==================== regfile_mp
regfile_mp, clock nets:
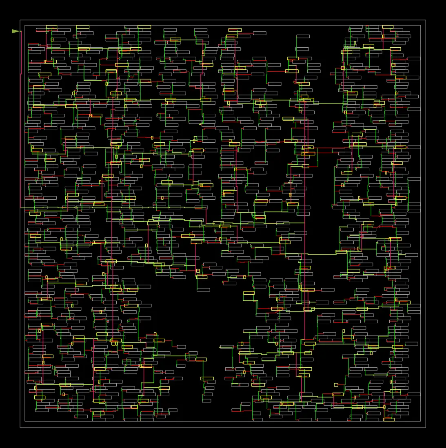
regfile_mp, drive-strength map:
The bar under the picture is 100 um long.
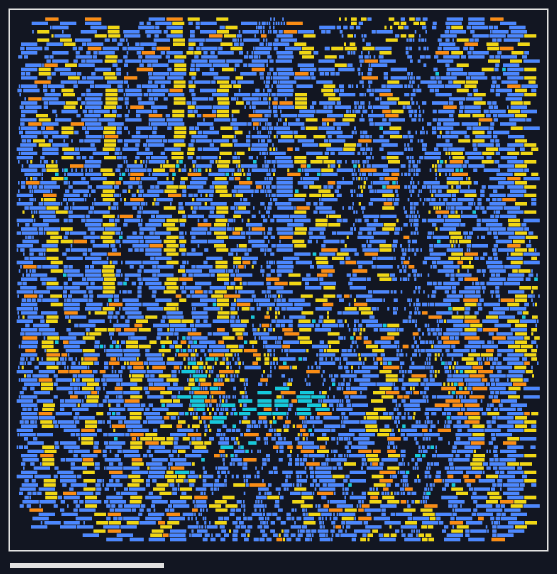
`src/rtl/regfile_mp.sv`:
```
// regfile_mp: two-write, NUM_RD-read register file with write bypass,
// optional registered reads and a per-entry busy scoreboard.
module regfile_mp #(
    parameter int DATA_W   = 32,
    parameter int ADDR_W   = 5,
    parameter int NUM_RD   = 2,
    parameter int ZERO_REG = 1,
    parameter int BYPASS   = 1,
    parameter int RD_LAT   = 0
) (
    input  logic                       clk,
    input  logic                       reset_b,
    input  logic [NUM_RD*ADDR_W-1:0]   rd_addr,
    output logic [NUM_RD*DATA_W-1:0]   rd_data,
    output logic [NUM_RD-1:0]          rd_busy,
    input  logic [1:0]                 wr_en,
    input  logic [2*ADDR_W-1:0]        wr_addr,
    input  logic [2*DATA_W-1:0]        wr_data,
    input  logic                       rsv_en,
    input  logic [ADDR_W-1:0]          rsv_addr,
    output logic [2**ADDR_W-1:0]       busy_vec
);
    localparam int DEPTH = 2**ADDR_W;

    if (NUM_RD < 1 || NUM_RD > 4 || RD_LAT > 1 || RD_LAT < 0) begin : g_bad
        $error("regfile_mp: NUM_RD must be 1..4 and RD_LAT 0..1");
    end

    logic [DATA_W-1:0]        mem [DEPTH];
    logic [DEPTH-1:0]         busy;
    logic [ADDR_W-1:0]        wa [2];
    logic [DATA_W-1:0]        wd [2];
    logic [1:0]               we;
    logic                     re;
    logic [NUM_RD*DATA_W-1:0] rd_c;
    logic [NUM_RD-1:0]        busy_c;

    // writes and reservations aimed at a hardwired-zero entry are squashed here
    always_comb begin
        for (int k = 0; k < 2; k++) begin
            wa[k] = wr_addr[k*ADDR_W +: ADDR_W];
            wd[k] = wr_data[k*DATA_W +: DATA_W];
            we[k] = wr_en[k] && !(ZERO_REG != 0 && wa[k] == '0);
        end
        re = rsv_en && !(ZERO_REG != 0 && rsv_addr == '0);
    end

    always_ff @(posedge clk) begin
        if (reset_b) begin
            for (int i = 0; i < DEPTH; i++) mem[i] <= '0;
            busy <= '0;
        end else begin
            for (int k = 0; k < 2; k++) begin
                if (we[k]) begin
                    mem[wa[k]]  <= wd[k];
                    busy[wa[k]] <= 1'b0;
                end
            end
            if (re) busy[rsv_addr] <= 1'b1;
        end
    end

    assign busy_vec = busy;

    for (genvar i = 0; i < NUM_RD; i++) begin : g_rd
        logic [ADDR_W-1:0] a;
        logic [1:0]        hit;
        logic              rhit;
        assign a    = rd_addr[i*ADDR_W +: ADDR_W];
        assign hit  = (BYPASS != 0) ? (we & {wa[1] == a, wa[0] == a}) : 2'b00;
        assign rhit = re && rsv_addr == a;
        assign rd_c[i*DATA_W +: DATA_W] = hit[1] ? wd[1] : hit[0] ? wd[0] :
                                          (ZERO_REG != 0 && a == '0) ? '0 : mem[a];
        // registered reads with bypass present the post-edge scoreboard state
        assign busy_c[i] = (|hit) ? rhit :
                           (RD_LAT != 0 && BYPASS != 0 && rhit) ? 1'b1 : busy[a];
    end

    if (RD_LAT == 0) begin : g_comb
        assign rd_data = rd_c;
        assign rd_busy = busy_c;
    end else begin : g_reg
        always_ff @(posedge clk) begin
            if (reset_b) begin
                rd_data <= '0;
                rd_busy <= '0;
            end else begin
                rd_data <= rd_c;
                rd_busy <= busy_c;
            end
        end
    end
endmodule

```
`config.mk`:
```
export PLATFORM = sky130hd
export DESIGN_NAME = regfile_mp
export DESIGN_NICKNAME = d
export VERILOG_FILES = /design/src/rtl/regfile_mp.sv
export SDC_FILE = /design/constraint.sdc
export NUM_CORES = 2
export LEC_CHECK = 0
export CAP_MARGIN = 40
export CORE_AREA = 4 4 344 346
export DETAILED_ROUTE_END_ITERATION = 8
export DIE_AREA = 0 0 348 350
export GPL_TIMING_DRIVEN = 0
export HOLD_SLACK_MARGIN = 0.08
export PLACE_DENSITY_LB_ADDON = 0.1
export SYNTH_ARGS = -nofsm -noshare
export SYNTH_HDL_FRONTEND = slang
export SYNTH_SLANG_ARGS = --single-unit
export TNS_END_PERCENT = 50
```
`constraint.sdc`:
```
create_clock -name clk -period 4.2 [get_ports clk]
set_input_delay 0.42 -clock clk [delete_from_list [all_inputs] [get_ports clk]]
set_output_delay 0.42 -clock clk [all_outputs]
set_load 0.05 [all_outputs]
```
==> results.json <==
{
  "yosys_warnings": 0,
  "clk_share": 0.0519,
  "seq_area_sq_um": 31400,
  "crit_fanout": 10,
  "seq-power_mw": 12.6,
  "fp.dieW_um": 348,
  "slowest_stage": "clkbuf_1",
  "hold_viol": 0,
  "startpoint": "rd_addr[8]",
  "rows": 125,
  "p_sw_mw": 8.31,
  "port_buffers": 116,
  "grt.busiest_layer": "met2",
  "use_met3": 0.213,
  "power_density_nw_per_um2": 388,
  "cpPeakStageDelay_ns": 0.60,
  "cts_resized": 307,
  "r2r-start": "busy_vec[12]",
  "period_used_share": 1.05,
  "yosysTopAreaCellShare": 0.488,
  "worst_slack_ns": -0.216,
  "rsz0062_at_grt": "true",
  "antennaDiodeCount": 20,
  "ys_seq_frac": 0.499,
  "synth_cells": 4417,
  "drc": 0,
  "hold_end": "mem[29][11]",
  "critPathTopFamily": "buffers and inverters",
  "swShare": 0.293,
  "ys_cells": 4417,
  "clk_pin_slew_ns": 0.06,
  "path_buffers": 6,
  "top_layer": "met5",
  "synth-simple-area-share": 0.0475,
  "pwr-share-clk": 0.372,
  "top_logic_kind": "multiplexers",
  "nMultiInputCombCells": 2644,
  "holdBufCountCts": 0,
  "grt_pass1_vias": 48000,
  "status": "finished with violations",
  "logic_area_sq_um": 29300,
  "path_cells": "clkbuf_1, buf_6, clkbuf_1, buf_6, clkbuf_1, nor2_1, o2111ai_2, nand4_1, clkdlybuf4s15_2",
  "tightest_slew_ns": 1.08,
  "endpoint_kind": "output port",
  "ys_sh_adder": 0,
  "internal_power_mw": 20.1,
  "ys_ff": 1056,
  "final_cells": 6464,
  "violations": "negative setup slack",
  "n_all_inverters": 35,
  "common_cells": "1,024 x edfxtp_1, 992 x a22o_1, 527 x mux4_2",
  "design_area_sq_um": 73200,
  "fin_skew_ns": 0,
  "worstSetupPathType": "in2out",
  "placed_area_sq_um": 68700,
  "post-route-util": 0.634,
  "sh_comb_area": 0.400,
  "finalSetupTns_ns": -2.22,
  "synth.distinct_cells": 61,
  "cp.required_ns": 3.78,
  "fp_util": 0.545,
  "hold_start": "wr_data[43]",
  "avgSynthCellArea_sq_um": 14.3,
  "grtUsageMet1": 0.593,
  "finalSetupViolations": 38,
  "tritoncts": "yes",
  "wl_um": 283000,
  "wl_met2_um": 119000,
  "largest-register": "mem",
  "combPwrFrac": 0.185
}
About 'clock nets' of regfile_mp:
CTS Buf Count: 115
# clk buffers: 146
clock latency (worst-skew pair): 0.72 ns
flip-flops: 1,056
Clock net power: 10.6 mW

About 'drive-strength map' of regfile_mp:
| colour | size | cells | share |
|---|---|---|---|
| cyan | _3 and _4 cells | 120 | 2.4% |
| blue | _0 and _1 cells | 3,640 | 74% |
| orange | _6 and larger | 286 | 5.8% |
| yellow | _2 cells | 874 | 18% |


==================== gcd_dispatch
gcd_dispatch, pin placement:
Pins as bars across the die edge, other pins in grey.
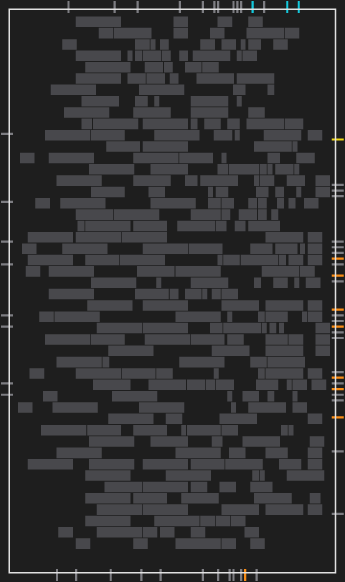
gcd_dispatch, clock nets:
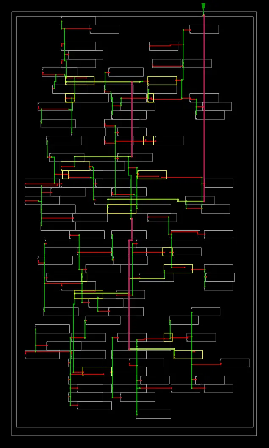
--- config.mk ---
export PLATFORM = sky130hd
export DESIGN_NAME = gcd_dispatch
export DESIGN_NICKNAME = d
export VERILOG_FILES = /design/src/rtl/gcd_dispatch.sv
export SDC_FILE = /design/constraint.sdc
export NUM_CORES = 1
export LEC_CHECK = 0
export ABC_CLOCK_PERIOD_IN_PS = 3500
export CAP_MARGIN = 20
export CORE_ASPECT_RATIO = 1.75
export CORE_MARGIN = 1
export CORE_UTILIZATION = 40
export DETAILED_ROUTE_END_ITERATION = 6
export SYNTH_ARGS = -nofsm -noshare
export SYNTH_HDL_FRONTEND = slang
export SYNTH_SLANG_ARGS = --single-unit
--- constraint.sdc ---
create_clock -name clk_i -period 3.5 [get_ports clk_i]
set_clock_uncertainty 0.15 [all_clocks]
set_input_delay 0.525 -clock clk_i [delete_from_list [all_inputs] [get_ports clk_i]]
set_output_delay 0.525 -clock clk_i [all_outputs]
set_load 0.03 [all_outputs]
--- src/rtl/gcd_dispatch.sv ---
// Operand FIFO and issue/response sequencer in front of the gcd core.
// Zero operands are answered locally (a|b) without involving the core.
module gcd_dispatch #(
  parameter int unsigned WIDTH = 8,
  parameter int unsigned DEPTH = 4
) (
  input  logic                       clk_i,
  input  logic                       reset_ni,
  input  logic                       in_valid_i,
  output logic                       in_ready_o,
  input  logic [WIDTH-1:0]           in_a_i,
  input  logic [WIDTH-1:0]           in_b_i,
  output logic                       core_valid_o,
  output logic [WIDTH-1:0]           core_a_o,
  output logic [WIDTH-1:0]           core_b_o,
  input  logic                       core_ready_i,
  input  logic                       core_valid_i,
  input  logic [WIDTH-1:0]           core_gcd_i,
  output logic                       res_valid_o,
  output logic [WIDTH-1:0]           res_gcd_o,
  input  logic                       res_ready_i,
  output logic [$clog2(DEPTH+1)-1:0] fifo_count_o
);
  localparam int unsigned CW = $clog2(DEPTH + 1);
  localparam int unsigned PW = $clog2(DEPTH);

  typedef enum logic [1:0] {IDLE, ISSUE, WAIT, RESP} state_e;

  state_e           state_q;
  logic [WIDTH-1:0] mem_a_q [DEPTH];
  logic [WIDTH-1:0] mem_b_q [DEPTH];
  logic [PW-1:0]    wr_ptr_q, rd_ptr_q;
  logic [CW-1:0]    count_q, count_d;
  logic [WIDTH-1:0] core_a_q, core_b_q, res_gcd_q;
  logic [WIDTH-1:0] head_a, head_b;
  logic             push, pop, fifo_empty, head_zero;

  assign fifo_empty = (count_q == '0);
  assign in_ready_o = (count_q != CW'(DEPTH));
  assign push       = in_valid_i && in_ready_o;
  assign head_a     = mem_a_q[rd_ptr_q];
  assign head_b     = mem_b_q[rd_ptr_q];
  assign head_zero  = (head_a == '0) || (head_b == '0);
  assign pop        = (state_q == IDLE) && !fifo_empty && (head_zero || core_ready_i);

  always_comb begin
    count_d = count_q;
    if (push && !pop) begin
      count_d = count_q + CW'(1);
    end else if (!push && pop) begin
      count_d = count_q - CW'(1);
    end
  end

  always_ff @(posedge clk_i) begin
    if (push) begin
      mem_a_q[wr_ptr_q] <= in_a_i;
      mem_b_q[wr_ptr_q] <= in_b_i;
    end
  end

  always_ff @(posedge clk_i or negedge reset_ni) begin
    if (!reset_ni) begin
      wr_ptr_q <= '0;
      rd_ptr_q <= '0;
      count_q  <= '0;
    end else begin
      if (push) wr_ptr_q <= wr_ptr_q + PW'(1);
      if (pop)  rd_ptr_q <= rd_ptr_q + PW'(1);
      count_q <= count_d;
    end
  end

  // The IDLE branch conditions mirror 'pop' so the FIFO and FSM advance together.
  always_ff @(posedge clk_i or negedge reset_ni) begin
    if (!reset_ni) begin
      state_q   <= IDLE;
      core_a_q  <= '0;
      core_b_q  <= '0;
      res_gcd_q <= '0;
    end else begin
      case (state_q)
        IDLE: begin
          if (!fifo_empty) begin
            if (head_zero) begin
              res_gcd_q <= head_a | head_b;
              state_q   <= RESP;
            end else if (core_ready_i) begin
              core_a_q <= head_a;
              core_b_q <= head_b;
              state_q  <= ISSUE;
            end
          end
        end
        ISSUE: state_q <= WAIT;
        WAIT: begin
          if (core_valid_i) begin
            res_gcd_q <= core_gcd_i;
            state_q   <= RESP;
          end
        end
        RESP: begin
          if (res_ready_i) state_q <= IDLE;
        end
        default: state_q <= IDLE;
      endcase
    end
  end

  assign core_valid_o = (state_q == ISSUE);
  assign core_a_o     = core_a_q;
  assign core_b_o     = core_b_q;
  assign res_valid_o  = (state_q == RESP);
  assign res_gcd_o    = res_gcd_q;
  assign fifo_count_o = count_q;

endmodule
==> results.json <==
{
  "status": "completed",
  "grt_pass1_vias": 2251,
  "mux_share": 0.167,
  "fp.dieH_um": 135,
  "log.warning_count": 32,
  "synth_area_leader_cell": "edfxtp_1",
  "dr.pass1.iters": 4,
  "drv_cap": 0,
  "holdBufCountCts": 0,
  "endpoint_kind": "flop",
  "fin_total_pwr_mw": 4.78,
  "seq-power_mw": 1.76,
  "grt.busiest_layer": "met2",
  "synthTopCellsByArea": "edfxtp_1 48%, dfrtp_1 21%, mux4_2 8.9%",
  "clockBufferDepth": 2,
  "synth-simple-area-share": 0.0497,
  "rows": 48,
  "hold_start": "core_b_o[0]",
  "grtUsageMet1": 0.178,
  "ys_cells": 228,
  "edf_count": 64,
  "pwr-share-clk": 0.186,
  "critPathTopFamily": "multiplexers",
  "path_cells": "buf_12, mux4_2, nor4_1, nand2_1, a31oi_1, inv_1, ha_1, inv_1, fa_1, mux2_2",
  "final_cell_mix": "64 x edfxtp_1, 59 x clkdlybuf4s50_1, 33 x dfrtp_1, 16 x mux4_2, 15 x mux2_2",
  "tritoncts": "yes",
  "grt_overflow": 0,
  "tightest_slew_ns": 0.912,
  "leakage_nw": 1.83,
  "fp_nets": 268,
  "port_buffers": 59,
  "seq_area_sq_um": 2750,
  "finalSetupViolations": 0,
  "top_area_cell_class": "registers",
  "globalRouteTotalUtil": 0.163,
  "ff2ff_path_depth": 10,
  "top_cell": "edfxtp_1",
  "slew_violations": 0,
  "met3_length_um": 300,
  "yosysTopAreaCellShare": 0.477,
  "comb-power_mw": 2.13,
  "antennaDiodeCount": 0,
  "internal_power_mw": 3.07,
  "vias": 2110,
  "cts_resized": 0,
  "clk_pin_slew_ns": 0.06,
  "buffer_area_frac": 0.127,
  "n_all_inverters": 9,
  "wl_per_cell_um": 18.5,
  "fp.dieW_um": 77.9,
  "power.group.top": "combinational cells",
  "worstSetupPathType": "reg2reg",
  "grt_first_pass_wirelength_um": 12100
}
About 'pin placement' of gcd_dispatch:
| colour | port | pins | direction | edge |
|---|---|---|---|---|
| yellow | `core_valid_o` | 1 | output | right |
| orange | `core_gcd_i` | 8 | input | 7 right, 1 bottom |
| cyan | `fifo_count_o` | 3 | output | top |
all pins by edge: 26 right, 14 top, 12 bottom, 8 left

About 'clock nets' of gcd_dispatch:
flip-flops: 97
clock latency (worst-skew pair): 0.34 ns
CTS Buf Count: 9


==================== sdp_ram
**config.mk**
```make
export PLATFORM = sky130hd
export DESIGN_NAME = sdp_ram
export DESIGN_NICKNAME = d
export VERILOG_FILES = /design/src/rtl/sdp_ram_pkg.sv /design/src/rtl/sdp_ram.sv
export SDC_FILE = /design/constraint.sdc
export NUM_CORES = 1
export LEC_CHECK = 0
export ABC_AREA = 1
export CORE_MARGIN = 4
export CORE_UTILIZATION = 39
export DETAILED_ROUTE_END_ITERATION = 8
export PLACE_DENSITY = 0.56
export SLEW_MARGIN = 20
export SYNTH_ARGS = -nofsm -noshare
export SYNTH_HDL_FRONTEND = slang
export SYNTH_SLANG_ARGS = --single-unit
```
**constraint.sdc**
```tcl
create_clock -name clk -period 2.2 [get_ports clk]
set_clock_uncertainty 0.1 [all_clocks]
set_input_delay 0.44 -clock clk [delete_from_list [all_inputs] [get_ports clk]]
set_output_delay 0.44 -clock clk [all_outputs]
set_load 0.02 [all_outputs]
```
**src/rtl/sdp_ram_pkg.sv**
```systemverilog
// Shared types and helpers for the simple dual-port RAM: FSM state encoding
// and the byte-lane merge used by both the write port and the read bypass.
package sdp_ram_pkg;

    typedef enum logic {
        S_INIT = 1'b0,
        S_RUN  = 1'b1
    } state_t;

    // Widest word / lane count the merge helper handles; callers zero-pad into it.
    localparam int MERGE_W = 256;

    // Take each lane from new_word where its be bit is set, otherwise from old_word.
    function automatic logic [MERGE_W-1:0] lane_merge(
        input logic [MERGE_W-1:0] old_word,
        input logic [MERGE_W-1:0] new_word,
        input logic [MERGE_W-1:0] be,
        input int                 lanes,
        input int                 width
    );
        logic [MERGE_W-1:0] merged;
        int                 lane_w;
        lane_w = width / lanes;
        merged = old_word;
        for (int i = 0; i < MERGE_W; i++) begin
            if (i < width && be[i / lane_w]) begin
                merged[i] = new_word[i];
            end
        end
        return merged;
    endfunction

endpackage

```
**src/rtl/sdp_ram.sv**
```systemverilog
// Simple dual-port RAM with per-lane write enables, write-first bypass,
// optional output register and a power-up/reset sweep that fills INIT_VAL.
module sdp_ram
    import sdp_ram_pkg::*;
#(
    parameter int               WIDTH    = 8,
    parameter int               ADDR     = 4,
    parameter int               LANES    = 1,
    parameter int               OUT_REG  = 0,
    parameter logic [WIDTH-1:0] INIT_VAL = '0
) (
    input  logic             clk,
    input  logic             rst_n,
    input  logic             wr_en,
    input  logic [ADDR-1:0]  wr_addr,
    input  logic [WIDTH-1:0] wr_data,
    input  logic [LANES-1:0] wr_be,
    input  logic             rd_en,
    input  logic [ADDR-1:0]  rd_addr,
    output logic [WIDTH-1:0] rd_data,
    output logic             rd_valid,
    output logic             busy
);

    localparam int DEPTH = 2 ** ADDR;

    logic [WIDTH-1:0] mem [DEPTH];

    state_t           state_reg, state_next;
    logic [ADDR-1:0]  init_ptr_reg, init_ptr_next;

    logic             run;
    logic             wr_fire;
    logic             rd_fire;
    logic [WIDTH-1:0] wr_word;
    logic [WIDTH-1:0] rd_word;

    logic [MERGE_W-1:0] old_pad, new_pad, be_pad, merged_pad;
    logic               unused_merge_bits;

    logic             s1_valid_reg;
    logic [WIDTH-1:0] s1_data_reg;

    assign run     = (state_reg == S_RUN);
    assign wr_fire = run && wr_en;
    assign rd_fire = run && rd_en;
    assign busy    = !run;

    // FSM: sweep every address once, then run.
    always_comb begin
        state_next    = state_reg;
        init_ptr_next = init_ptr_reg;
        if (state_reg == S_INIT) begin
            init_ptr_next = init_ptr_reg + ADDR'(1);
            if (&init_ptr_reg) begin
                state_next = S_RUN;
            end
        end
    end

    always_ff @(posedge clk) begin
        if (!rst_n) begin
            state_reg    <= S_INIT;
            init_ptr_reg <= '0;
        end else begin
            state_reg    <= state_next;
            init_ptr_reg <= init_ptr_next;
        end
    end

    // The merged word feeds both the memory write and the same-address read bypass.
    always_comb begin
        old_pad              = '0;
        new_pad              = '0;
        be_pad               = '0;
        old_pad[WIDTH-1:0]   = mem[wr_addr];
        new_pad[WIDTH-1:0]   = wr_data;
        be_pad[LANES-1:0]    = wr_be;
        merged_pad           = lane_merge(old_pad, new_pad, be_pad, LANES, WIDTH);
        wr_word              = merged_pad[WIDTH-1:0];
    end

    assign unused_merge_bits = ^merged_pad;

    assign rd_word = (wr_fire && (wr_addr == rd_addr)) ? wr_word : mem[rd_addr];

    // Memory contents are never reset; only the sweep defines them.
    always_ff @(posedge clk) begin
        if (rst_n) begin
            if (!run) begin
                mem[init_ptr_reg] <= INIT_VAL;
            end else if (wr_fire) begin
                mem[wr_addr] <= wr_word;
            end
        end
    end

    always_ff @(posedge clk) begin
        if (!rst_n) begin
            s1_valid_reg <= 1'b0;
            s1_data_reg  <= '0;
        end else begin
            s1_valid_reg <= rd_fire;
            if (rd_fire) begin
                s1_data_reg <= rd_word;
            end
        end
    end

    generate
        if (OUT_REG != 0) begin : g_out_reg
            logic             s2_valid_reg;
            logic [WIDTH-1:0] s2_data_reg;

            always_ff @(posedge clk) begin
                if (!rst_n) begin
                    s2_valid_reg <= 1'b0;
                    s2_data_reg  <= '0;
                end else begin
                    s2_valid_reg <= s1_valid_reg;
                    if (s1_valid_reg) begin
                        s2_data_reg <= s1_data_reg;
                    end
                end
            end

            assign rd_valid = s2_valid_reg;
            assign rd_data  = s2_data_reg;
        end else begin : g_no_out_reg
            assign rd_valid = s1_valid_reg;
            assign rd_data  = s1_data_reg;
        end
    endgenerate

endmodule

```
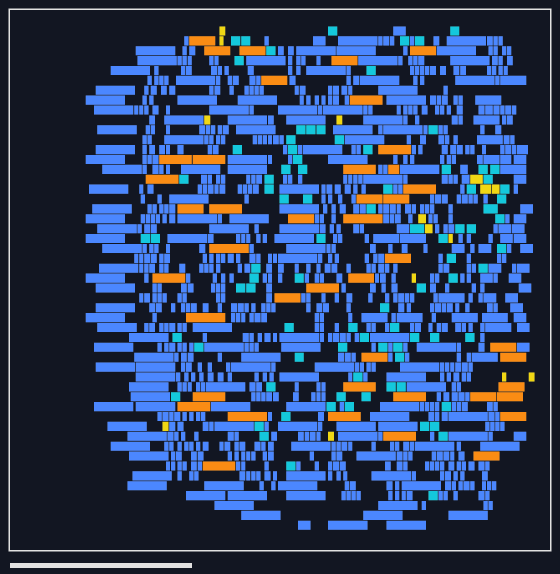
sdp_ram: drive-strength map
The bar under the picture is 50 um long.
| colour | size | cells | share |
|---|---|---|---|
| blue | _0 and _1 cells | 960 | 87% |
| orange | _6 and larger | 43 | 3.9% |
| yellow | _2 cells | 15 | 1.4% |
| cyan | _3 and _4 cells | 87 | 7.9% |

==> results.json <==
{
  "dr.pass1.iters": 5,
  "drv_cap": 0,
  "p_sw_mw": 1.56,
  "use_met3": 0.0390,
  "worstSetupPathType": "in2reg",
  "synth-simple-area-share": 0.360,
  "cts.sinks": 142,
  "crit_cells": 11,
  "die-area_sq_um": 22100,
  "whs_ns": 0.371,
  "nClkBuffers": 17,
  "dp_hpwl_um": 16600,
  "globalplace.congestion": 0.960,
  "lay_top_count": "nand2_1",
  "wl_met2_um": 11300,
  "ys_sh_aoi": 0.0154,
  "ys_sh_adder": 0.00162,
  "flops": 142,
  "fp.dieH_um": 149,
  "rows": 51,
  "io-pin-count": 31,
  "vias": 6896,
  "post-route-util": 0.498,
  "start_kind": "input port",
  "met3_length_um": 1760,
  "tightest_slew_ns": 0.272,
  "crit_fanout": 11,
  "grt_antenna_before_repair": 0,
  "status": "completed",
  "hold_start": "rd_data[2]",
  "slowest_stage": "clkdlybuf4s50_1",
  "logic_area_sq_um": 2900,
  "ant_nets": 0,
  "clock_latency_ns": 0.42,
  "cts_setup_buffers": 0,
  "placed_area_sq_um": 9040,
  "swShare": 0.234,
  "cp.required_ns": 2.27,
  "fp_nets": 1018,
  "grt_max_degree": 40,
  "path_cells": "clkdlybuf4s50_1, buf_4, buf_12, nand3_1, nand3_1, nand2_1, nand2_1, nand3_1, nand2_1, clkinvlp_4, buf_4",
  "cp.arrival_ns": 2.18,
  "top_cell": "nand2_1",
  "root_buffer": "clkbuf_16",
  "xor_share": 0
}

==================== seq_tx
seq_tx, drive-strength map:
The bar under the picture is 20 um long.
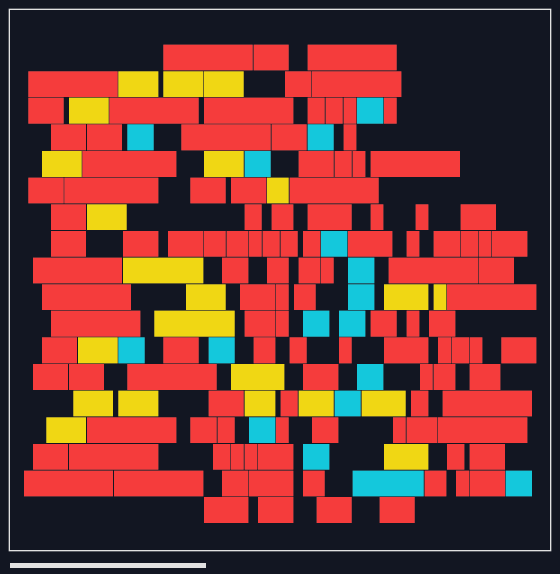
seq_tx, cells coloured by class:
The bar under the picture is 20 um long.
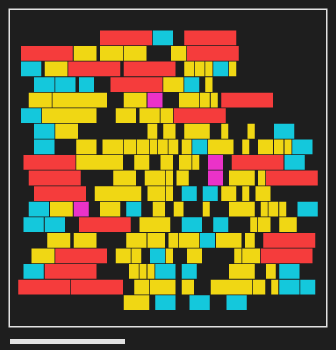
seq_tx, clock distribution:
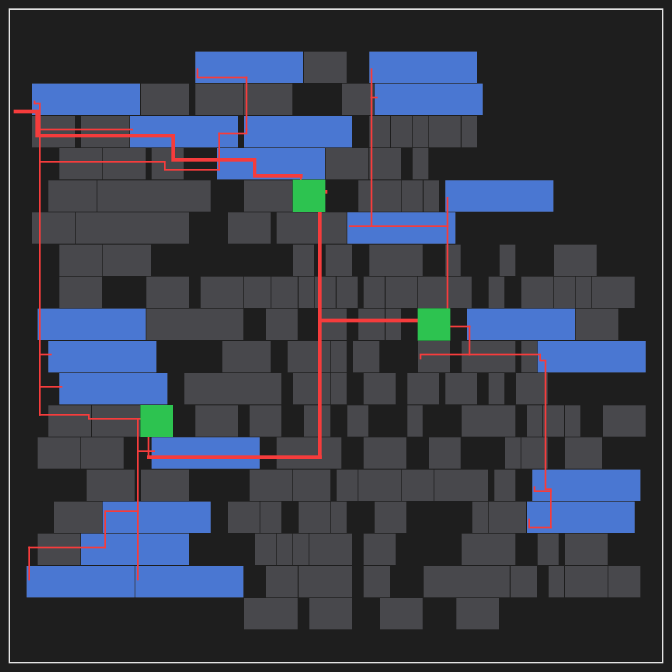
$ cat src/rtl/seq_pkg.sv
// Shared types and default sizes for the seq_tx serial pattern transmitter.
package seq_pkg;

    localparam int SEQ_WIDTH = 8;
    localparam int SEQ_RPT_W = 4;

    typedef enum logic [1:0] {
        IDLE  = 2'd0,
        SHIFT = 2'd1,
        GAP   = 2'd2,
        DONE  = 2'd3
    } seq_state_e;

endpackage

$ cat src/rtl/seq_shreg.sv
// Loadable down-indexing bit selector; holds the latched pattern and drives the
// registered serial bit (cur_bit) that feeds Out1 directly.
module seq_shreg
    import seq_pkg::*;
#(
    parameter int WIDTH = SEQ_WIDTH,
    parameter int IDX_W = $clog2(WIDTH)
) (
    input  logic             CLK,
    input  logic             RST,
    input  logic             load,
    input  logic             advance,
    input  logic             restart,
    input  logic             clear,
    input  logic [WIDTH-1:0] pattern,
    input  logic [IDX_W-1:0] len,
    output logic             cur_bit,
    output logic             last
);

    logic [WIDTH-1:0] pat_q;
    logic [IDX_W-1:0] len_q;
    logic [IDX_W-1:0] idx_q;
    logic [IDX_W-1:0] idx_m1;
    logic             bit_q;

    assign idx_m1  = idx_q - 1'b1;
    assign last    = (idx_q == '0);
    assign cur_bit = bit_q;

    // clear only zeroes the output bit so the latched pattern survives a gap cycle
    always_ff @(posedge CLK or negedge RST) begin
        if (!RST) begin
            pat_q <= '0;
            len_q <= '0;
            idx_q <= '0;
            bit_q <= 1'b0;
        end else if (clear) begin
            bit_q <= 1'b0;
        end else if (load) begin
            pat_q <= pattern;
            len_q <= len;
            idx_q <= len;
            bit_q <= pattern[len];
        end else if (restart) begin
            idx_q <= len_q;
            bit_q <= pat_q[len_q];
        end else if (advance) begin
            idx_q <= idx_m1;
            bit_q <= pat_q[idx_m1];
        end
    end

endmodule

$ cat src/rtl/seq_tx.sv
// Serial pattern transmitter: sends Pattern[Len:0] MSB-first, Repeat+1 times.
// Define SEQ_TX_GAP_EN to insert one idle GAP cycle between repetitions.
//
// state | meaning
// IDLE  | waiting for Start; nothing latched in flight
// SHIFT | Out1 carries bit idx of the latched pattern
// GAP   | one blank cycle between repetitions (SEQ_TX_GAP_EN only)
// DONE  | one-cycle Done pulse, then back to IDLE
module seq_tx
    import seq_pkg::*;
#(
    parameter int WIDTH = SEQ_WIDTH,
    parameter int RPT_W = SEQ_RPT_W
) (
    input  logic                     CLK,
    input  logic                     RST,
    input  logic                     Start,
    input  logic                     Abort,
    input  logic [WIDTH-1:0]         Pattern,
    input  logic [$clog2(WIDTH)-1:0] Len,
    input  logic [RPT_W-1:0]         Repeat,
    output logic                     Out1,
    output logic                     Valid,
    output logic                     Busy,
    output logic                     Done
);

    localparam int IDX_W = $clog2(WIDTH);

    seq_state_e       state_q;
    seq_state_e       state_d;
    logic [RPT_W-1:0] rpt_q;
    logic             rpt_load;
    logic             rpt_dec;
    logic             sr_load;
    logic             sr_advance;
    logic             sr_restart;
    logic             sr_clear;
    logic             sr_bit;
    logic             sr_last;

    seq_shreg #(
        .WIDTH (WIDTH),
        .IDX_W (IDX_W)
    ) u_shreg (
        .CLK     (CLK),
        .RST     (RST),
        .load    (sr_load),
        .advance (sr_advance),
        .restart (sr_restart),
        .clear   (sr_clear),
        .pattern (Pattern),
        .len     (Len),
        .cur_bit (sr_bit),
        .last    (sr_last)
    );

    always_ff @(posedge CLK or negedge RST) begin
        if (!RST) begin
            state_q <= IDLE;
        end else begin
            state_q <= state_d;
        end
    end

    // remaining-repetition count is tested before decrementing, so the max value never wraps
    always_ff @(posedge CLK or negedge RST) begin
        if (!RST) begin
            rpt_q <= '0;
        end else if (rpt_load) begin
            rpt_q <= Repeat;
        end else if (rpt_dec) begin
            rpt_q <= rpt_q - 1'b1;
        end
    end

    always_comb begin
        state_d    = state_q;
        rpt_load   = 1'b0;
        rpt_dec    = 1'b0;
        sr_load    = 1'b0;
        sr_advance = 1'b0;
        sr_restart = 1'b0;
        sr_clear   = 1'b0;
        if (Abort) begin
            state_d  = IDLE;
            sr_clear = 1'b1;
        end else begin
            case (state_q)
                IDLE: begin
                    if (Start) begin
                        state_d  = SHIFT;
                        sr_load  = 1'b1;
                        rpt_load = 1'b1;
                    end
                end
                SHIFT: begin
                    if (!sr_last) begin
                        sr_advance = 1'b1;
                    end else if (rpt_q != '0) begin
                        rpt_dec = 1'b1;
`ifdef SEQ_TX_GAP_EN
                        state_d  = GAP;
                        sr_clear = 1'b1;
`else
                        sr_restart = 1'b1;
`endif
                    end else begin
                        state_d  = DONE;
                        sr_clear = 1'b1;
                    end
                end
`ifdef SEQ_TX_GAP_EN
                GAP: begin
                    state_d    = SHIFT;
                    sr_restart = 1'b1;
                end
`endif
                DONE: begin
                    state_d = IDLE;
                end
                default: begin
                    state_d = IDLE;
                end
            endcase
        end
    end

    assign Out1  = sr_bit;
    assign Valid = (state_q == SHIFT);
    assign Busy  = (state_q == SHIFT) || (state_q == GAP);
    assign Done  = (state_q == DONE);

endmodule

$ cat config.mk
export PLATFORM = sky130hd
export DESIGN_NAME = seq_tx
export DESIGN_NICKNAME = d
export VERILOG_FILES = /design/src/rtl/seq_pkg.sv /design/src/rtl/seq_shreg.sv /design/src/rtl/seq_tx.sv
export SDC_FILE = /design/constraint.sdc
export NUM_CORES = 1
export LEC_CHECK = 0
export CAP_MARGIN = 10
export CORE_UTILIZATION = 47
export CTS_CLUSTER_DIAMETER = 120
export DETAILED_ROUTE_END_ITERATION = 16
export PLACE_DENSITY = 0.75
export SYNTH_ARGS = -nofsm -noshare
export SYNTH_HDL_FRONTEND = slang
export SYNTH_HIERARCHICAL = 1
export SYNTH_SLANG_ARGS = --single-unit
$ cat constraint.sdc
create_clock -name CLK -period 2.2 [get_ports CLK]
set_input_delay 0.55 -clock CLK [delete_from_list [all_inputs] [get_ports CLK]]
set_output_delay 0.55 -clock CLK [all_outputs]
set_load 0.005 [all_outputs]
==> results.json <==
{
  "status": "completed",
  "vias": 1059,
  "yosysChipArea_sq_um": 1330,
  "yosysTopAreaCellShare": 0.395,
  "powerClk_mw": 0.197,
  "cpPeakStageDelay_ns": 0.50,
  "core_sq_um": 2570,
  "port_buffers": 22,
  "finalSetupViolations": 0,
  "wl_um": 2750,
  "power_frac_seq": 0.421,
  "ys_sh_adder": 0.0565,
  "slowest_stage": "clkdlybuf4s50_1",
  "cts_made_buffers": 3,
  "grtUsageMet1": 0.241,
  "path_cells": "inv_1, ha_1, clkdlybuf4s50_1",
  "cp.arrival_ns": 1.57
}
About 'drive-strength map' of seq_tx:
| colour | size | cells | share |
|---|---|---|---|
| red | _0 and _1 cells | 117 | 75% |
| yellow | _2 cells | 22 | 14% |
| cyan | _3 and _4 cells | 17 | 11% |

About 'cells coloured by class' of seq_tx:
| colour | class | cells | share of their area |
|---|---|---|---|
| magenta | clock drivers and dummy loads | 4 | 1.8% |
| red | sequential cells | 21 | 32% |
| cyan | remaining buffers and delay cells | 34 | 19% |
| yellow | combinational and other logic | 97 | 48% |

About 'clock distribution' of seq_tx:
[blue] flip-flops | count: 21
[red] clock wires | length: 257 um
[green] clock drivers | count: 3
routed clock nets: 4
flops lie: all over the die


==================== shot_clock_controller
shot_clock_controller, M4 wires:
The bar under the picture is 20 um long.
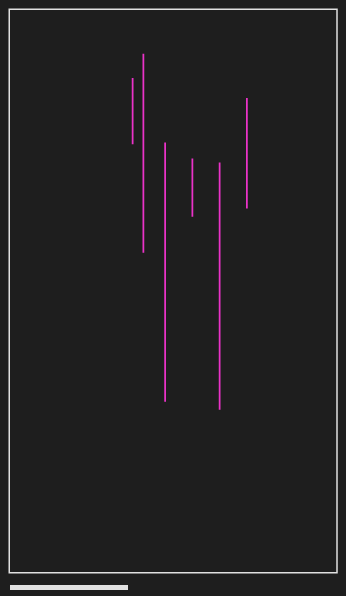
shot_clock_controller, clock distribution:
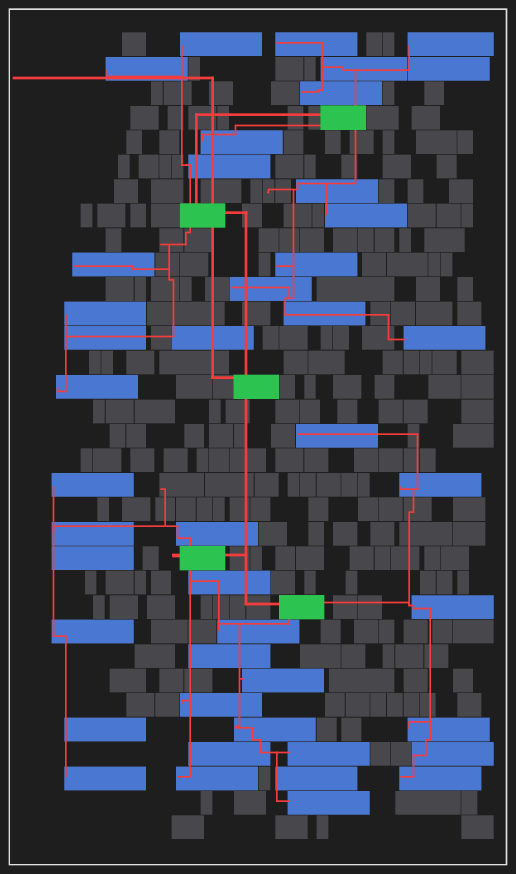
File: src/rtl/shot_clock_controller.sv
// Shot clock control stage: button synchronise/debounce, 1 Hz prescaler, 24/14 countdown FSM, buzzer timer.
// Define SHOT_CLOCK_DEBOUNCE_EN to insert a per-button debounce counter after the synchronisers.
module shot_clock_controller #(
    parameter int TICK_DIV        = 50_000_000,
    parameter int DEBOUNCE_CYCLES = 500_000,
    parameter int FULL_COUNT      = 24,
    parameter int SHORT_COUNT     = 14,
    parameter int BUZZ_TICKS      = 2
) (
    input  logic       clock,
    input  logic       reset_n,
    input  logic       btn_start_n,
    input  logic       btn_reset24_n,
    input  logic       btn_reset14_n,
    output logic [4:0] count,
    output logic       running,
    output logic       expired,
    output logic       buzzer
);

    typedef enum logic [1:0] {IDLE, RUN, PAUSE, EXPIRED} state_t;

    localparam int         PW    = (TICK_DIV > 1) ? $clog2(TICK_DIV) : 1;
    localparam int         BW    = (BUZZ_TICKS > 1) ? $clog2(BUZZ_TICKS) : 1;
    localparam logic [4:0] FULL  = 5'(FULL_COUNT);
    localparam logic [4:0] SHORT = 5'(SHORT_COUNT);

    // Button vectors are active-high "pressed": bit 0 start, bit 1 reset24, bit 2 reset14.
    logic [2:0] raw_pressed;
    logic [2:0] sync1, sync2;
    logic [2:0] db, db_prev, evt;

    assign raw_pressed = ~{btn_reset14_n, btn_reset24_n, btn_start_n};

    // NOTE: sequential state uses non-blocking assignments so every register samples pre-edge values.
    always_ff @(posedge clock or negedge reset_n) begin
        if (!reset_n) begin
            sync1 <= '0;
            sync2 <= '0;
        end else begin
            sync1 <= raw_pressed;
            sync2 <= sync1;
        end
    end

`ifdef SHOT_CLOCK_DEBOUNCE_EN
    localparam int DW = (DEBOUNCE_CYCLES > 1) ? $clog2(DEBOUNCE_CYCLES) : 1;
    logic [DW-1:0] db_cnt [3];

    // NOTE: these counters are a tiny register array, not a RAM, so they are reset like any other flop.
    always_ff @(posedge clock or negedge reset_n) begin
        if (!reset_n) begin
            db <= '0;
            for (int i = 0; i < 3; i++) db_cnt[i] <= '0;
        end else begin
            for (int i = 0; i < 3; i++) begin
                if (sync2[i] == db[i]) begin
                    db_cnt[i] <= '0;
                end else if (db_cnt[i] == DW'(DEBOUNCE_CYCLES - 1)) begin
                    db[i]     <= sync2[i];
                    db_cnt[i] <= '0;
                end else begin
                    db_cnt[i] <= db_cnt[i] + 1'b1;
                end
            end
        end
    end
`else
    assign db = sync2;
`endif

    always_ff @(posedge clock or negedge reset_n) begin
        if (!reset_n) db_prev <= '0;
        else          db_prev <= db;
    end

    assign evt = db & ~db_prev;

    logic reload24, reload14, start_evt;
    assign reload24  = evt[1];
    assign reload14  = evt[2] & ~evt[1];
    assign start_evt = evt[0] & ~evt[1] & ~evt[2];

    state_t        state, state_nx;
    logic [4:0]    count_nx;
    logic [PW-1:0] prescale, prescale_nx;
    logic [BW-1:0] btimer, btimer_nx;
    logic          buzzer_nx;
    logic          counting, tick;

    assign counting = (state == RUN) || (state == EXPIRED);
    assign tick     = counting && (prescale == PW'(TICK_DIV - 1));

    // NOTE: every combinational output gets a default first, so no path can infer a latch.
    always_comb begin
        state_nx    = state;
        count_nx    = count;
        prescale_nx = prescale;
        btimer_nx   = btimer;
        buzzer_nx   = buzzer;

        if (counting) prescale_nx = tick ? '0 : prescale + 1'b1;

        if (reload24 || reload14) begin
            // A reload always wins over a same-cycle tick; the second restarts from zero.
            count_nx    = reload24 ? FULL : ((count < SHORT) ? SHORT : count);
            prescale_nx = '0;
            btimer_nx   = '0;
            buzzer_nx   = 1'b0;
            state_nx    = (state == RUN) ? RUN : IDLE;
        end else begin
            unique case (state)
                IDLE: if (start_evt) state_nx = RUN;
                RUN: begin
                    if (tick) begin
                        if (count > 5'd1) begin
                            count_nx = count - 5'd1;
                        end else begin
                            count_nx  = '0;
                            state_nx  = EXPIRED;
                            buzzer_nx = 1'b1;
                            btimer_nx = '0;
                        end
                    end
                    if (start_evt && state_nx == RUN) state_nx = PAUSE;
                end
                PAUSE: if (start_evt) state_nx = RUN;
                EXPIRED: begin
                    if (tick && buzzer) begin
                        if (btimer == BW'(BUZZ_TICKS - 1)) buzzer_nx = 1'b0;
                        else                               btimer_nx = btimer + 1'b1;
                    end
                end
                default: state_nx = IDLE;
            endcase
        end
    end

    always_ff @(posedge clock or negedge reset_n) begin
        if (!reset_n) begin
            state    <= IDLE;
            count    <= FULL;
            prescale <= '0;
            btimer   <= '0;
            buzzer   <= 1'b0;
        end else begin
            state    <= state_nx;
            count    <= count_nx;
            prescale <= prescale_nx;
            btimer   <= btimer_nx;
            buzzer   <= buzzer_nx;
        end
    end

    assign running = (state == RUN);
    assign expired = (state == EXPIRED);

endmodule

File: config.mk
export PLATFORM = sky130hd
export DESIGN_NAME = shot_clock_controller
export DESIGN_NICKNAME = d
export VERILOG_FILES = /design/src/rtl/shot_clock_controller.sv
export SDC_FILE = /design/constraint.sdc
export NUM_CORES = 1
export LEC_CHECK = 0
export CAP_MARGIN = 20
export CORE_ASPECT_RATIO = 1.75
export CORE_MARGIN = 1
export CORE_UTILIZATION = 47
export CTS_BUF_LIST = sky130_fd_sc_hd__clkbuf_8
export DETAILED_ROUTE_END_ITERATION = 10
export PLACE_DENSITY = 0.68
export SKIP_CTS_REPAIR_TIMING = 1
export SYNTH_ARGS = -nofsm -noshare
export SYNTH_HDL_FRONTEND = slang
export SYNTH_SLANG_ARGS = --single-unit
File: constraint.sdc
create_clock -name clock -period 1.9 [get_ports clock]
set_input_delay 0.285 -clock clock [delete_from_list [all_inputs] [get_ports clock]]
set_output_delay 0.285 -clock clock [all_outputs]
set_load 0.01 [all_outputs]
==> results.json <==
{
  "grt.busiest_layer": "met2",
  "comb-power_mw": 0.427,
  "path_buffers": 0,
  "status": "finished with violations",
  "worst_slack_ns": -0.0121,
  "endpoint": "count[4]",
  "worstSetupPathType": "reg2reg",
  "ys_sh_adder": 0.0162,
  "hold_start": "sync1[0]",
  "fin_total_pwr_mw": 2.06,
  "cts.sinks": 44,
  "rows": 33,
  "clk_pin_slew_ns": 0.09,
  "lay_top_count": "dfrtp_1",
  "crit_cells": 5,
  "rrSetupSlack_ns": -0.01,
  "tightest_slew_ns": 0.704,
  "fp.dieH_um": 94.9,
  "use_met3": 0.0467,
  "dp_hpwl_um": 4230,
  "power_density_nw_per_um2": 694,
  "finalSetupViolations": 1,
  "slew_headroom": 0.528,
  "wl_per_cell_um": 16.8,
  "power.group.top": "registers",
  "r2r_end": "count[4]",
  "wl_met1_um": 2300,
  "violations": "negative setup slack"
}
About 'M4 wires' of shot_clock_controller:
nets with wire on the layer: 5
wire length on this layer: 157 um

About 'clock distribution' of shot_clock_controller:
[green] clock drivers | count: 5
[red] clock wires | length: 553 um
[blue] flip-flops | count: 44
routed clock nets: 6
flops lie: all over the die


==================== control_unit
`src/rtl/cpu_pkg.sv`:
```
// Shared definitions for the 8-bit CPU: widths, opcode constants and sequencer states.
package cpu_pkg;

  localparam int unsigned CPU_DATA_WIDTH    = 8;
  localparam int unsigned CPU_ADDRESS_WIDTH = 8;
  localparam int unsigned REG_ADDR_WIDTH    = 2;
  localparam int unsigned OPCODE_WIDTH      = 4;

  localparam logic [OPCODE_WIDTH-1:0] OP_NOP  = 4'h0;
  localparam logic [OPCODE_WIDTH-1:0] OP_MOV  = 4'h1;
  localparam logic [OPCODE_WIDTH-1:0] OP_ADD  = 4'h2;
  localparam logic [OPCODE_WIDTH-1:0] OP_SUB  = 4'h3;
  localparam logic [OPCODE_WIDTH-1:0] OP_AND  = 4'h4;
  localparam logic [OPCODE_WIDTH-1:0] OP_OR   = 4'h5;
  localparam logic [OPCODE_WIDTH-1:0] OP_XOR  = 4'h6;
  localparam logic [OPCODE_WIDTH-1:0] OP_LDI  = 4'h7;
  localparam logic [OPCODE_WIDTH-1:0] OP_JMP  = 4'h8;
  localparam logic [OPCODE_WIDTH-1:0] OP_JZ   = 4'h9;
  localparam logic [OPCODE_WIDTH-1:0] OP_HALT = 4'hF;

  typedef enum logic [2:0] {
    ST_START,
    ST_FETCH,
    ST_DECODE,
    ST_READ_A,
    ST_READ_B,
    ST_FETCH_IMM,
    ST_WRITEBACK,
    ST_HALT
  } state_t;

  // Two-operand ALU instructions that read rd before rs.
  function automatic logic is_alu_op(input logic [OPCODE_WIDTH-1:0] op);
    return (op >= OP_ADD) && (op <= OP_XOR);
  endfunction

endpackage

```
`src/rtl/alu.sv`:
```
// Combinational ALU; MOV and LDI pass operand b through unchanged.
module alu
  import cpu_pkg::*;
#(
  parameter int unsigned DATA_WIDTH = CPU_DATA_WIDTH
) (
  input  logic [OPCODE_WIDTH-1:0] opcode,
  input  logic [DATA_WIDTH-1:0]   a,
  input  logic [DATA_WIDTH-1:0]   b,
  output logic [DATA_WIDTH-1:0]   result
);

  always_comb begin
    result = '0;
    case (opcode)
      OP_MOV:  result = b;
      OP_ADD:  result = a + b;
      OP_SUB:  result = a - b;
      OP_AND:  result = a & b;
      OP_OR:   result = a | b;
      OP_XOR:  result = a ^ b;
      OP_LDI:  result = b;
      default: result = '0;
    endcase
  end

endmodule

```
`src/rtl/control_unit.sv`:
```
// Multicycle fetch/decode/execute sequencer driving a single-read-port register file.
module control_unit
  import cpu_pkg::*;
#(
  parameter int unsigned DATA_WIDTH    = CPU_DATA_WIDTH,
  parameter int unsigned ADDRESS_WIDTH = CPU_ADDRESS_WIDTH
) (
  input  logic                      clock,
  input  logic                      reset,
  output logic                      instr_request,
  output logic [ADDRESS_WIDTH-1:0]  instr_address,
  input  logic                      instr_ready,
  input  logic [DATA_WIDTH-1:0]     instr_data,
  output logic [REG_ADDR_WIDTH-1:0] rf_read_address,
  input  logic [DATA_WIDTH-1:0]     rf_read_data,
  output logic [REG_ADDR_WIDTH-1:0] rf_write_address,
  output logic [DATA_WIDTH-1:0]     rf_write_data,
  output logic                      rf_write_enable,
  output logic                      zero_flag,
  output logic                      halted
);

  state_t                    state, state_n;
  logic [ADDRESS_WIDTH-1:0]  pc, pc_n, pc_inc;
  logic [DATA_WIDTH-1:0]     ir, ir_n, a, a_n, b, b_n, imm, imm_n;
  logic [OPCODE_WIDTH-1:0]   op, op_n;
  logic [DATA_WIDTH-1:0]     alu_b, result;

  logic                      request_n, we_n, z_n, halted_n;
  logic [ADDRESS_WIDTH-1:0]  address_n;
  logic [REG_ADDR_WIDTH-1:0] raddr_n, waddr_n;
  logic [DATA_WIDTH-1:0]     wdata_n;

  assign op = ir[7:4];

  // Next-state and next-register logic.
  always_comb begin
    state_n = state;
    pc_n    = pc;
    ir_n    = ir;
    a_n     = a;
    b_n     = b;
    imm_n   = imm;
    pc_inc  = pc + ADDRESS_WIDTH'(1);
    case (state)
      ST_START: state_n = ST_FETCH;
      ST_FETCH: begin
        if (instr_ready) begin
          ir_n    = instr_data;
          pc_n    = pc_inc;
          state_n = ST_DECODE;
        end
      end
      ST_DECODE: begin
        if (is_alu_op(op))                                  state_n = ST_READ_A;
        else if (op == OP_MOV)                              state_n = ST_READ_B;
        else if (op == OP_LDI || op == OP_JMP || op == OP_JZ) state_n = ST_FETCH_IMM;
        else if (op == OP_HALT)                             state_n = ST_HALT;
        else                                                state_n = ST_FETCH;
      end
      ST_READ_A: begin
        a_n     = rf_read_data;
        state_n = ST_READ_B;
      end
      ST_READ_B: begin
        b_n     = rf_read_data;
        state_n = ST_WRITEBACK;
      end
      ST_FETCH_IMM: begin
        if (instr_ready) begin
          imm_n   = instr_data;
          pc_n    = pc_inc;
          state_n = ST_FETCH;
          if (op == OP_LDI) state_n = ST_WRITEBACK;
          else if (op == OP_JMP || (op == OP_JZ && zero_flag))
            pc_n = ADDRESS_WIDTH'(instr_data);
        end
      end
      ST_WRITEBACK: state_n = ST_FETCH;
      ST_HALT:      state_n = ST_HALT;
      default:      state_n = ST_START;
    endcase
  end

  assign op_n  = ir_n[7:4];
  assign alu_b = (op_n == OP_LDI) ? imm_n : b_n;

  alu #(.DATA_WIDTH(DATA_WIDTH)) u_alu (
    .opcode (op_n),
    .a      (a_n),
    .b      (alu_b),
    .result (result)
  );

  // Outputs are decoded from the next state so they register alongside it.
  always_comb begin
    request_n = (state_n == ST_FETCH) || (state_n == ST_FETCH_IMM);
    address_n = pc_n;
    raddr_n   = '0;
    if (state_n == ST_READ_A)      raddr_n = ir_n[3:2];
    else if (state_n == ST_READ_B) raddr_n = ir_n[1:0];
    we_n      = (state_n == ST_WRITEBACK);
    waddr_n   = we_n ? ir_n[3:2] : '0;
    wdata_n   = we_n ? result : '0;
    z_n       = we_n ? (result == '0) : zero_flag;
    halted_n  = (state_n == ST_HALT);
  end

  always_ff @(posedge clock or negedge reset) begin
    if (!reset) begin
      state            <= ST_START;
      pc               <= '0;
      ir               <= '0;
      a                <= '0;
      b                <= '0;
      imm              <= '0;
      instr_request    <= 1'b0;
      instr_address    <= '0;
      rf_read_address  <= '0;
      rf_write_address <= '0;
      rf_write_data    <= '0;
      rf_write_enable  <= 1'b0;
      zero_flag        <= 1'b0;
      halted           <= 1'b0;
    end else begin
      state            <= state_n;
      pc               <= pc_n;
      ir               <= ir_n;
      a                <= a_n;
      b                <= b_n;
      imm              <= imm_n;
      instr_request    <= request_n;
      instr_address    <= address_n;
      rf_read_address  <= raddr_n;
      rf_write_address <= waddr_n;
      rf_write_data    <= wdata_n;
      rf_write_enable  <= we_n;
      zero_flag        <= z_n;
      halted           <= halted_n;
    end
  end

endmodule
```
`config.mk`:
```
export PLATFORM = sky130hd
export DESIGN_NAME = control_unit
export DESIGN_NICKNAME = d
export VERILOG_FILES = /design/src/rtl/cpu_pkg.sv /design/src/rtl/alu.sv /design/src/rtl/control_unit.sv
export SDC_FILE = /design/constraint.sdc
export NUM_CORES = 1
export LEC_CHECK = 0
export CAP_MARGIN = 20
export CORE_ASPECT_RATIO = 0.8
export CORE_MARGIN = 10
export CORE_UTILIZATION = 45
export DETAILED_ROUTE_END_ITERATION = 10
export PLACE_DENSITY = 0.72
export SYNTH_ARGS = -nofsm -noshare
export SYNTH_HDL_FRONTEND = slang
export SYNTH_HIERARCHICAL = 1
export SYNTH_SLANG_ARGS = --single-unit
export TNS_END_PERCENT = 20
```
`constraint.sdc`:
```
create_clock -name clock -period 6.5 [get_ports clock]
set_input_delay 1.3 -clock clock [delete_from_list [all_inputs] [get_ports clock]]
set_output_delay 1.3 -clock clock [all_outputs]
set_load 0.01 [all_outputs]
```
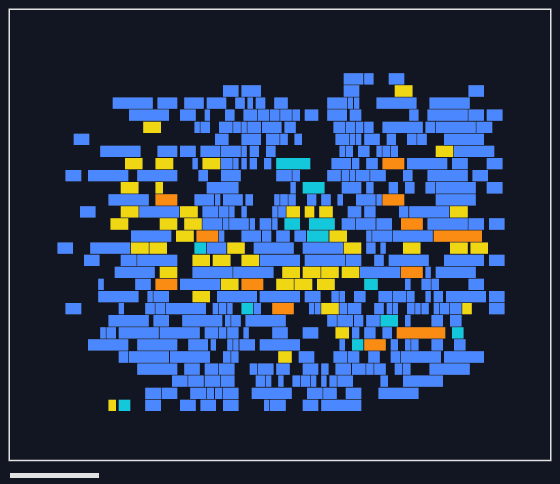
control_unit: drive-strength map
The bar under the picture is 20 um long.
| colour | size | cells | share |
|---|---|---|---|
| yellow | _2 cells | 44 | 11% |
| cyan | _3 and _4 cells | 12 | 3.0% |
| orange | _6 and larger | 12 | 3.0% |
| blue | _0 and _1 cells | 335 | 83% |

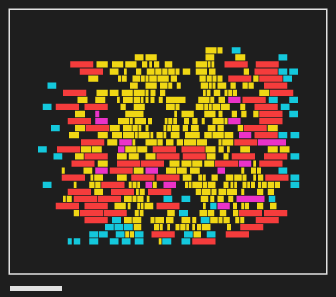
control_unit: cells coloured by class
The bar under the picture is 20 um long.
| colour | class | cells | share of their area |
|---|---|---|---|
| cyan | remaining buffers and delay cells | 45 | 10% |
| yellow | combinational and other logic | 283 | 50% |
| magenta | clock drivers and dummy loads | 16 | 5.3% |
| red | sequential cells | 59 | 34% |

==> results.json <==
{
  "ys_cells": 355,
  "rsz0062_at_grt": "false",
  "drc": 0,
  "synthFlopType": "dfrtp_1",
  "whs_ns": 0.490,
  "core_sq_um": 7980,
  "cpPeakStageDelay_ns": 0.57,
  "crit_fanout": 9,
  "status": "completed",
  "worst_slack_ns": 1.25,
  "post-place-ws_ns": 0.923,
  "mux_share": 0.155,
  "path_buffers": 2,
  "seq_share": 0.334,
  "finalSetupViolations": 0,
  "ys_sh_aoi": 0.124,
  "fp.dieH_um": 101,
  "cp_common_cell": "mux2_2",
  "root_buffer": "clkbuf_8",
  "use_met3": 0.0495,
  "xor_share": 0.0283,
  "yosys_warnings": 6,
  "n_all_inverters": 28,
  "seq_area_sq_um": 1480,
  "cts.sinks": 59,
  "grt_overflow": 0,
  "startpoint": "instr_ready",
  "endpoint_kind": "flop",
  "final_cell_mix": "59 x dfrtp_1, 41 x clkdlybuf4s50_1, 36 x mux2_2, 28 x inv_1, 25 x ha_1"
}
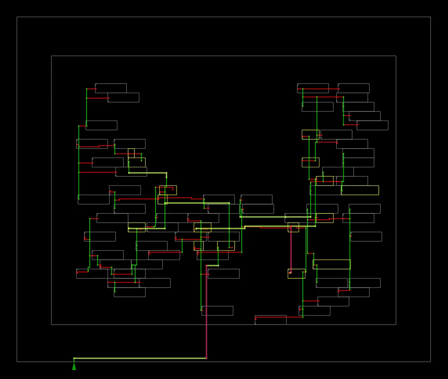
control_unit: clock nets
flip-flops: 59
# clk buffers: 10


==================== ysyx_23060072_mem_arbiter
ysyx_23060072_mem_arbiter, clock distribution:
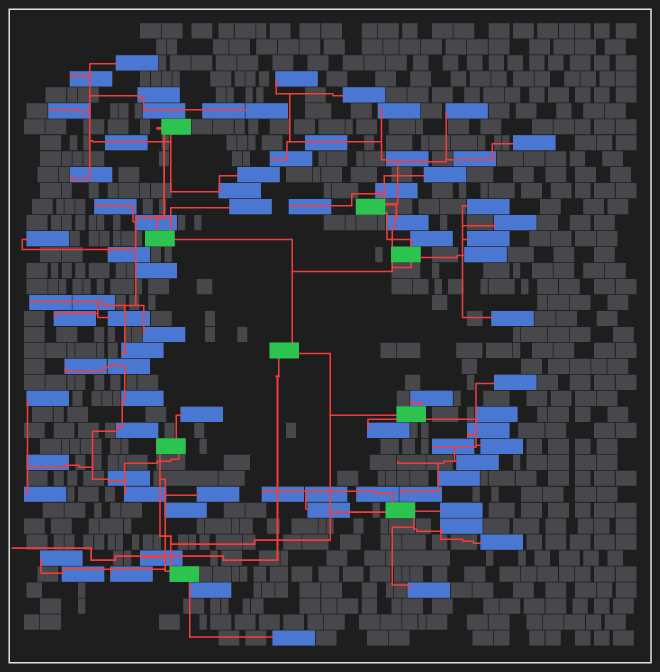
ysyx_23060072_mem_arbiter, pin placement:
Pins as bars across the die edge, other pins in grey.
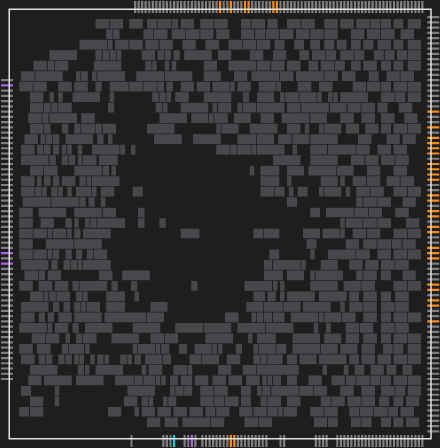
===== src/rtl/ysyx_23060072_mem_arbiter_pkg.sv =====
// ---------------------------------------------------------------------------
// ysyx_23060072_mem_arbiter_pkg
// Shared definitions for the IF/LSU memory arbiter:
//   - arb_state_e : sequencer states (idle, request on the bus, awaiting rsp)
//   - ARB_OWNER_* : which requester owns the in-flight transaction
//   - STARVE_W    : width of the IF starvation counter
// ---------------------------------------------------------------------------
package ysyx_23060072_mem_arbiter_pkg;

   typedef enum logic [1:0] {
      ARB_IDLE = 2'd0,
      ARB_REQ  = 2'd1,
      ARB_RESP = 2'd2
   } arb_state_e;

   localparam logic ARB_OWNER_IF  = 1'b0;
   localparam logic ARB_OWNER_LSU = 1'b1;

   localparam int STARVE_W = 4;

endpackage


===== src/rtl/ysyx_23060072_arb_prio.sv =====
// ---------------------------------------------------------------------------
// ysyx_23060072_arb_prio
// Two-way grant logic with an IF starvation guard. LSU normally wins a
// simultaneous request; after IF_STARVE_MAX consecutive LSU grants that
// were made while IF was waiting, IF wins the next contested cycle.
// Ports:
//   clk, rst      : clock, synchronous active-high reset
//   grant_en_i    : arbiter is idle and may grant this cycle
//   if_valid_i    : IF requesting
//   lsu_valid_i   : LSU requesting
//   if_grant_o    : IF granted (combinational)
//   lsu_grant_o   : LSU granted (combinational)
// ---------------------------------------------------------------------------
module ysyx_23060072_arb_prio
   import ysyx_23060072_mem_arbiter_pkg::*;
#(
   parameter int IF_STARVE_MAX = 4
) (
   input  logic clk,
   input  logic rst,
   input  logic grant_en_i,
   input  logic if_valid_i,
   input  logic lsu_valid_i,
   output logic if_grant_o,
   output logic lsu_grant_o
);

   logic [STARVE_W-1:0] starve_cnt_q;
   logic [STARVE_W-1:0] starve_cnt_d;
   logic                if_wins;

   always_comb begin
      // IF wins when uncontested, or when it has waited out the LSU budget.
      if_wins     = if_valid_i &
                    (~lsu_valid_i | (starve_cnt_q == STARVE_W'(IF_STARVE_MAX)));
      if_grant_o  = grant_en_i & if_wins;
      lsu_grant_o = grant_en_i & lsu_valid_i & ~if_wins;

      starve_cnt_d = starve_cnt_q;
      if (lsu_grant_o & if_valid_i) begin
         starve_cnt_d = starve_cnt_q + STARVE_W'(1);
      end else if (if_grant_o | lsu_grant_o) begin
         // Either IF was served or nobody was starving it.
         starve_cnt_d = '0;
      end
   end

   always_ff @(posedge clk) begin
      if (rst) begin
         starve_cnt_q <= '0;
      end else begin
         starve_cnt_q <= starve_cnt_d;
      end
   end

endmodule


===== src/rtl/ysyx_23060072_mem_arbiter.sv =====
// ---------------------------------------------------------------------------
// ysyx_23060072_mem_arbiter
// Shares one memory port between instruction fetch (read-only) and the
// load/store unit. One transaction is in flight at a time; its response is
// routed back to the requester that owns it. Fetches flushed while in
// flight still complete on the bus but their response is swallowed.
// Ports:
//   clk, rst                        : clock, synchronous active-high reset
//   if_req_* / if_addr_i            : fetch request handshake and address
//   if_flush_i                      : cancel any in-flight fetch
//   if_rsp_valid_o / if_rdata_o     : fetch response
//   lsu_req_* / lsu_addr_i / lsu_we_i / lsu_wdata_i / lsu_wstrb_i
//                                   : load/store request
//   lsu_rsp_valid_o / lsu_rdata_o   : load data / store completion
//   mem_req_* / mem_addr_o / mem_we_o / mem_wdata_o / mem_wstrb_o
//                                   : registered memory request
//   mem_rsp_valid_i / mem_rdata_i   : memory response
//   busy_o                          : a transaction is in progress
// ---------------------------------------------------------------------------
module ysyx_23060072_mem_arbiter
   import ysyx_23060072_mem_arbiter_pkg::*;
#(
   parameter int ADDR_W        = 32,
   parameter int DATA_W        = 32,
   parameter int IF_STARVE_MAX = 4
) (
   input  logic                clk,
   input  logic                rst,
   input  logic                if_req_valid_i,
   output logic                if_req_ready_o,
   input  logic [ADDR_W-1:0]   if_addr_i,
   input  logic                if_flush_i,
   output logic                if_rsp_valid_o,
   output logic [DATA_W-1:0]   if_rdata_o,
   input  logic                lsu_req_valid_i,
   output logic                lsu_req_ready_o,
   input  logic [ADDR_W-1:0]   lsu_addr_i,
   input  logic                lsu_we_i,
   input  logic [DATA_W-1:0]   lsu_wdata_i,
   input  logic [DATA_W/8-1:0] lsu_wstrb_i,
   output logic                lsu_rsp_valid_o,
   output logic [DATA_W-1:0]   lsu_rdata_o,
   output logic                mem_req_valid_o,
   input  logic                mem_req_ready_i,
   output logic [ADDR_W-1:0]   mem_addr_o,
   output logic                mem_we_o,
   output logic [DATA_W-1:0]   mem_wdata_o,
   output logic [DATA_W/8-1:0] mem_wstrb_o,
   input  logic                mem_rsp_valid_i,
   input  logic [DATA_W-1:0]   mem_rdata_i,
   output logic                busy_o
);

   localparam int STRB_W = DATA_W / 8;

   arb_state_e          state_q, state_d;
   logic                owner_q, owner_d;
   logic                cancel_q, cancel_d;
   logic                mem_req_valid_q, mem_req_valid_d;
   logic [ADDR_W-1:0]   addr_q, addr_d;
   logic                we_q, we_d;
   logic [DATA_W-1:0]   wdata_q, wdata_d;
   logic [STRB_W-1:0]   wstrb_q, wstrb_d;

   logic                is_idle;
   logic                if_grant;
   logic                lsu_grant;
   logic                rsp_fire;
   logic                if_owned;

   assign is_idle  = (state_q == ARB_IDLE);
   assign rsp_fire = (state_q == ARB_RESP) & mem_rsp_valid_i;
   assign if_owned = (owner_q == ARB_OWNER_IF);

   ysyx_23060072_arb_prio #(
      .IF_STARVE_MAX (IF_STARVE_MAX)
   ) u_prio (
      .clk         (clk),
      .rst         (rst),
      .grant_en_i  (is_idle),
      .if_valid_i  (if_req_valid_i),
      .lsu_valid_i (lsu_req_valid_i),
      .if_grant_o  (if_grant),
      .lsu_grant_o (lsu_grant)
   );

   always_comb begin
      state_d         = state_q;
      owner_d         = owner_q;
      cancel_d        = cancel_q;
      mem_req_valid_d = mem_req_valid_q;
      addr_d          = addr_q;
      we_d            = we_q;
      wdata_d         = wdata_q;
      wstrb_d         = wstrb_q;

      case (state_q)
         ARB_IDLE: begin
            cancel_d = 1'b0;
            if (lsu_grant) begin
               state_d         = ARB_REQ;
               mem_req_valid_d = 1'b1;
               owner_d         = ARB_OWNER_LSU;
               addr_d          = lsu_addr_i;
               we_d            = lsu_we_i;
               wdata_d         = lsu_wdata_i;
               wstrb_d         = lsu_wstrb_i;
            end else if (if_grant) begin
               // A flush arriving with the accept is not a cancel: the fetch
               // stage simply re-requests after this one drains.
               state_d         = ARB_REQ;
               mem_req_valid_d = 1'b1;
               owner_d         = ARB_OWNER_IF;
               addr_d          = if_addr_i;
               we_d            = 1'b0;
               wdata_d         = '0;
               wstrb_d         = '0;
            end
         end
         ARB_REQ: begin
            if (if_flush_i & if_owned) begin
               cancel_d = 1'b1;
            end
            if (mem_req_ready_i) begin
               state_d         = ARB_RESP;
               mem_req_valid_d = 1'b0;
            end
         end
         ARB_RESP: begin
            if (if_flush_i & if_owned) begin
               cancel_d = 1'b1;
            end
            if (mem_rsp_valid_i) begin
               state_d  = ARB_IDLE;
               cancel_d = 1'b0;
            end
         end
         default: begin
            state_d         = ARB_IDLE;
            mem_req_valid_d = 1'b0;
            cancel_d        = 1'b0;
         end
      endcase
   end

   always_ff @(posedge clk) begin
      if (rst) begin
         state_q         <= ARB_IDLE;
         owner_q         <= ARB_OWNER_IF;
         cancel_q        <= 1'b0;
         mem_req_valid_q <= 1'b0;
         addr_q          <= '0;
         we_q            <= 1'b0;
         wdata_q         <= '0;
         wstrb_q         <= '0;
      end else begin
         state_q         <= state_d;
         owner_q         <= owner_d;
         cancel_q        <= cancel_d;
         mem_req_valid_q <= mem_req_valid_d;
         addr_q          <= addr_d;
         we_q            <= we_d;
         wdata_q         <= wdata_d;
         wstrb_q         <= wstrb_d;
      end
   end

   assign if_req_ready_o  = if_grant;
   assign lsu_req_ready_o = lsu_grant;

   // The same-cycle flush term drops a response that lands together with
   // the flush, before cancel has had a chance to register.
   assign if_rsp_valid_o  = rsp_fire & if_owned & ~cancel_q & ~if_flush_i;
   assign lsu_rsp_valid_o = rsp_fire & (owner_q == ARB_OWNER_LSU);
   assign if_rdata_o      = mem_rdata_i;
   assign lsu_rdata_o     = mem_rdata_i;

   assign mem_req_valid_o = mem_req_valid_q;
   assign mem_addr_o      = addr_q;
   assign mem_we_o        = we_q;
   assign mem_wdata_o     = wdata_q;
   assign mem_wstrb_o     = wstrb_q;
   assign busy_o          = ~is_idle;

endmodule

===== config.mk =====
export PLATFORM = sky130hd
export DESIGN_NAME = ysyx_23060072_mem_arbiter
export DESIGN_NICKNAME = d
export VERILOG_FILES = /design/src/rtl/ysyx_23060072_mem_arbiter_pkg.sv /design/src/rtl/ysyx_23060072_arb_prio.sv /design/src/rtl/ysyx_23060072_mem_arbiter.sv
export SDC_FILE = /design/constraint.sdc
export NUM_CORES = 1
export LEC_CHECK = 0
export ABC_CLOCK_PERIOD_IN_PS = 4200
export CORE_AREA = 2 2 107 109
export CTS_BUF_LIST = sky130_fd_sc_hd__clkbuf_8
export DETAILED_ROUTE_END_ITERATION = 10
export DIE_AREA = 0 0 109 111
export GPL_ROUTABILITY_DRIVEN = 0
export GPL_TIMING_DRIVEN = 0
export HOLD_SLACK_MARGIN = 0.12
export PLACE_DENSITY = 0.83
export SETUP_SLACK_MARGIN = 0.3
export SLEW_MARGIN = 40
export SYNTH_ARGS = -nofsm -noshare
export SYNTH_HDL_FRONTEND = slang
export SYNTH_HIERARCHICAL = 1
export SYNTH_SLANG_ARGS = --single-unit

===== constraint.sdc =====
create_clock -name clk -period 4.2 [get_ports clk]
set_input_delay 0.42 -clock clk [delete_from_list [all_inputs] [get_ports clk]]
set_output_delay 0.42 -clock clk [all_outputs]
set_load 0.02 [all_outputs]

==> results.json <==
{
  "status": "completed",
  "post-place-ws_ns": 1.56,
  "crit_fanout": 10,
  "placed_area_sq_um": 6600,
  "ys_ff": 78,
  "common_cells": "78 x dfxtp_1, 72 x buf_4, 45 x nand2_1",
  "crit_cells": 5,
  "path_cells": "inv_1, ha_1, nand2_1, a21oi_1, clkdlybuf4s50_1",
  "cts.sinks": 78,
  "critPathTopFamily": "buffers and inverters",
  "clk_share": 0.0342,
  "met2_usage": 0.405,
  "io-pin-count": 279,
  "n_all_inverters": 9,
  "grt_max_degree": 13,
  "fp_nets": 585,
  "fp.dieH_um": 111,
  "clockBufferDepth": 2,
  "wl_per_cell_um": 16.0,
  "ys_cells": 439,
  "top_logic_kind": "AND-OR/OR-AND gates",
  "seq_share": 0.229,
  "syn-cell-area_sq_um": 3960,
  "ys_seq_frac": 0.395,
  "avgSynthCellArea_sq_um": 9.01,
  "cts_made_buffers": 9,
  "top_area_cell_class": "non-clock buffers",
  "combPwrFrac": 0.558,
  "cp.required_ns": 3.78,
  "power_frac_seq": 0.283,
  "nClkBuffers": 12,
  "fillers": 955,
  "drc": 0,
  "sh_comb_area": 0.249,
  "endpoint_kind": "output port",
  "power_density_nw_per_um2": 598,
  "top_cell": "dfxtp_1",
  "yosysTopAreaCellShare": 0.395,
  "core_sq_um": 11100,
  "flops": 78,
  "slew_violations": 0,
  "synth_cells": 439,
  "tightest_slew_ns": 0.679
}
Notes on 'clock distribution' of ysyx_23060072_mem_arbiter above:
[blue] flip-flops | count: 78
[red] clock wires | length: 1,040 um
[green] clock drivers | count: 9
routed clock nets: 10

Notes on 'pin placement' of ysyx_23060072_mem_arbiter above:
| colour | port | pins | direction | edge |
|---|---|---|---|---|
| purple | `lsu_wstrb_i` | 4 | input | 3 left, 1 bottom |
| orange | `lsu_addr_i` | 32 | input | 24 right, 6 top, 2 bottom |
| cyan | `mem_rsp_valid_i` | 1 | input | bottom |


==================== serial_add_seq_flat
serial_add_seq_flat, drive-strength map:
The bar under the picture is 20 um long.
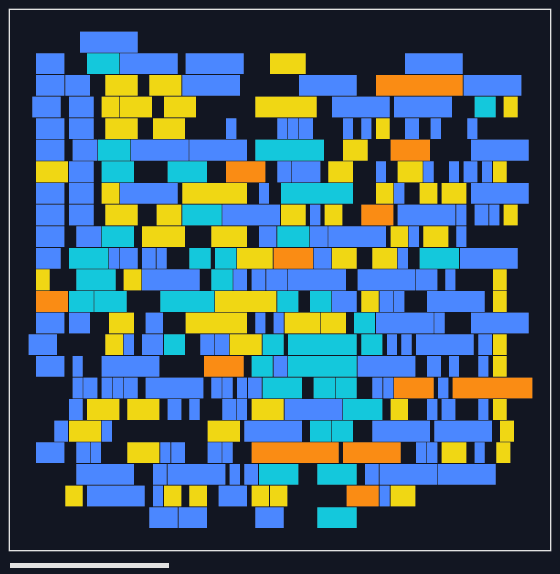
serial_add_seq_flat, clock distribution:
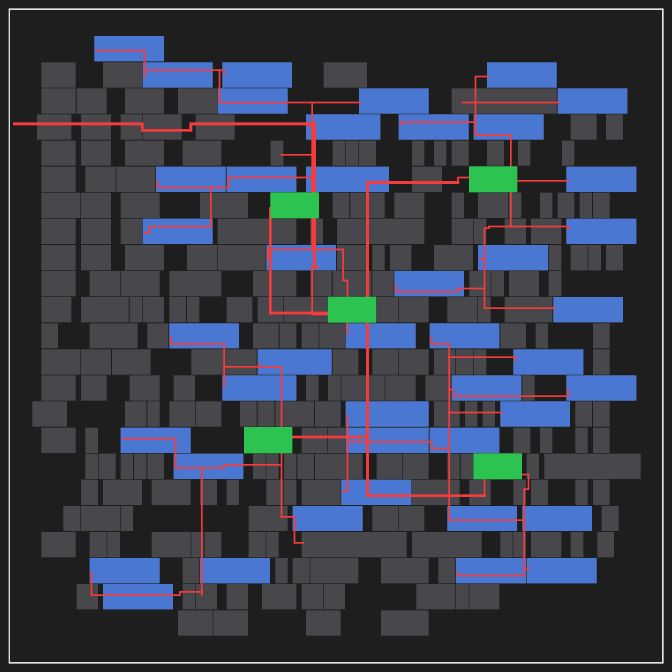
serial_add_seq_flat, pin placement:
Pins as bars across the die edge, other pins in grey.
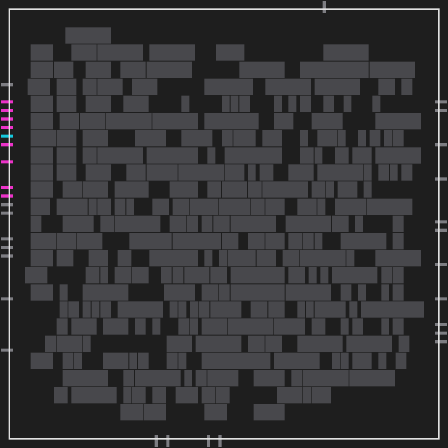
`config.mk`:
```
export PLATFORM = sky130hd
export DESIGN_NAME = serial_add_seq_flat
export DESIGN_NICKNAME = d
export VERILOG_FILES = /design/src/rtl/serial_add_seq_pkg.sv /design/src/rtl/serial_add_seq_if.sv /design/src/rtl/full_adder.sv /design/src/rtl/serial_add_seq.sv /design/src/flat_wrapper.sv
export SDC_FILE = /design/constraint.sdc
export NUM_CORES = 1
export LEC_CHECK = 0
export ABC_CLOCK_PERIOD_IN_PS = 1400
export CAP_MARGIN = 20
export CORE_MARGIN = 2
export CORE_UTILIZATION = 47
export DETAILED_ROUTE_END_ITERATION = 10
export GPL_TIMING_DRIVEN = 0
export PLACE_DENSITY = 0.75
export REMOVE_ABC_BUFFERS = 1
export SETUP_SLACK_MARGIN = 0.2
export SYNTH_ARGS = -nofsm -noshare
export SYNTH_HDL_FRONTEND = slang
export SYNTH_SLANG_ARGS = --single-unit
```
`constraint.sdc`:
```
create_clock -name clk -period 1.4 [get_ports clk]
set_clock_uncertainty 0.05 [all_clocks]
set_input_delay 0.28 -clock clk [delete_from_list [all_inputs] [get_ports clk]]
set_output_delay 0.28 -clock clk [all_outputs]
set_load 0.03 [all_outputs]
```
`src/rtl/serial_add_seq_pkg.sv`:
```
// Shared constants for the bit-serial add/subtract controller:
// FSM state encodings and the add/subtract opcode values.
package serial_add_seq_pkg;

    typedef enum logic [1:0] {
        ST_IDLE = 2'd0,
        ST_RUN  = 2'd1,
        ST_FIN  = 2'd2
    } state_e;

    localparam logic OP_ADD = 1'b0;
    localparam logic OP_SUB = 1'b1;

endpackage

```
`src/rtl/serial_add_seq_if.sv`:
```
// Request/result bundle of serial_add_seq: the requester drives operands and
// start, the sequencer returns busy/done and the registered results.
interface serial_add_seq_if #(
    parameter int WIDTH = 8
) ();
    logic             start;
    logic             Sub;
    logic [WIDTH-1:0] A;
    logic [WIDTH-1:0] B;
    logic             Cin;
    logic             busy;
    logic             done;
    logic [WIDTH-1:0] Sum;
    logic             Cout;
    logic             Overflow;

    modport master (
        output start, Sub, A, B, Cin,
        input  busy, done, Sum, Cout, Overflow
    );

    modport slave (
        input  start, Sub, A, B, Cin,
        output busy, done, Sum, Cout, Overflow
    );
endinterface

```
`src/rtl/full_adder.sv`:
```
// One-bit full adder: the single arithmetic slice reused for every bit.
module full_adder (
    input  logic a,
    input  logic b,
    input  logic cin,
    output logic s,
    output logic cout
);
    assign s    = a ^ b ^ cin;
    assign cout = (a & b) | (cin & (a ^ b));
endmodule

```
`src/rtl/serial_add_seq.sv`:
```
// Bit-serial add/subtract: one full_adder walks the operands LSB first, one
// bit per clock, with the carry held in a flop between bits.
module serial_add_seq
    import serial_add_seq_pkg::*;
#(
    parameter int WIDTH = 8,
    parameter int CNT_W = $clog2(WIDTH) + 1
) (
    input logic           clk,
    input logic           rst,
    serial_add_seq_if.slave bus
);
    localparam logic [CNT_W-1:0] LAST_BIT = CNT_W'(WIDTH - 1);

    state_e           state_q, state_d;
    logic [CNT_W-1:0] cnt_q, cnt_d;
    logic [WIDTH-1:0] sa_q, sa_d;
    logic [WIDTH-1:0] sb_q, sb_d;
    logic [WIDTH-1:0] res_q, res_d;
    logic             carry_q, carry_d;
    logic             c_msb_in_q, c_msb_in_d;
    logic             done_q, done_d;
    logic [WIDTH-1:0] sum_q, sum_d;
    logic             cout_q, cout_d;
    logic             ovf_q, ovf_d;
    logic             fa_s, fa_cout;

    full_adder u_fa (
        .a    (sa_q[0]),
        .b    (sb_q[0]),
        .cin  (carry_q),
        .s    (fa_s),
        .cout (fa_cout)
    );

    always_comb begin
        // NOTE: every _d gets its hold value first, so no path can infer a latch.
        state_d    = state_q;
        cnt_d      = cnt_q;
        sa_d       = sa_q;
        sb_d       = sb_q;
        res_d      = res_q;
        carry_d    = carry_q;
        c_msb_in_d = c_msb_in_q;
        done_d     = 1'b0;
        sum_d      = sum_q;
        cout_d     = cout_q;
        ovf_d      = ovf_q;

        case (state_q)
            ST_IDLE: begin
                if (bus.start) begin
                    sa_d    = bus.A;
                    sb_d    = (bus.Sub == OP_SUB) ? ~bus.B : bus.B;
                    carry_d = (bus.Sub == OP_SUB) ? 1'b1 : bus.Cin;
                    cnt_d   = '0;
                    state_d = ST_RUN;
                end
            end
            ST_RUN: begin
                // Sum bits enter at the MSB so bit 0 lands at the LSB after WIDTH shifts.
                res_d   = {fa_s, res_q[WIDTH-1:1]};
                sa_d    = sa_q >> 1;
                sb_d    = sb_q >> 1;
                carry_d = fa_cout;
                cnt_d   = cnt_q + CNT_W'(1);
                if (cnt_q == LAST_BIT) begin
                    c_msb_in_d = carry_q;
                    state_d    = ST_FIN;
                end
            end
            ST_FIN: begin
                sum_d   = res_q;
                cout_d  = carry_q;
                ovf_d   = c_msb_in_q ^ carry_q;
                done_d  = 1'b1;
                state_d = ST_IDLE;
            end
            default: state_d = ST_IDLE;
        endcase
    end

    always_ff @(posedge clk) begin
        // NOTE: synchronous reset clears every register, operand shifters included.
        if (rst) begin
            state_q    <= ST_IDLE;
            cnt_q      <= '0;
            sa_q       <= '0;
            sb_q       <= '0;
            res_q      <= '0;
            carry_q    <= 1'b0;
            c_msb_in_q <= 1'b0;
            done_q     <= 1'b0;
            sum_q      <= '0;
            cout_q     <= 1'b0;
            ovf_q      <= 1'b0;
        end else begin
            state_q    <= state_d;
            cnt_q      <= cnt_d;
            sa_q       <= sa_d;
            sb_q       <= sb_d;
            res_q      <= res_d;
            carry_q    <= carry_d;
            c_msb_in_q <= c_msb_in_d;
            done_q     <= done_d;
            sum_q      <= sum_d;
            cout_q     <= cout_d;
            ovf_q      <= ovf_d;
        end
    end

    assign bus.busy     = (state_q != ST_IDLE);
    assign bus.done     = done_q;
    assign bus.Sum      = sum_q;
    assign bus.Cout     = cout_q;
    assign bus.Overflow = ovf_q;

endmodule

```
`src/flat_wrapper.sv`:
```
// flat-port wrapper written by rule: the top's interface ports become plain ports
module serial_add_seq_flat import serial_add_seq_pkg::*;
#(
    parameter int WIDTH = 8,
    parameter int CNT_W = $clog2(WIDTH) + 1
)
  (clk, rst, bus_start, bus_Sub, bus_A, bus_B, bus_Cin, bus_busy, bus_done, bus_Sum, bus_Cout, bus_Overflow);
  serial_add_seq_if #(.WIDTH(WIDTH)) bus_i ();
  input logic clk;
  input logic rst;
  input wire logic [$bits(bus_i.start)-1:0] bus_start;
  input wire logic [$bits(bus_i.Sub)-1:0] bus_Sub;
  input wire logic [$bits(bus_i.A)-1:0] bus_A;
  input wire logic [$bits(bus_i.B)-1:0] bus_B;
  input wire logic [$bits(bus_i.Cin)-1:0] bus_Cin;
  output wire logic [$bits(bus_i.busy)-1:0] bus_busy;
  output wire logic [$bits(bus_i.done)-1:0] bus_done;
  output wire logic [$bits(bus_i.Sum)-1:0] bus_Sum;
  output wire logic [$bits(bus_i.Cout)-1:0] bus_Cout;
  output wire logic [$bits(bus_i.Overflow)-1:0] bus_Overflow;
  assign bus_i.start = bus_start;
  assign bus_i.Sub = bus_Sub;
  assign bus_i.A = bus_A;
  assign bus_i.B = bus_B;
  assign bus_i.Cin = bus_Cin;
  assign bus_busy = bus_i.busy;
  assign bus_done = bus_i.done;
  assign bus_Sum = bus_i.Sum;
  assign bus_Cout = bus_i.Cout;
  assign bus_Overflow = bus_i.Overflow;
  serial_add_seq #(.WIDTH(WIDTH), .CNT_W(CNT_W)) u_core (.clk(clk), .rst(rst), .bus(bus_i));
endmodule
```
==> results.json <==
{
  "slew_violations": 0,
  "ys_seq_frac": 0.448,
  "syn_to_final_growth_pct": 40.9,
  "worst_slack_ns": 0.0168,
  "cts_resized": 116,
  "design_area_sq_um": 2710,
  "wl_um": 4470,
  "dp_cells": 292,
  "clockBufferDepth": 2,
  "status": "completed",
  "common_cells": "43 x dfxtp_1, 38 x nand2_1, 35 x a21oi_1",
  "n_all_inverters": 10,
  "viasPerCell": 5.34,
  "fillers": 352,
  "power_density_nw_per_um2": 1050,
  "die-area_sq_um": 4620,
  "finalSetupTns_ns": 0,
  "grtUsageMet1": 0.256,
  "sh_comb_area": 0.430,
  "hold_end": "u_core.cnt_q[1]",
  "yosysChipArea_sq_um": 1920,
  "cp.required_ns": 1.07,
  "mux_share": 0.00520,
  "ant_nets": 0,
  "fp_util": 0.484,
  "synth_area_leader_cell": "dfxtp_1",
  "grt_pass1_vias": 1539,
  "clock_latency_ns": 0.30,
  "top_area_cell_class": "multi-input combinational cells",
  "core_sq_um": 3970,
  "hold_viol": 0,
  "wl_met2_um": 2160,
  "placed_area_sq_um": 2230,
  "fp.dieH_um": 68.0,
  "xor_share": 0.0410,
  "tap-cell-count": 50,
  "cts.sinks": 43,
  "met3_length_um": 279,
  "root_buffer": "clkbuf_8",
  "drv_cap": 0
}
Notes on 'drive-strength map' of serial_add_seq_flat above:
| colour | size | cells | share |
|---|---|---|---|
| yellow | _2 cells | 64 | 24% |
| blue | _0 and _1 cells | 156 | 58% |
| orange | _6 and larger | 12 | 4.5% |
| cyan | _3 and _4 cells | 37 | 14% |

Notes on 'clock distribution' of serial_add_seq_flat above:
[green] clock drivers | count: 5
[blue] flip-flops | count: 43
[red] clock wires | length: 511 um
routed clock nets: 6
flops lie: all over the die

Notes on 'pin placement' of serial_add_seq_flat above:
| colour | port | pins | direction | edge |
|---|---|---|---|---|
| magenta | `bus_B` | 8 | input | left |
| cyan | `bus_Sub` | 1 | input | left |
all pins by edge: 17 left, 11 right, 4 bottom, 1 top


==================== flappy_ctrl_seq
flappy_ctrl_seq, pin placement:
Pins as bars across the die edge, other pins in grey.
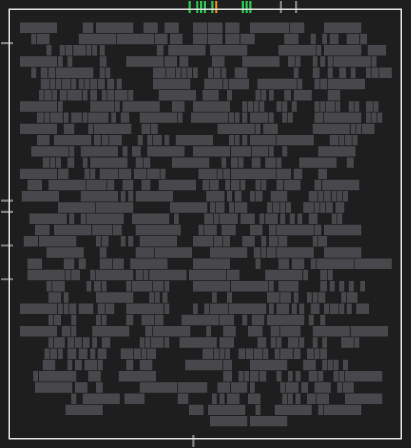
**config.mk**
```make
export PLATFORM = sky130hd
export DESIGN_NAME = flappy_ctrl_seq
export DESIGN_NICKNAME = d
export VERILOG_FILES = /design/src/rtl/flappy_ctrl_pkg.sv /design/src/rtl/input_debounce.sv /design/src/rtl/flappy_ctrl_seq.sv
export SDC_FILE = /design/constraint.sdc
export NUM_CORES = 1
export LEC_CHECK = 0
export ABC_AREA = 1
export CAP_MARGIN = 20
export CORE_ASPECT_RATIO = 1.1
export CORE_MARGIN = 2
export CORE_UTILIZATION = 55
export CTS_CLUSTER_DIAMETER = 50
export DETAILED_ROUTE_END_ITERATION = 6
export HOLD_SLACK_MARGIN = 0.12
export PLACE_DENSITY_LB_ADDON = 0.1
export SLEW_MARGIN = 20
export SYNTH_ARGS = -nofsm -noshare
export SYNTH_HDL_FRONTEND = slang
export SYNTH_SLANG_ARGS = --single-unit
```
**constraint.sdc**
```tcl
create_clock -name clk_sys -period 3 [get_ports clk_sys]
set_clock_uncertainty 0.1 [all_clocks]
set_input_delay 0.45 -clock clk_sys [delete_from_list [all_inputs] [get_ports clk_sys]]
set_output_delay 0.45 -clock clk_sys [all_outputs]
set_load 0.005 [all_outputs]
```
**src/rtl/flappy_ctrl_pkg.sv**
```systemverilog
// Shared types and default constants for the FlappyBird input/reset sequencer.
package flappy_ctrl_pkg;

  typedef enum logic [1:0] {
    S_POR,
    S_GUARD,
    S_RUN,
    S_RST
  } state_t;

  localparam int unsigned FRAME_W          = 8;
  localparam int unsigned DEF_DEB_CYCLES   = 65536;
  localparam int unsigned DEF_POR_FRAMES   = 8;
  localparam int unsigned DEF_RESET_FRAMES = 4;
  localparam int unsigned DEF_GUARD_FRAMES = 2;
  localparam int unsigned DEF_FLAP_FRAMES  = 2;
  localparam bit          DEF_VS_POL       = 1'b0;
  localparam int unsigned DEF_VS_TIMEOUT   = 1048576;

endpackage

```
**src/rtl/input_debounce.sv**
```systemverilog
// Button conditioner: 2-FF synchroniser, stable-count debounce and a
// one-cycle registered pulse on each debounced rising edge.
module input_debounce
  import flappy_ctrl_pkg::*;
#(
  parameter int unsigned DEB_CYCLES = DEF_DEB_CYCLES
) (
  input  logic clk,
  input  logic rst,
  input  logic din,
  output logic rise
);

  localparam int unsigned CNT_W = $clog2(DEB_CYCLES) + 1;

  logic             sync1;
  logic             sync2;
  logic             level;
  logic             level_d;
  logic [CNT_W-1:0] cnt;

  always_ff @(posedge clk or posedge rst) begin
    if (rst) begin
      sync1   <= 1'b0;
      sync2   <= 1'b0;
      level   <= 1'b0;
      level_d <= 1'b0;
      rise    <= 1'b0;
      cnt     <= '0;
    end else begin
      sync1   <= din;
      sync2   <= sync1;
      level_d <= level;
      rise    <= level & ~level_d;
      // Level follows the synchronised input only after an unbroken run of differences
      if (sync2 == level) begin
        cnt <= '0;
      end else if (cnt == CNT_W'(DEB_CYCLES - 1)) begin
        level <= sync2;
        cnt   <= '0;
      end else begin
        cnt <= cnt + CNT_W'(1);
      end
    end
  end

endmodule

```
**src/rtl/flappy_ctrl_seq.sv**
```systemverilog
// Input and reset sequencer for the FlappyBird core: frame-aligned reset,
// post-reset guard interval and minimum-width flap pulses.
module flappy_ctrl_seq
  import flappy_ctrl_pkg::*;
#(
  parameter int unsigned DEB_CYCLES   = DEF_DEB_CYCLES,
  parameter int unsigned POR_FRAMES   = DEF_POR_FRAMES,
  parameter int unsigned RESET_FRAMES = DEF_RESET_FRAMES,
  parameter int unsigned GUARD_FRAMES = DEF_GUARD_FRAMES,
  parameter int unsigned FLAP_FRAMES  = DEF_FLAP_FRAMES,
  parameter bit          VS_POL       = DEF_VS_POL,
  parameter int unsigned VS_TIMEOUT   = DEF_VS_TIMEOUT
) (
  input  logic               clk_sys,
  input  logic               reset,
  input  logic               fire_flap,
  input  logic               fire_reset,
  input  logic               osd_reset,
  input  logic               vs,
  output logic               game_reset_n,
  output logic               game_button_n,
  output logic               busy,
  output logic [FRAME_W-1:0] flap_count
);

  localparam int unsigned TO_W = $clog2(VS_TIMEOUT + 1);

  logic flap_rise;
  logic rst_rise;

  input_debounce #(.DEB_CYCLES(DEB_CYCLES)) u_flap_deb (
    .clk  (clk_sys),
    .rst  (reset),
    .din  (fire_flap),
    .rise (flap_rise)
  );

  input_debounce #(.DEB_CYCLES(DEB_CYCLES)) u_reset_deb (
    .clk  (clk_sys),
    .rst  (reset),
    .din  (fire_reset),
    .rise (rst_rise)
  );

  // Frame tick: vsync edge into the active level, or a synthetic tick on timeout
  logic            vs_s1;
  logic            vs_s2;
  logic            vs_d;
  logic            tick;
  logic [TO_W-1:0] to_cnt;
  logic            tick_set;
  logic            osd_d;
  logic            osd_rise;

  assign tick_set = ((vs_s2 == VS_POL) && (vs_d != VS_POL)) ||
                    (to_cnt == TO_W'(VS_TIMEOUT - 1));

  always_ff @(posedge clk_sys or posedge reset) begin
    if (reset) begin
      vs_s1    <= 1'b0;
      vs_s2    <= 1'b0;
      vs_d     <= 1'b0;
      tick     <= 1'b0;
      to_cnt   <= '0;
      osd_d    <= 1'b0;
      osd_rise <= 1'b0;
    end else begin
      vs_s1    <= vs;
      vs_s2    <= vs_s1;
      vs_d     <= vs_s2;
      tick     <= tick_set;
      to_cnt   <= tick_set ? '0 : to_cnt + TO_W'(1);
      osd_d    <= osd_reset;
      osd_rise <= osd_reset & ~osd_d;
    end
  end

  logic reset_req;
  assign reset_req = rst_rise | osd_rise;

  state_t             state, state_nxt;
  logic [FRAME_W-1:0] frame_cnt, frame_cnt_nxt;
  logic [FRAME_W-1:0] pulse_cnt, pulse_cnt_nxt;
  logic [FRAME_W-1:0] flap_count_nxt;
  logic               pulse_active, pulse_active_nxt;
  logic               game_reset_n_nxt;
  logic               game_button_n_nxt;
  logic               busy_nxt;

  always_ff @(posedge clk_sys or posedge reset) begin
    if (reset) begin
      state         <= S_POR;
      frame_cnt     <= '0;
      pulse_cnt     <= '0;
      pulse_active  <= 1'b0;
      flap_count    <= '0;
      game_reset_n  <= 1'b0;
      game_button_n <= 1'b1;
      busy          <= 1'b1;
    end else begin
      state         <= state_nxt;
      frame_cnt     <= frame_cnt_nxt;
      pulse_cnt     <= pulse_cnt_nxt;
      pulse_active  <= pulse_active_nxt;
      flap_count    <= flap_count_nxt;
      game_reset_n  <= game_reset_n_nxt;
      game_button_n <= game_button_n_nxt;
      busy          <= busy_nxt;
    end
  end

  always_comb begin
    state_nxt        = state;
    frame_cnt_nxt    = tick ? frame_cnt + FRAME_W'(1) : frame_cnt;
    pulse_cnt_nxt    = pulse_cnt;
    pulse_active_nxt = pulse_active;
    flap_count_nxt   = flap_count;

    unique case (state)
      S_POR:   if (tick && (frame_cnt + FRAME_W'(1) == FRAME_W'(POR_FRAMES)))   state_nxt = S_GUARD;
      S_GUARD: if (tick && (frame_cnt + FRAME_W'(1) == FRAME_W'(GUARD_FRAMES))) state_nxt = S_RUN;
      S_RUN:   if (reset_req)                                                   state_nxt = S_RST;
      S_RST:   if (tick && (frame_cnt + FRAME_W'(1) == FRAME_W'(RESET_FRAMES))) state_nxt = S_GUARD;
      default: state_nxt = S_POR;
    endcase

    if (state_nxt != state) frame_cnt_nxt = '0;

    // Flap pulse: edges during an active pulse are dropped; a reset request wins
    if (pulse_active) begin
      if (tick) begin
        if (pulse_cnt + FRAME_W'(1) == FRAME_W'(FLAP_FRAMES)) begin
          pulse_active_nxt = 1'b0;
          pulse_cnt_nxt    = '0;
        end else begin
          pulse_cnt_nxt = pulse_cnt + FRAME_W'(1);
        end
      end
    end else if ((state == S_RUN) && flap_rise && !reset_req) begin
      pulse_active_nxt = 1'b1;
      pulse_cnt_nxt    = '0;
      flap_count_nxt   = flap_count + FRAME_W'(1);
    end

    if (state_nxt != S_RUN) begin
      pulse_active_nxt = 1'b0;
      pulse_cnt_nxt    = '0;
    end

    game_reset_n_nxt  = (state_nxt == S_GUARD) || (state_nxt == S_RUN);
    game_button_n_nxt = !pulse_active_nxt;
    busy_nxt          = (state_nxt != S_RUN);
  end

endmodule
```
==> results.json <==
{
  "status": "completed",
  "cts_resized": 0,
  "finalSetupViolations": 0,
  "use_met3": 0.0284,
  "slowest_stage": "dfrtp_1",
  "grt_antenna_before_repair": 0,
  "met3_length_um": 161,
  "tightest_slew_ns": 0.874,
  "power.group.top": "registers",
  "ant_nets": 0,
  "post-route-util": 0.622,
  "grt.busiest_layer": "met2",
  "dr.pass1.iters": 5,
  "top_layer": "met4",
  "clock_latency_ns": 0.37,
  "buffer_area_frac": 0.0356,
  "final_cells": 694,
  "seq_area_sq_um": 2530,
  "wl_per_cell_um": 11.9,
  "xor_share": 0.0830,
  "flops": 101,
  "fin_total_pwr_mw": 2.94,
  "core_sq_um": 8830,
  "worstSetupPathType": "reg2reg",
  "r2r_end": "pulse_cnt[2]",
  "grtUsageMet1": 0.260,
  "cp_common_cell": "nand2_1",
  "path_cells": "ha_1, nand3_2, o21ai_1, nand2_2, nor2_4, nand3_1, nand2_2, nand2_1, ha_1, inv_1, nor2_1, nand2_1, inv_1, nand2_1, o21ai_0",
  "fp_util": 0.562,
  "hold_path.class": "reg2reg",
  "async_flop_share": 1.00,
  "antennaDiodeCount": 0,
  "globalplace.congestion": 0.830,
  "fp.dieW_um": 94.5,
  "cts.sinks": 101,
  "top_area_cell_class": "registers",
  "drc": 0,
  "grt_pass1_vias": 3520,
  "cp.required_ns": 3.16,
  "ys_sh_adder": 0.0252,
  "slew_violations": 0,
  "largest-register": "to_cnt"
}
About 'pin placement' of flappy_ctrl_seq:
| colour | port | pins | direction | edge |
|---|---|---|---|---|
| orange | `game_reset_n` | 1 | output | top |
| green | `flap_count` | 8 | output | top |
all pins by edge: 11 top, 5 left, 1 bottom


==================== apb_manager
apb_manager, M4 wires:
The bar under the picture is 20 um long.
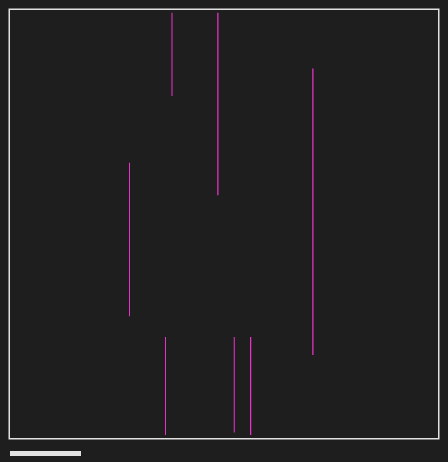
apb_manager, clock nets:
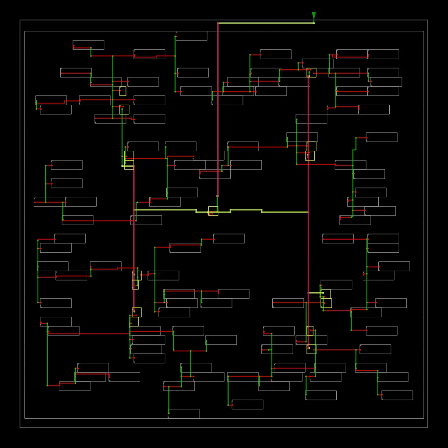
[src/rtl/apb_manager.sv]
// Single-outstanding APB requester: valid/ready command in, APB SETUP/ACCESS out,
// valid/ready response back, with a wait-state watchdog on the ACCESS phase.
module apb_manager #(
  parameter int AddrWidth     = 32,
  parameter int DataWidth     = 32,
  parameter int TimeoutCycles = 16
) (
  input  logic                 clk,
  input  logic                 nReset,
  input  logic                 cmdValid,
  output logic                 cmdReady,
  input  logic [AddrWidth-1:0] cmdAddr,
  input  logic                 cmdWrite,
  input  logic [DataWidth-1:0] cmdWData,
  output logic                 rspValid,
  input  logic                 rspReady,
  output logic [DataWidth-1:0] rspRData,
  output logic                 rspErr,
  output logic                 rspTimeout,
  output logic                 sel,
  output logic                 enable,
  output logic [AddrWidth-1:0] addr,
  output logic                 write,
  output logic [DataWidth-1:0] wData,
  input  logic [DataWidth-1:0] rData,
  input  logic                 readyOut,
  input  logic                 subErr
);
  localparam int CW = (TimeoutCycles > 0) ? $clog2(TimeoutCycles + 1) : 1;
  localparam logic [CW-1:0] CNT_MAX = '1;
  localparam logic [CW-1:0] TO_LAST = (TimeoutCycles > 0) ? CW'(TimeoutCycles - 1) : '0;

  typedef enum logic [1:0] {IDLE, SETUP, ACCESS, RESP} state_e;

  state_e        state_q, state_d;
  logic [CW-1:0] wait_cnt;
  logic          timeout_hit;
  logic          cmd_ready_d, sel_d, enable_d, rsp_valid_d;

  // wait_cnt holds the number of ACCESS cycles already spent waiting
  assign timeout_hit = (TimeoutCycles != 0) && (state_q == ACCESS) && !readyOut &&
                       (wait_cnt == TO_LAST);

  always_ff @(posedge clk or negedge nReset) begin
    if (!nReset) begin
      state_q  <= IDLE;
      cmdReady <= 1'b1;
      sel      <= 1'b0;
      enable   <= 1'b0;
      rspValid <= 1'b0;
    end else begin
      state_q  <= state_d;
      cmdReady <= cmd_ready_d;
      sel      <= sel_d;
      enable   <= enable_d;
      rspValid <= rsp_valid_d;
    end
  end

  always_comb begin
    state_d = state_q;
    case (state_q)
      IDLE:    if (cmdValid) state_d = SETUP;
      SETUP:   state_d = ACCESS;
      ACCESS:  if (readyOut || timeout_hit) state_d = RESP;
      RESP:    if (rspReady) state_d = IDLE;
      default: state_d = IDLE;
    endcase
  end

  // Control outputs are decoded from the next state so they register in step with it
  always_comb begin
    cmd_ready_d = (state_d == IDLE);
    sel_d       = (state_d == SETUP) || (state_d == ACCESS);
    enable_d    = (state_d == ACCESS);
    rsp_valid_d = (state_d == RESP);
  end

  always_ff @(posedge clk or negedge nReset) begin
    if (!nReset) begin
      addr       <= '0;
      write      <= 1'b0;
      wData      <= '0;
      wait_cnt   <= '0;
      rspRData   <= '0;
      rspErr     <= 1'b0;
      rspTimeout <= 1'b0;
    end else begin
      case (state_q)
        IDLE: if (cmdValid) begin
          addr     <= cmdAddr;
          write    <= cmdWrite;
          wData    <= cmdWData;
          wait_cnt <= '0;
        end
        ACCESS: begin
          if (readyOut) begin
            rspRData   <= write ? '0 : rData;
            rspErr     <= subErr;
            rspTimeout <= 1'b0;
          end else begin
            if (wait_cnt != CNT_MAX) wait_cnt <= wait_cnt + CW'(1);
            if (timeout_hit) begin
              rspRData   <= '0;
              rspErr     <= 1'b1;
              rspTimeout <= 1'b1;
            end
          end
        end
        default: ;
      endcase
    end
  end
endmodule
[config.mk]
export PLATFORM = sky130hd
export DESIGN_NAME = apb_manager
export DESIGN_NICKNAME = d
export VERILOG_FILES = /design/src/rtl/apb_manager.sv
export SDC_FILE = /design/constraint.sdc
export NUM_CORES = 1
export LEC_CHECK = 0
export CAP_MARGIN = 40
export CORE_UTILIZATION = 30
export CTS_BUF_LIST = sky130_fd_sc_hd__clkbuf_4
export CTS_CLUSTER_DIAMETER = 150
export DETAILED_ROUTE_END_ITERATION = 8
export MAX_ROUTING_LAYER = met4
export PLACE_DENSITY = 0.72
export SYNTH_ARGS = -nofsm -noshare
export SYNTH_HDL_FRONTEND = slang
export SYNTH_SLANG_ARGS = --single-unit
export TNS_END_PERCENT = 30
[constraint.sdc]
create_clock -name clk -period 5.95 [get_ports clk]
set_input_delay 1.19 -clock clk [delete_from_list [all_inputs] [get_ports clk]]
set_output_delay 1.19 -clock clk [all_outputs]
set_load 0.01 [all_outputs]
==> results.json <==
{
  "async_flop_share": 1.00,
  "fp_nets": 511,
  "top_area_cell_class": "registers",
  "dp_hpwl_um": 8120,
  "ys_sh_adder": 0.0179,
  "cts_made_buffers": 9,
  "r2r_end": "sel",
  "internal_power_mw": 1.94,
  "core_sq_um": 13500,
  "status": "completed",
  "logic_area_sq_um": 1340,
  "wl_per_cell_um": 14.4,
  "leakage_nw": 3.06,
  "worstSetupPathType": "reg2out",
  "period_used_share": 0.459,
  "slew_headroom": 0.477,
  "antennaDiodeCount": 0,
  "cpPeakStageDelay_ns": 0.55,
  "avgSynthCellArea_sq_um": 10.4,
  "swShare": 0.349,
  "grt_overflow": 0,
  "power_density_nw_per_um2": 455,
  "drive_gt1_frac": 0.0495,
  "drv_cap": 0,
  "startpoint": "cmdReady",
  "whs_ns": 0.494,
  "synth_area_leader_cell": "dfrtp_1",
  "dr.pass1.iters": 4,
  "tap-cell-count": 176,
  "cts_setup_buffers": 0,
  "met2_usage": 0.279,
  "worst_slack_ns": 3.22,
  "seq-power_mw": 1.25,
  "rsz0062_at_grt": "false",
  "lay_top_count": "clkdlybuf4s50_1"
}
## Picture notes: 'M4 wires' of apb_manager
share of all routed wire: 2.5%
main direction: vertical
nets with wire on the layer: 6
longest straight run: 80.2 um

## Picture notes: 'clock nets' of apb_manager
CTS sink cnt: 110
Clock net power: 0.330 mW
flip-flops: 110
clk_skew: 0.0170 ns


==================== midi_tx
==> src/rtl/midi_tx.sv <==
// rtl/midi_tx.sv - MIDI 8N1 Note On/Off transmitter; MIDI_TX_RUNNING_STATUS_EN enables running status
module midi_tx #(
    parameter int         CLKS_PER_BIT = 2080,
    parameter logic [3:0] CHANNEL      = 4'd0
) (
    input  logic       clock,
    input  logic       reset,
    input  logic       send,
    input  logic       note_on,
    input  logic [6:0] key_index,
    input  logic [6:0] velocity,
    output logic       ready,
    output logic       busy,
    output logic       done,
    output logic       serial
);
    localparam int TW = $clog2(CLKS_PER_BIT + 1);
    localparam logic [TW-1:0] TIMER_LAST = TW'(CLKS_PER_BIT - 1);
    localparam logic [TW-1:0] TIMER_ONE  = TW'(1);

    typedef enum logic [1:0] {IDLE, START, DATA, STOP} state_t;

    state_t        state, state_next;
    logic [TW-1:0] bit_timer;
    logic [2:0]    bit_count;
    logic [1:0]    byte_index;
    logic [1:0]    first_index;
    logic [7:0]    status_byte, key_byte, vel_byte;
    logic [7:0]    new_status, cur_byte;
    logic          accept, bit_end, last_byte;

    assign new_status = {3'b100, note_on, CHANNEL};
    assign accept     = send & ready;
    assign bit_end    = (bit_timer == TIMER_LAST);
    assign last_byte  = (byte_index == 2'd2);

`ifdef MIDI_TX_RUNNING_STATUS_EN
    logic [7:0] last_status;

    // The status register is loaded at acceptance; when skipped it already holds the same value.
    always_ff @(posedge clock or posedge reset) begin
        if (reset)
            last_status <= 8'h00;
        else if (accept)
            last_status <= new_status;
    end

    assign first_index = (new_status == last_status) ? 2'd1 : 2'd0;
`else
    assign first_index = 2'd0;
`endif

    always_ff @(posedge clock or posedge reset) begin
        if (reset)
            state <= IDLE;
        else
            state <= state_next;
    end

    always_comb begin
        state_next = state;
        case (state)
            IDLE:  if (accept) state_next = START;
            START: if (bit_end) state_next = DATA;
            DATA:  if (bit_end && bit_count == 3'd7) state_next = STOP;
            STOP:  if (bit_end) state_next = last_byte ? IDLE : START;
        endcase
    end

    always_comb begin
        ready  = (state == IDLE);
        busy   = ~ready;
        serial = 1'b1;
        case (state)
            START:   serial = 1'b0;
            DATA:    serial = cur_byte[bit_count];
            default: serial = 1'b1;
        endcase
    end

    always_comb begin
        case (byte_index)
            2'd0:    cur_byte = status_byte;
            2'd1:    cur_byte = key_byte;
            default: cur_byte = vel_byte;
        endcase
    end

    // Timer restarts at every bit boundary, which is also every state entry.
    always_ff @(posedge clock or posedge reset) begin
        if (reset) begin
            bit_timer   <= '0;
            bit_count   <= 3'd0;
            byte_index  <= 2'd0;
            done        <= 1'b0;
            status_byte <= 8'h00;
            key_byte    <= 8'h00;
            vel_byte    <= 8'h00;
        end else begin
            done <= (state == STOP) && bit_end && last_byte;
            if (state == IDLE || bit_end)
                bit_timer <= '0;
            else
                bit_timer <= bit_timer + TIMER_ONE;
            if (state == DATA && bit_end)
                bit_count <= bit_count + 3'd1;
            if (accept) begin
                byte_index  <= first_index;
                status_byte <= new_status;
                key_byte    <= {1'b0, key_index};
                vel_byte    <= {1'b0, velocity};
            end else if (state == STOP && bit_end && !last_byte) begin
                byte_index <= byte_index + 2'd1;
            end
        end
    end
endmodule

==> config.mk <==
export PLATFORM = sky130hd
export DESIGN_NAME = midi_tx
export DESIGN_NICKNAME = d
export VERILOG_FILES = /design/src/rtl/midi_tx.sv
export SDC_FILE = /design/constraint.sdc
export NUM_CORES = 1
export LEC_CHECK = 0
export CELL_PAD_IN_SITES_DETAIL_PLACEMENT = 0
export CELL_PAD_IN_SITES_GLOBAL_PLACEMENT = 1
export CORE_MARGIN = 2
export CORE_UTILIZATION = 50
export CTS_CLUSTER_DIAMETER = 80
export DETAILED_ROUTE_END_ITERATION = 12
export DONT_BUFFER_PORTS = 1
export PLACE_DENSITY_LB_ADDON = 0.05
export SETUP_SLACK_MARGIN = 0.2
export SLEW_MARGIN = 15
export SYNTH_ARGS = -nofsm -noshare
export SYNTH_HDL_FRONTEND = slang
export SYNTH_SLANG_ARGS = --single-unit
==> constraint.sdc <==
create_clock -name clock -period 3 [get_ports clock]
set_clock_uncertainty 0.15 [all_clocks]
set_input_delay 0.6 -clock clock [delete_from_list [all_inputs] [get_ports clock]]
set_output_delay 0.6 -clock clock [all_outputs]
set_load 0.005 [all_outputs]
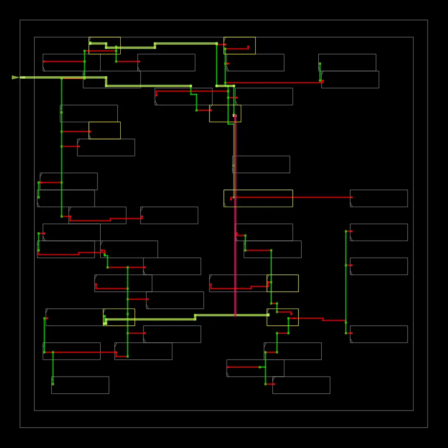
midi_tx: clock nets
CTS sink cnt: 36
# clk buffers: 7
Clock net power: 0.465 mW

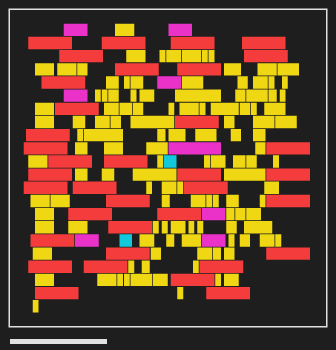
midi_tx: cells coloured by class
The bar under the picture is 20 um long.
| colour | class | cells | share of their area |
|---|---|---|---|
| red | sequential cells | 36 | 44% |
| cyan | remaining buffers and delay cells | 2 | 0.74% |
| magenta | clock drivers and dummy loads | 8 | 6.2% |
| yellow | combinational and other logic | 122 | 49% |

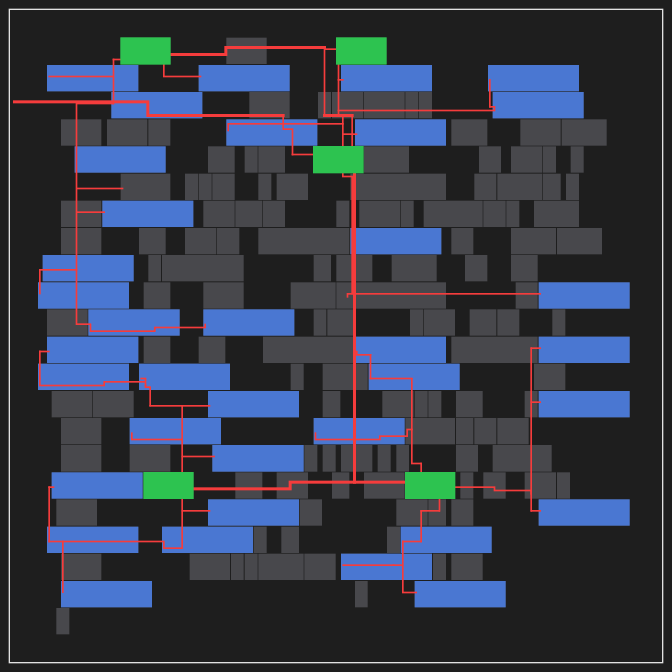
midi_tx: clock distribution
[red] clock wires | length: 451 um
[green] clock drivers | count: 5
[blue] flip-flops | count: 36
flops lie: all over the die
routed clock nets: 6

==> results.json <==
{
  "path_buffers": 1,
  "placed_area_sq_um": 1910,
  "globalRouteTotalUtil": 0.174,
  "ys_seq_frac": 0.479,
  "whs_ns": 0.134,
  "top_cell": "dfrtp_1",
  "post-route-util": 0.577,
  "clock_latency_ns": 0.29,
  "largest-register": "bit_timer",
  "antennaDiodeCount": 0,
  "rrSetupSlack_ns": 0.83,
  "wl_per_cell_um": 14.7,
  "finalSetupViolations": 0,
  "met2_usage": 0.265,
  "use_met3": 0.0616,
  "pwr-share-clk": 0.275,
  "reg_top3": "bit_timer x12, key_byte x7, vel_byte x7",
  "logic_area_sq_um": 953,
  "min_period_ns": 2.70,
  "dr.pass1.iters": 5,
  "seq_area_sq_um": 901,
  "drive_gt1_frac": 0.262,
  "rsz0062_at_grt": "false",
  "ys_ff": 36,
  "grt_first_pass_wirelength_um": 5550,
  "top_logic_kind": "simple AND/OR/NAND/NOR gates",
  "flops": 36,
  "yosys_warnings": 0,
  "ant_nets": 0,
  "status": "completed",
  "r2r-start": "state[0]",
  "p_sw_mw": 0.513,
  "fin_total_pwr_mw": 1.69,
  "hold_viol": 0,
  "worst_slack_ns": 0.301,
  "avgSynthCellArea_sq_um": 11.5
}

==================== candidate_gen_flat
**src/rtl/hc_pkg.sv**
```systemverilog
// hc_pkg: shared widths, generator state encoding and length legality check.
package hc_pkg;
  localparam int CAND_W = 56;
  localparam int CHAR_W = 8;
  localparam int MAX_LEN = 7;
  typedef enum logic [1:0] {IDLE, RUN, DONE} gen_state_t;
  typedef logic [2:0] len_t;
  function automatic logic lens_ok(len_t lo, len_t hi);
    return lo != '0 && lo <= hi;
  endfunction
endpackage

```
**src/rtl/candidate_gen_if.sv**
```systemverilog
// candidate_gen_if: write/full handshake and data word into the candidate FIFO.
interface candidate_gen_if;
  import hc_pkg::*;
  logic write;
  logic full;
  logic [CAND_W-1:0] out_data;
  modport master(output write, out_data, input full);
  modport slave(input write, out_data, output full);
endinterface

```
**src/rtl/cand_digit.sv**
```systemverilog
// cand_digit: one odometer position; wraps at CHAR_COUNT-1 and carries left.
module cand_digit #(
  parameter int CHAR_COUNT = 26,
  parameter int DW = $clog2(CHAR_COUNT)
) (
  input  logic          clk,
  input  logic          reset,
  input  logic          inc,
  input  logic          clr,
  input  logic          active,
  output logic [DW-1:0] index,
  output logic          carry_out
);
  logic wrap;
  always_comb begin
    wrap = index == DW'(CHAR_COUNT - 1);
    carry_out = inc && active && wrap;
  end
  always_ff @(posedge clk or posedge reset)
    if (reset) index <= '0;
    else if (clr || carry_out) index <= '0;
    else if (inc && active) index <= index + 1'b1;
endmodule

```
**src/rtl/candidate_gen.sv**
```systemverilog
// candidate_gen: enumerates min_len..max_len candidates in odometer order into the FIFO.
module candidate_gen
  import hc_pkg::*;
#(
  parameter logic [7:0] CHAR_FIRST = 8'h61,
  parameter int         CHAR_COUNT = 26
) (
  input  logic                   clk,
  input  logic                   reset,
  input  logic                   start,
  input  logic                   abort,
  input  len_t                   min_len,
  input  len_t                   max_len,
  candidate_gen_if.master        fifo,
  output logic                   busy,
  output logic                   done,
  output logic                   err,
  output logic [31:0]            count
);
  localparam int DW = $clog2(CHAR_COUNT);
  gen_state_t state, state_n;
  len_t cur_len, max_l, nl;
  logic go, legal, adv, clr, carry0, grow, last, err_r;
  logic [CAND_W-1:0] out_n;
  assign go = start && !abort && state != RUN;
  assign legal = lens_ok(min_len, max_len);
  assign adv = fifo.write && !abort;
  assign clr = go || grow;
  assign carry0 = g_dig[0].c_out;
  assign grow = carry0 && cur_len < max_l;
  assign last = carry0 && !grow;
  assign nl = go ? min_len : grow ? cur_len + 1'b1 : cur_len;
  // Each digit is fed by its right neighbour's carry; the rightmost live digit takes the accept.
  for (genvar i = 0; i < MAX_LEN; i++) begin : g_dig
    logic c_in, c_out, inc, act;
    logic [DW-1:0] idx, d_n;
    if (i == MAX_LEN - 1) begin : g_tail
      assign c_in = 1'b0;
    end else begin : g_link
      assign c_in = g_dig[i+1].c_out;
    end
    assign act = len_t'(i) < cur_len;
    assign inc = (adv && cur_len == len_t'(i + 1)) || c_in;
    assign d_n = (clr || c_out) ? '0 : idx + DW'(inc && act);
    assign out_n[CAND_W-1-CHAR_W*i -: CHAR_W] = len_t'(i) < nl ? CHAR_FIRST + CHAR_W'(d_n) : '0;
    cand_digit #(.CHAR_COUNT(CHAR_COUNT), .DW(DW)) u_digit (
      .clk,
      .reset,
      .inc,
      .clr,
      .active(act),
      .index(idx),
      .carry_out(c_out)
    );
  end
  always_ff @(posedge clk or posedge reset)
    if (reset) state <= IDLE;
    else state <= state_n;
  always_comb begin
    state_n = state;
    if (abort) state_n = IDLE;
    else if (go) state_n = legal ? RUN : DONE;
    else if (state == RUN && last) state_n = DONE;
  end
  always_comb begin
    busy = state == RUN;
    done = state == DONE;
    err = done && err_r;
    fifo.write = busy && !fifo.full;
  end
  always_ff @(posedge clk or posedge reset)
    if (reset) begin
      cur_len <= '0;
      max_l <= '0;
      err_r <= 1'b0;
      count <= '0;
      fifo.out_data <= '0;
    end else begin
      if (go) begin
        cur_len <= min_len;
        max_l <= max_len;
        err_r <= !legal;
        count <= '0;
      end else begin
        if (grow) cur_len <= cur_len + 1'b1;
        if (fifo.write && count != '1) count <= count + 1'b1;
      end
      if ((go && legal) || adv) fifo.out_data <= out_n;
    end
endmodule

```
**src/flat_wrapper.sv**
```systemverilog
// flat-port wrapper written by rule: the top's interface ports become plain ports
module candidate_gen_flat import hc_pkg::*;
#(
  parameter logic [7:0] CHAR_FIRST = 8'h61,
  parameter int         CHAR_COUNT = 26
)
  (clk, reset, start, abort, min_len, max_len, busy, done, err, count, fifo_write, fifo_out_data, fifo_full);
  candidate_gen_if fifo_i ();
  input  logic clk;
  input  logic reset;
  input  logic start;
  input  logic abort;
  input  len_t min_len;
  input  len_t max_len;
  output logic busy;
  output logic done;
  output logic err;
  output logic [31:0] count;
  output wire logic [$bits(fifo_i.write)-1:0] fifo_write;
  output wire logic [$bits(fifo_i.out_data)-1:0] fifo_out_data;
  input wire logic [$bits(fifo_i.full)-1:0] fifo_full;
  assign fifo_write = fifo_i.write;
  assign fifo_out_data = fifo_i.out_data;
  assign fifo_i.full = fifo_full;
  candidate_gen #(.CHAR_FIRST(CHAR_FIRST), .CHAR_COUNT(CHAR_COUNT)) u_core (.clk(clk), .reset(reset), .start(start), .abort(abort), .min_len(min_len), .max_len(max_len), .fifo(fifo_i), .busy(busy), .done(done), .err(err), .count(count));
endmodule
```
**config.mk**
```make
export PLATFORM = sky130hd
export DESIGN_NAME = candidate_gen_flat
export DESIGN_NICKNAME = d
export VERILOG_FILES = /design/src/rtl/hc_pkg.sv /design/src/rtl/candidate_gen_if.sv /design/src/rtl/cand_digit.sv /design/src/rtl/candidate_gen.sv /design/src/flat_wrapper.sv
export SDC_FILE = /design/constraint.sdc
export NUM_CORES = 1
export LEC_CHECK = 0
export CAP_MARGIN = 10
export CORE_MARGIN = 5
export CORE_UTILIZATION = 40
export CTS_BUF_LIST = sky130_fd_sc_hd__clkbuf_16
export DETAILED_ROUTE_END_ITERATION = 6
export GPL_ROUTABILITY_DRIVEN = 0
export REMOVE_ABC_BUFFERS = 1
export SYNTH_ARGS = -nofsm -noshare
export SYNTH_HDL_FRONTEND = slang
export SYNTH_SLANG_ARGS = --single-unit
```
**constraint.sdc**
```tcl
create_clock -name clk -period 9.08 [get_ports clk]
set_input_delay 0.908 -clock clk [delete_from_list [all_inputs] [get_ports clk]]
set_output_delay 0.908 -clock clk [all_outputs]
set_load 0.03 [all_outputs]
```
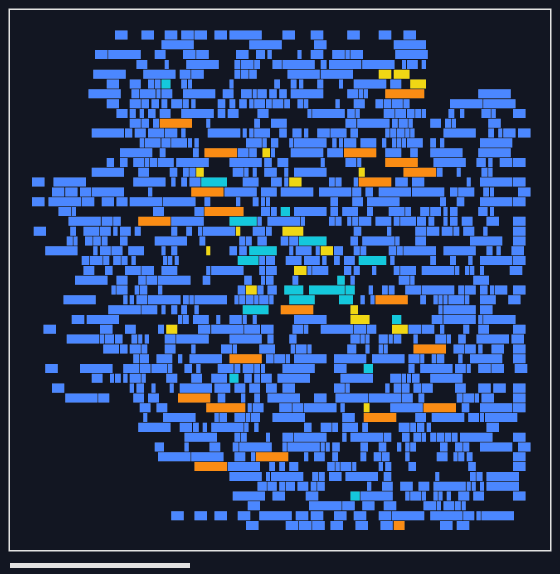
candidate_gen_flat: drive-strength map
The bar under the picture is 50 um long.
| colour | size | cells | share |
|---|---|---|---|
| cyan | _3 and _4 cells | 19 | 2.0% |
| blue | _0 and _1 cells | 871 | 94% |
| yellow | _2 cells | 18 | 1.9% |
| orange | _6 and larger | 21 | 2.3% |

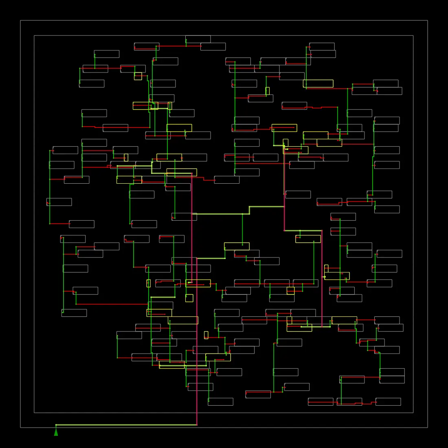
candidate_gen_flat: clock nets
clk_skew: 0.00757 ns
clock latency (worst-skew pair): 0.42 ns
Clock net power: 0.674 mW
flip-flops: 132
# clk buffers: 17

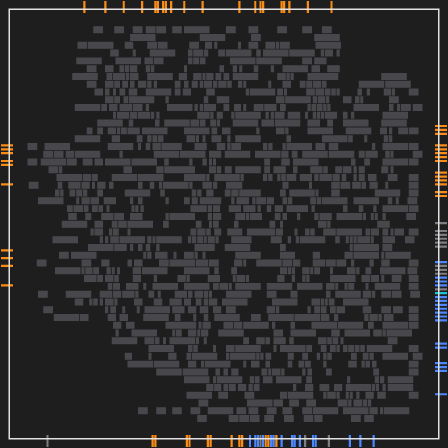
candidate_gen_flat: pin placement
Pins as bars across the die edge, other pins in grey.
| colour | port | pins | direction | edge |
|---|---|---|---|---|
| blue | `count` | 32 | output | 17 right, 15 bottom |
| orange | `fifo_out_data` | 56 | output | 20 top, 14 right, 12 bottom, 10 left |
| cyan | `err` | 1 | output | right |
all pins by edge: 42 right, 31 bottom, 20 top, 10 left

==> results.json <==
{
  "status": "completed",
  "final_cells": 1194,
  "top_cell": "dfrtp_1",
  "rrSetupSlack_ns": 4.74,
  "wl_met1_um": 9020,
  "common_cells": "132 x dfrtp_1, 93 x nor2_1, 78 x nand2_1",
  "comb-power_mw": 0.293,
  "hold_path.class": "reg2reg",
  "r2r-start": "u_core.cur_len[0]",
  "grt_pass1_vias": 6090,
  "fp_util": 0.404,
  "grt_antenna_before_repair": 0,
  "worstSetupPathType": "in2reg",
  "ys_sh_adder": 0.0721,
  "grtUsageMet1": 0.242,
  "path_buffers": 1,
  "syn-cell-area_sq_um": 7810,
  "sh_comb_area": 0.441,
  "power_frac_seq": 0.406,
  "synth_cells": 827,
  "xor_share": 0.0886,
  "grt.busiest_layer": "met2",
  "rows": 51,
  "synth-simple-area-share": 0.220,
  "slowest_stage": "o211ai_1",
  "core_sq_um": 19300,
  "cts_resized": 0,
  "drtIter0Drc": 332,
  "final_cell_mix": "132 x dfrtp_1, 102 x clkdlybuf4s50_1, 92 x nor2_1, 78 x nand2_1, 45 x ha_1",
  "power_density_nw_per_um2": 169,
  "p_sw_mw": 0.468,
  "tritoncts": "yes",
  "die-area_sq_um": 22400,
  "clockBufferDepth": 2
}


==> notes/layouts.md <==
Pictures saved along the way, in no particular order.

M4 wires.
Plate I
The bar under the picture is 20 um long.
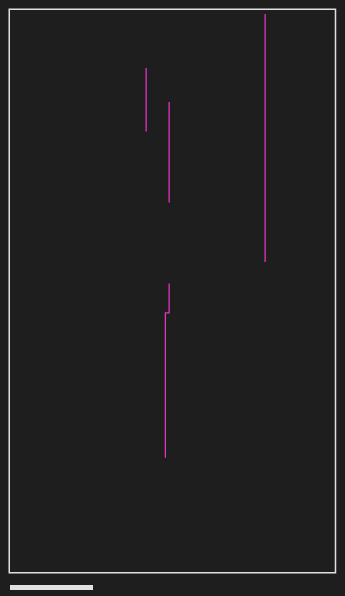
Plate II
The bar under the picture is 100 um long.
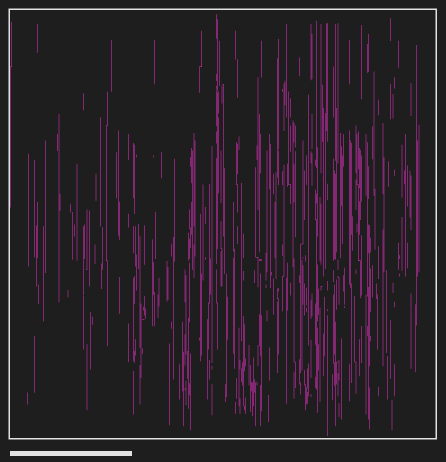
Plate III
The bar under the picture is 50 um long.
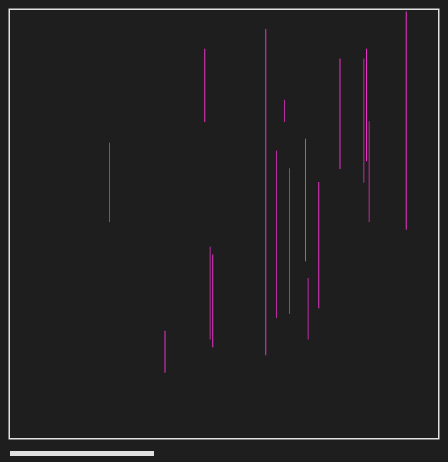
Plate IV
The bar under the picture is 20 um long.
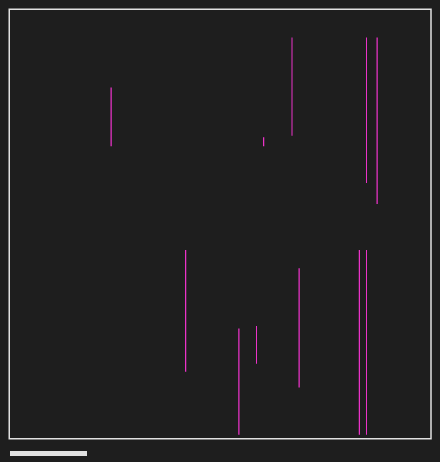
Plate V
The bar under the picture is 20 um long.
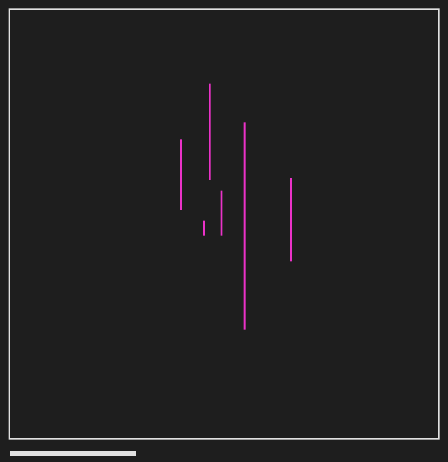
Plate VI
The bar under the picture is 50 um long.
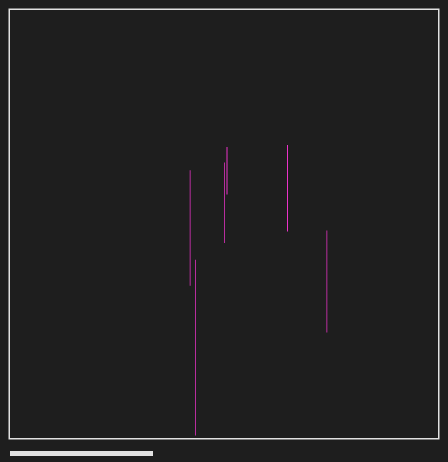
- Plate IV = ysyx_23060072_mem_arbiter
- Plate III = sdp_ram
- Plate II = regfile_mp
- Plate VI = candidate_gen_flat
- Plate I = gcd_dispatch
- Plate V = serial_add_seq_flat


==> notes/layouts.md <==
Pictures saved along the way, in no particular order.

Clock distribution.
panel A
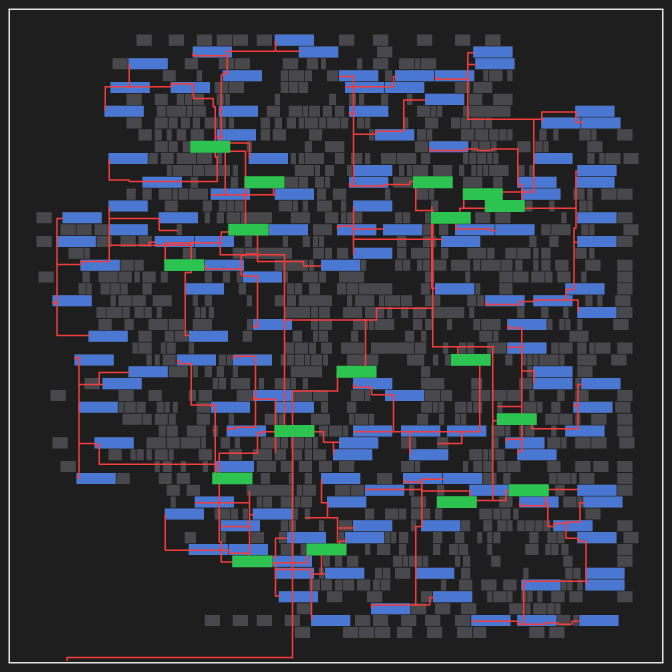
panel B
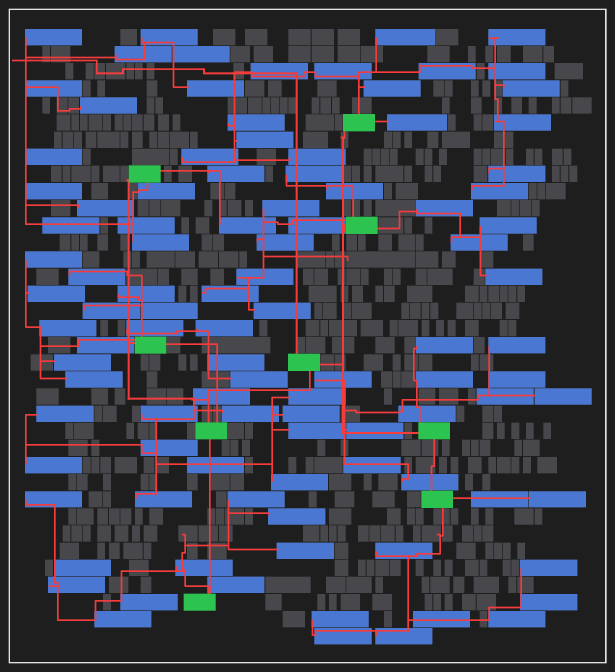
panel C
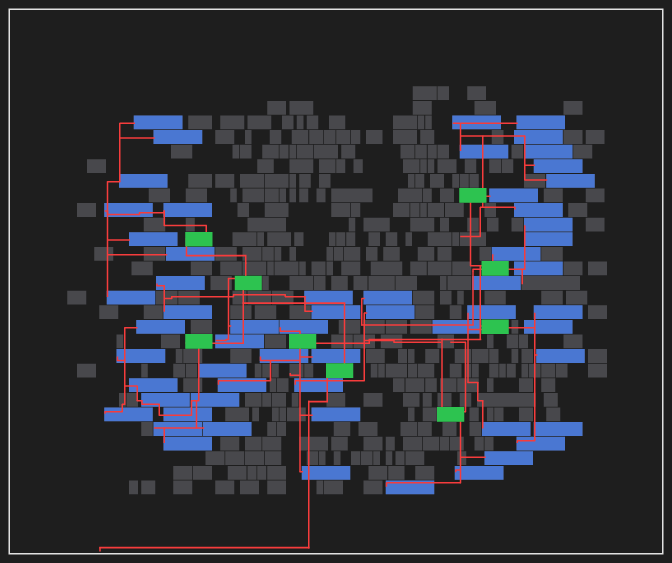
panel D
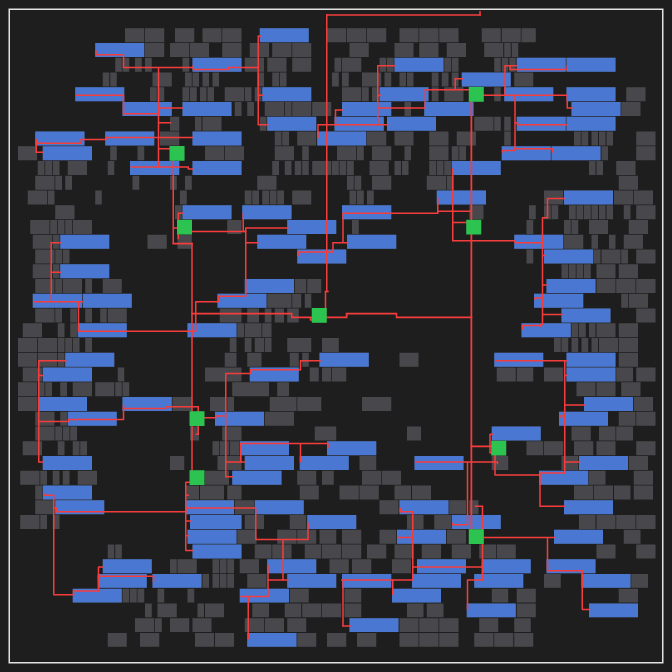
panel E
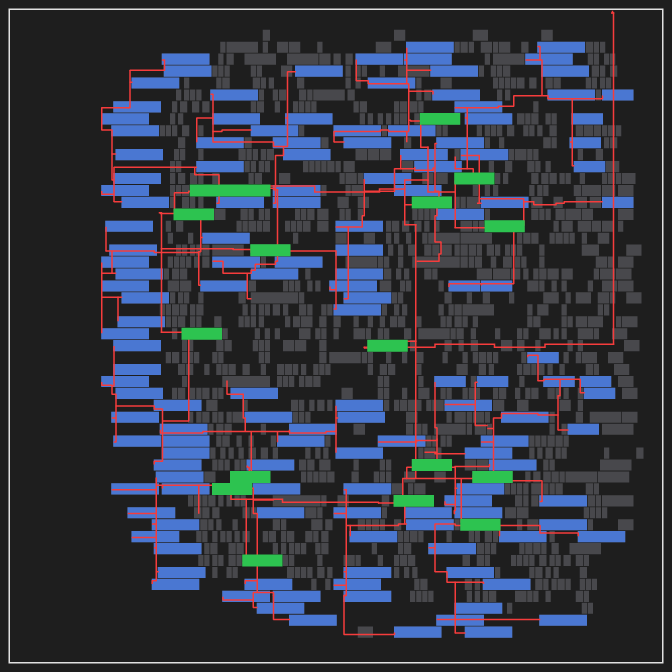
panel F
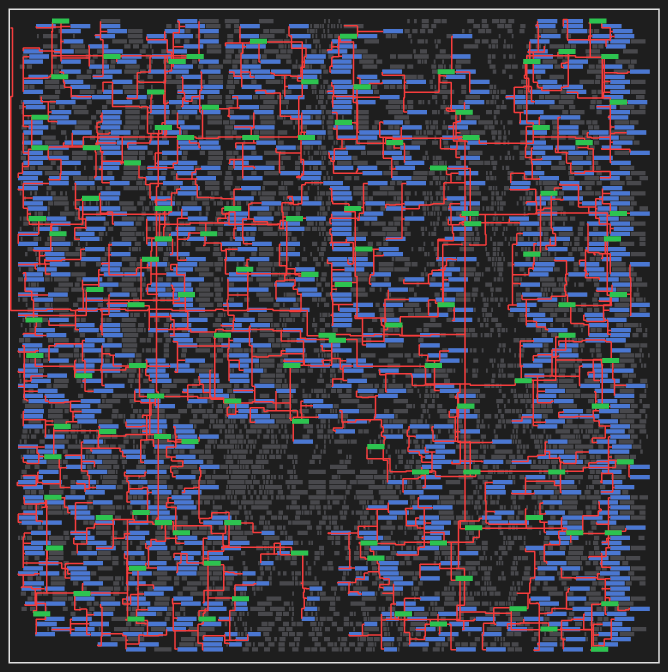
panel C -> control_unit
panel A -> candidate_gen_flat
panel E -> sdp_ram
panel F -> regfile_mp
panel D -> apb_manager
panel B -> flappy_ctrl_seq

Key to panel E:
[red] clock wires | length: 1,820 um
[green] clock drivers | count: 17
[blue] flip-flops | count: 142
routed clock nets: 18

No activity file was given, so power comes from the tool's default toggle rates.
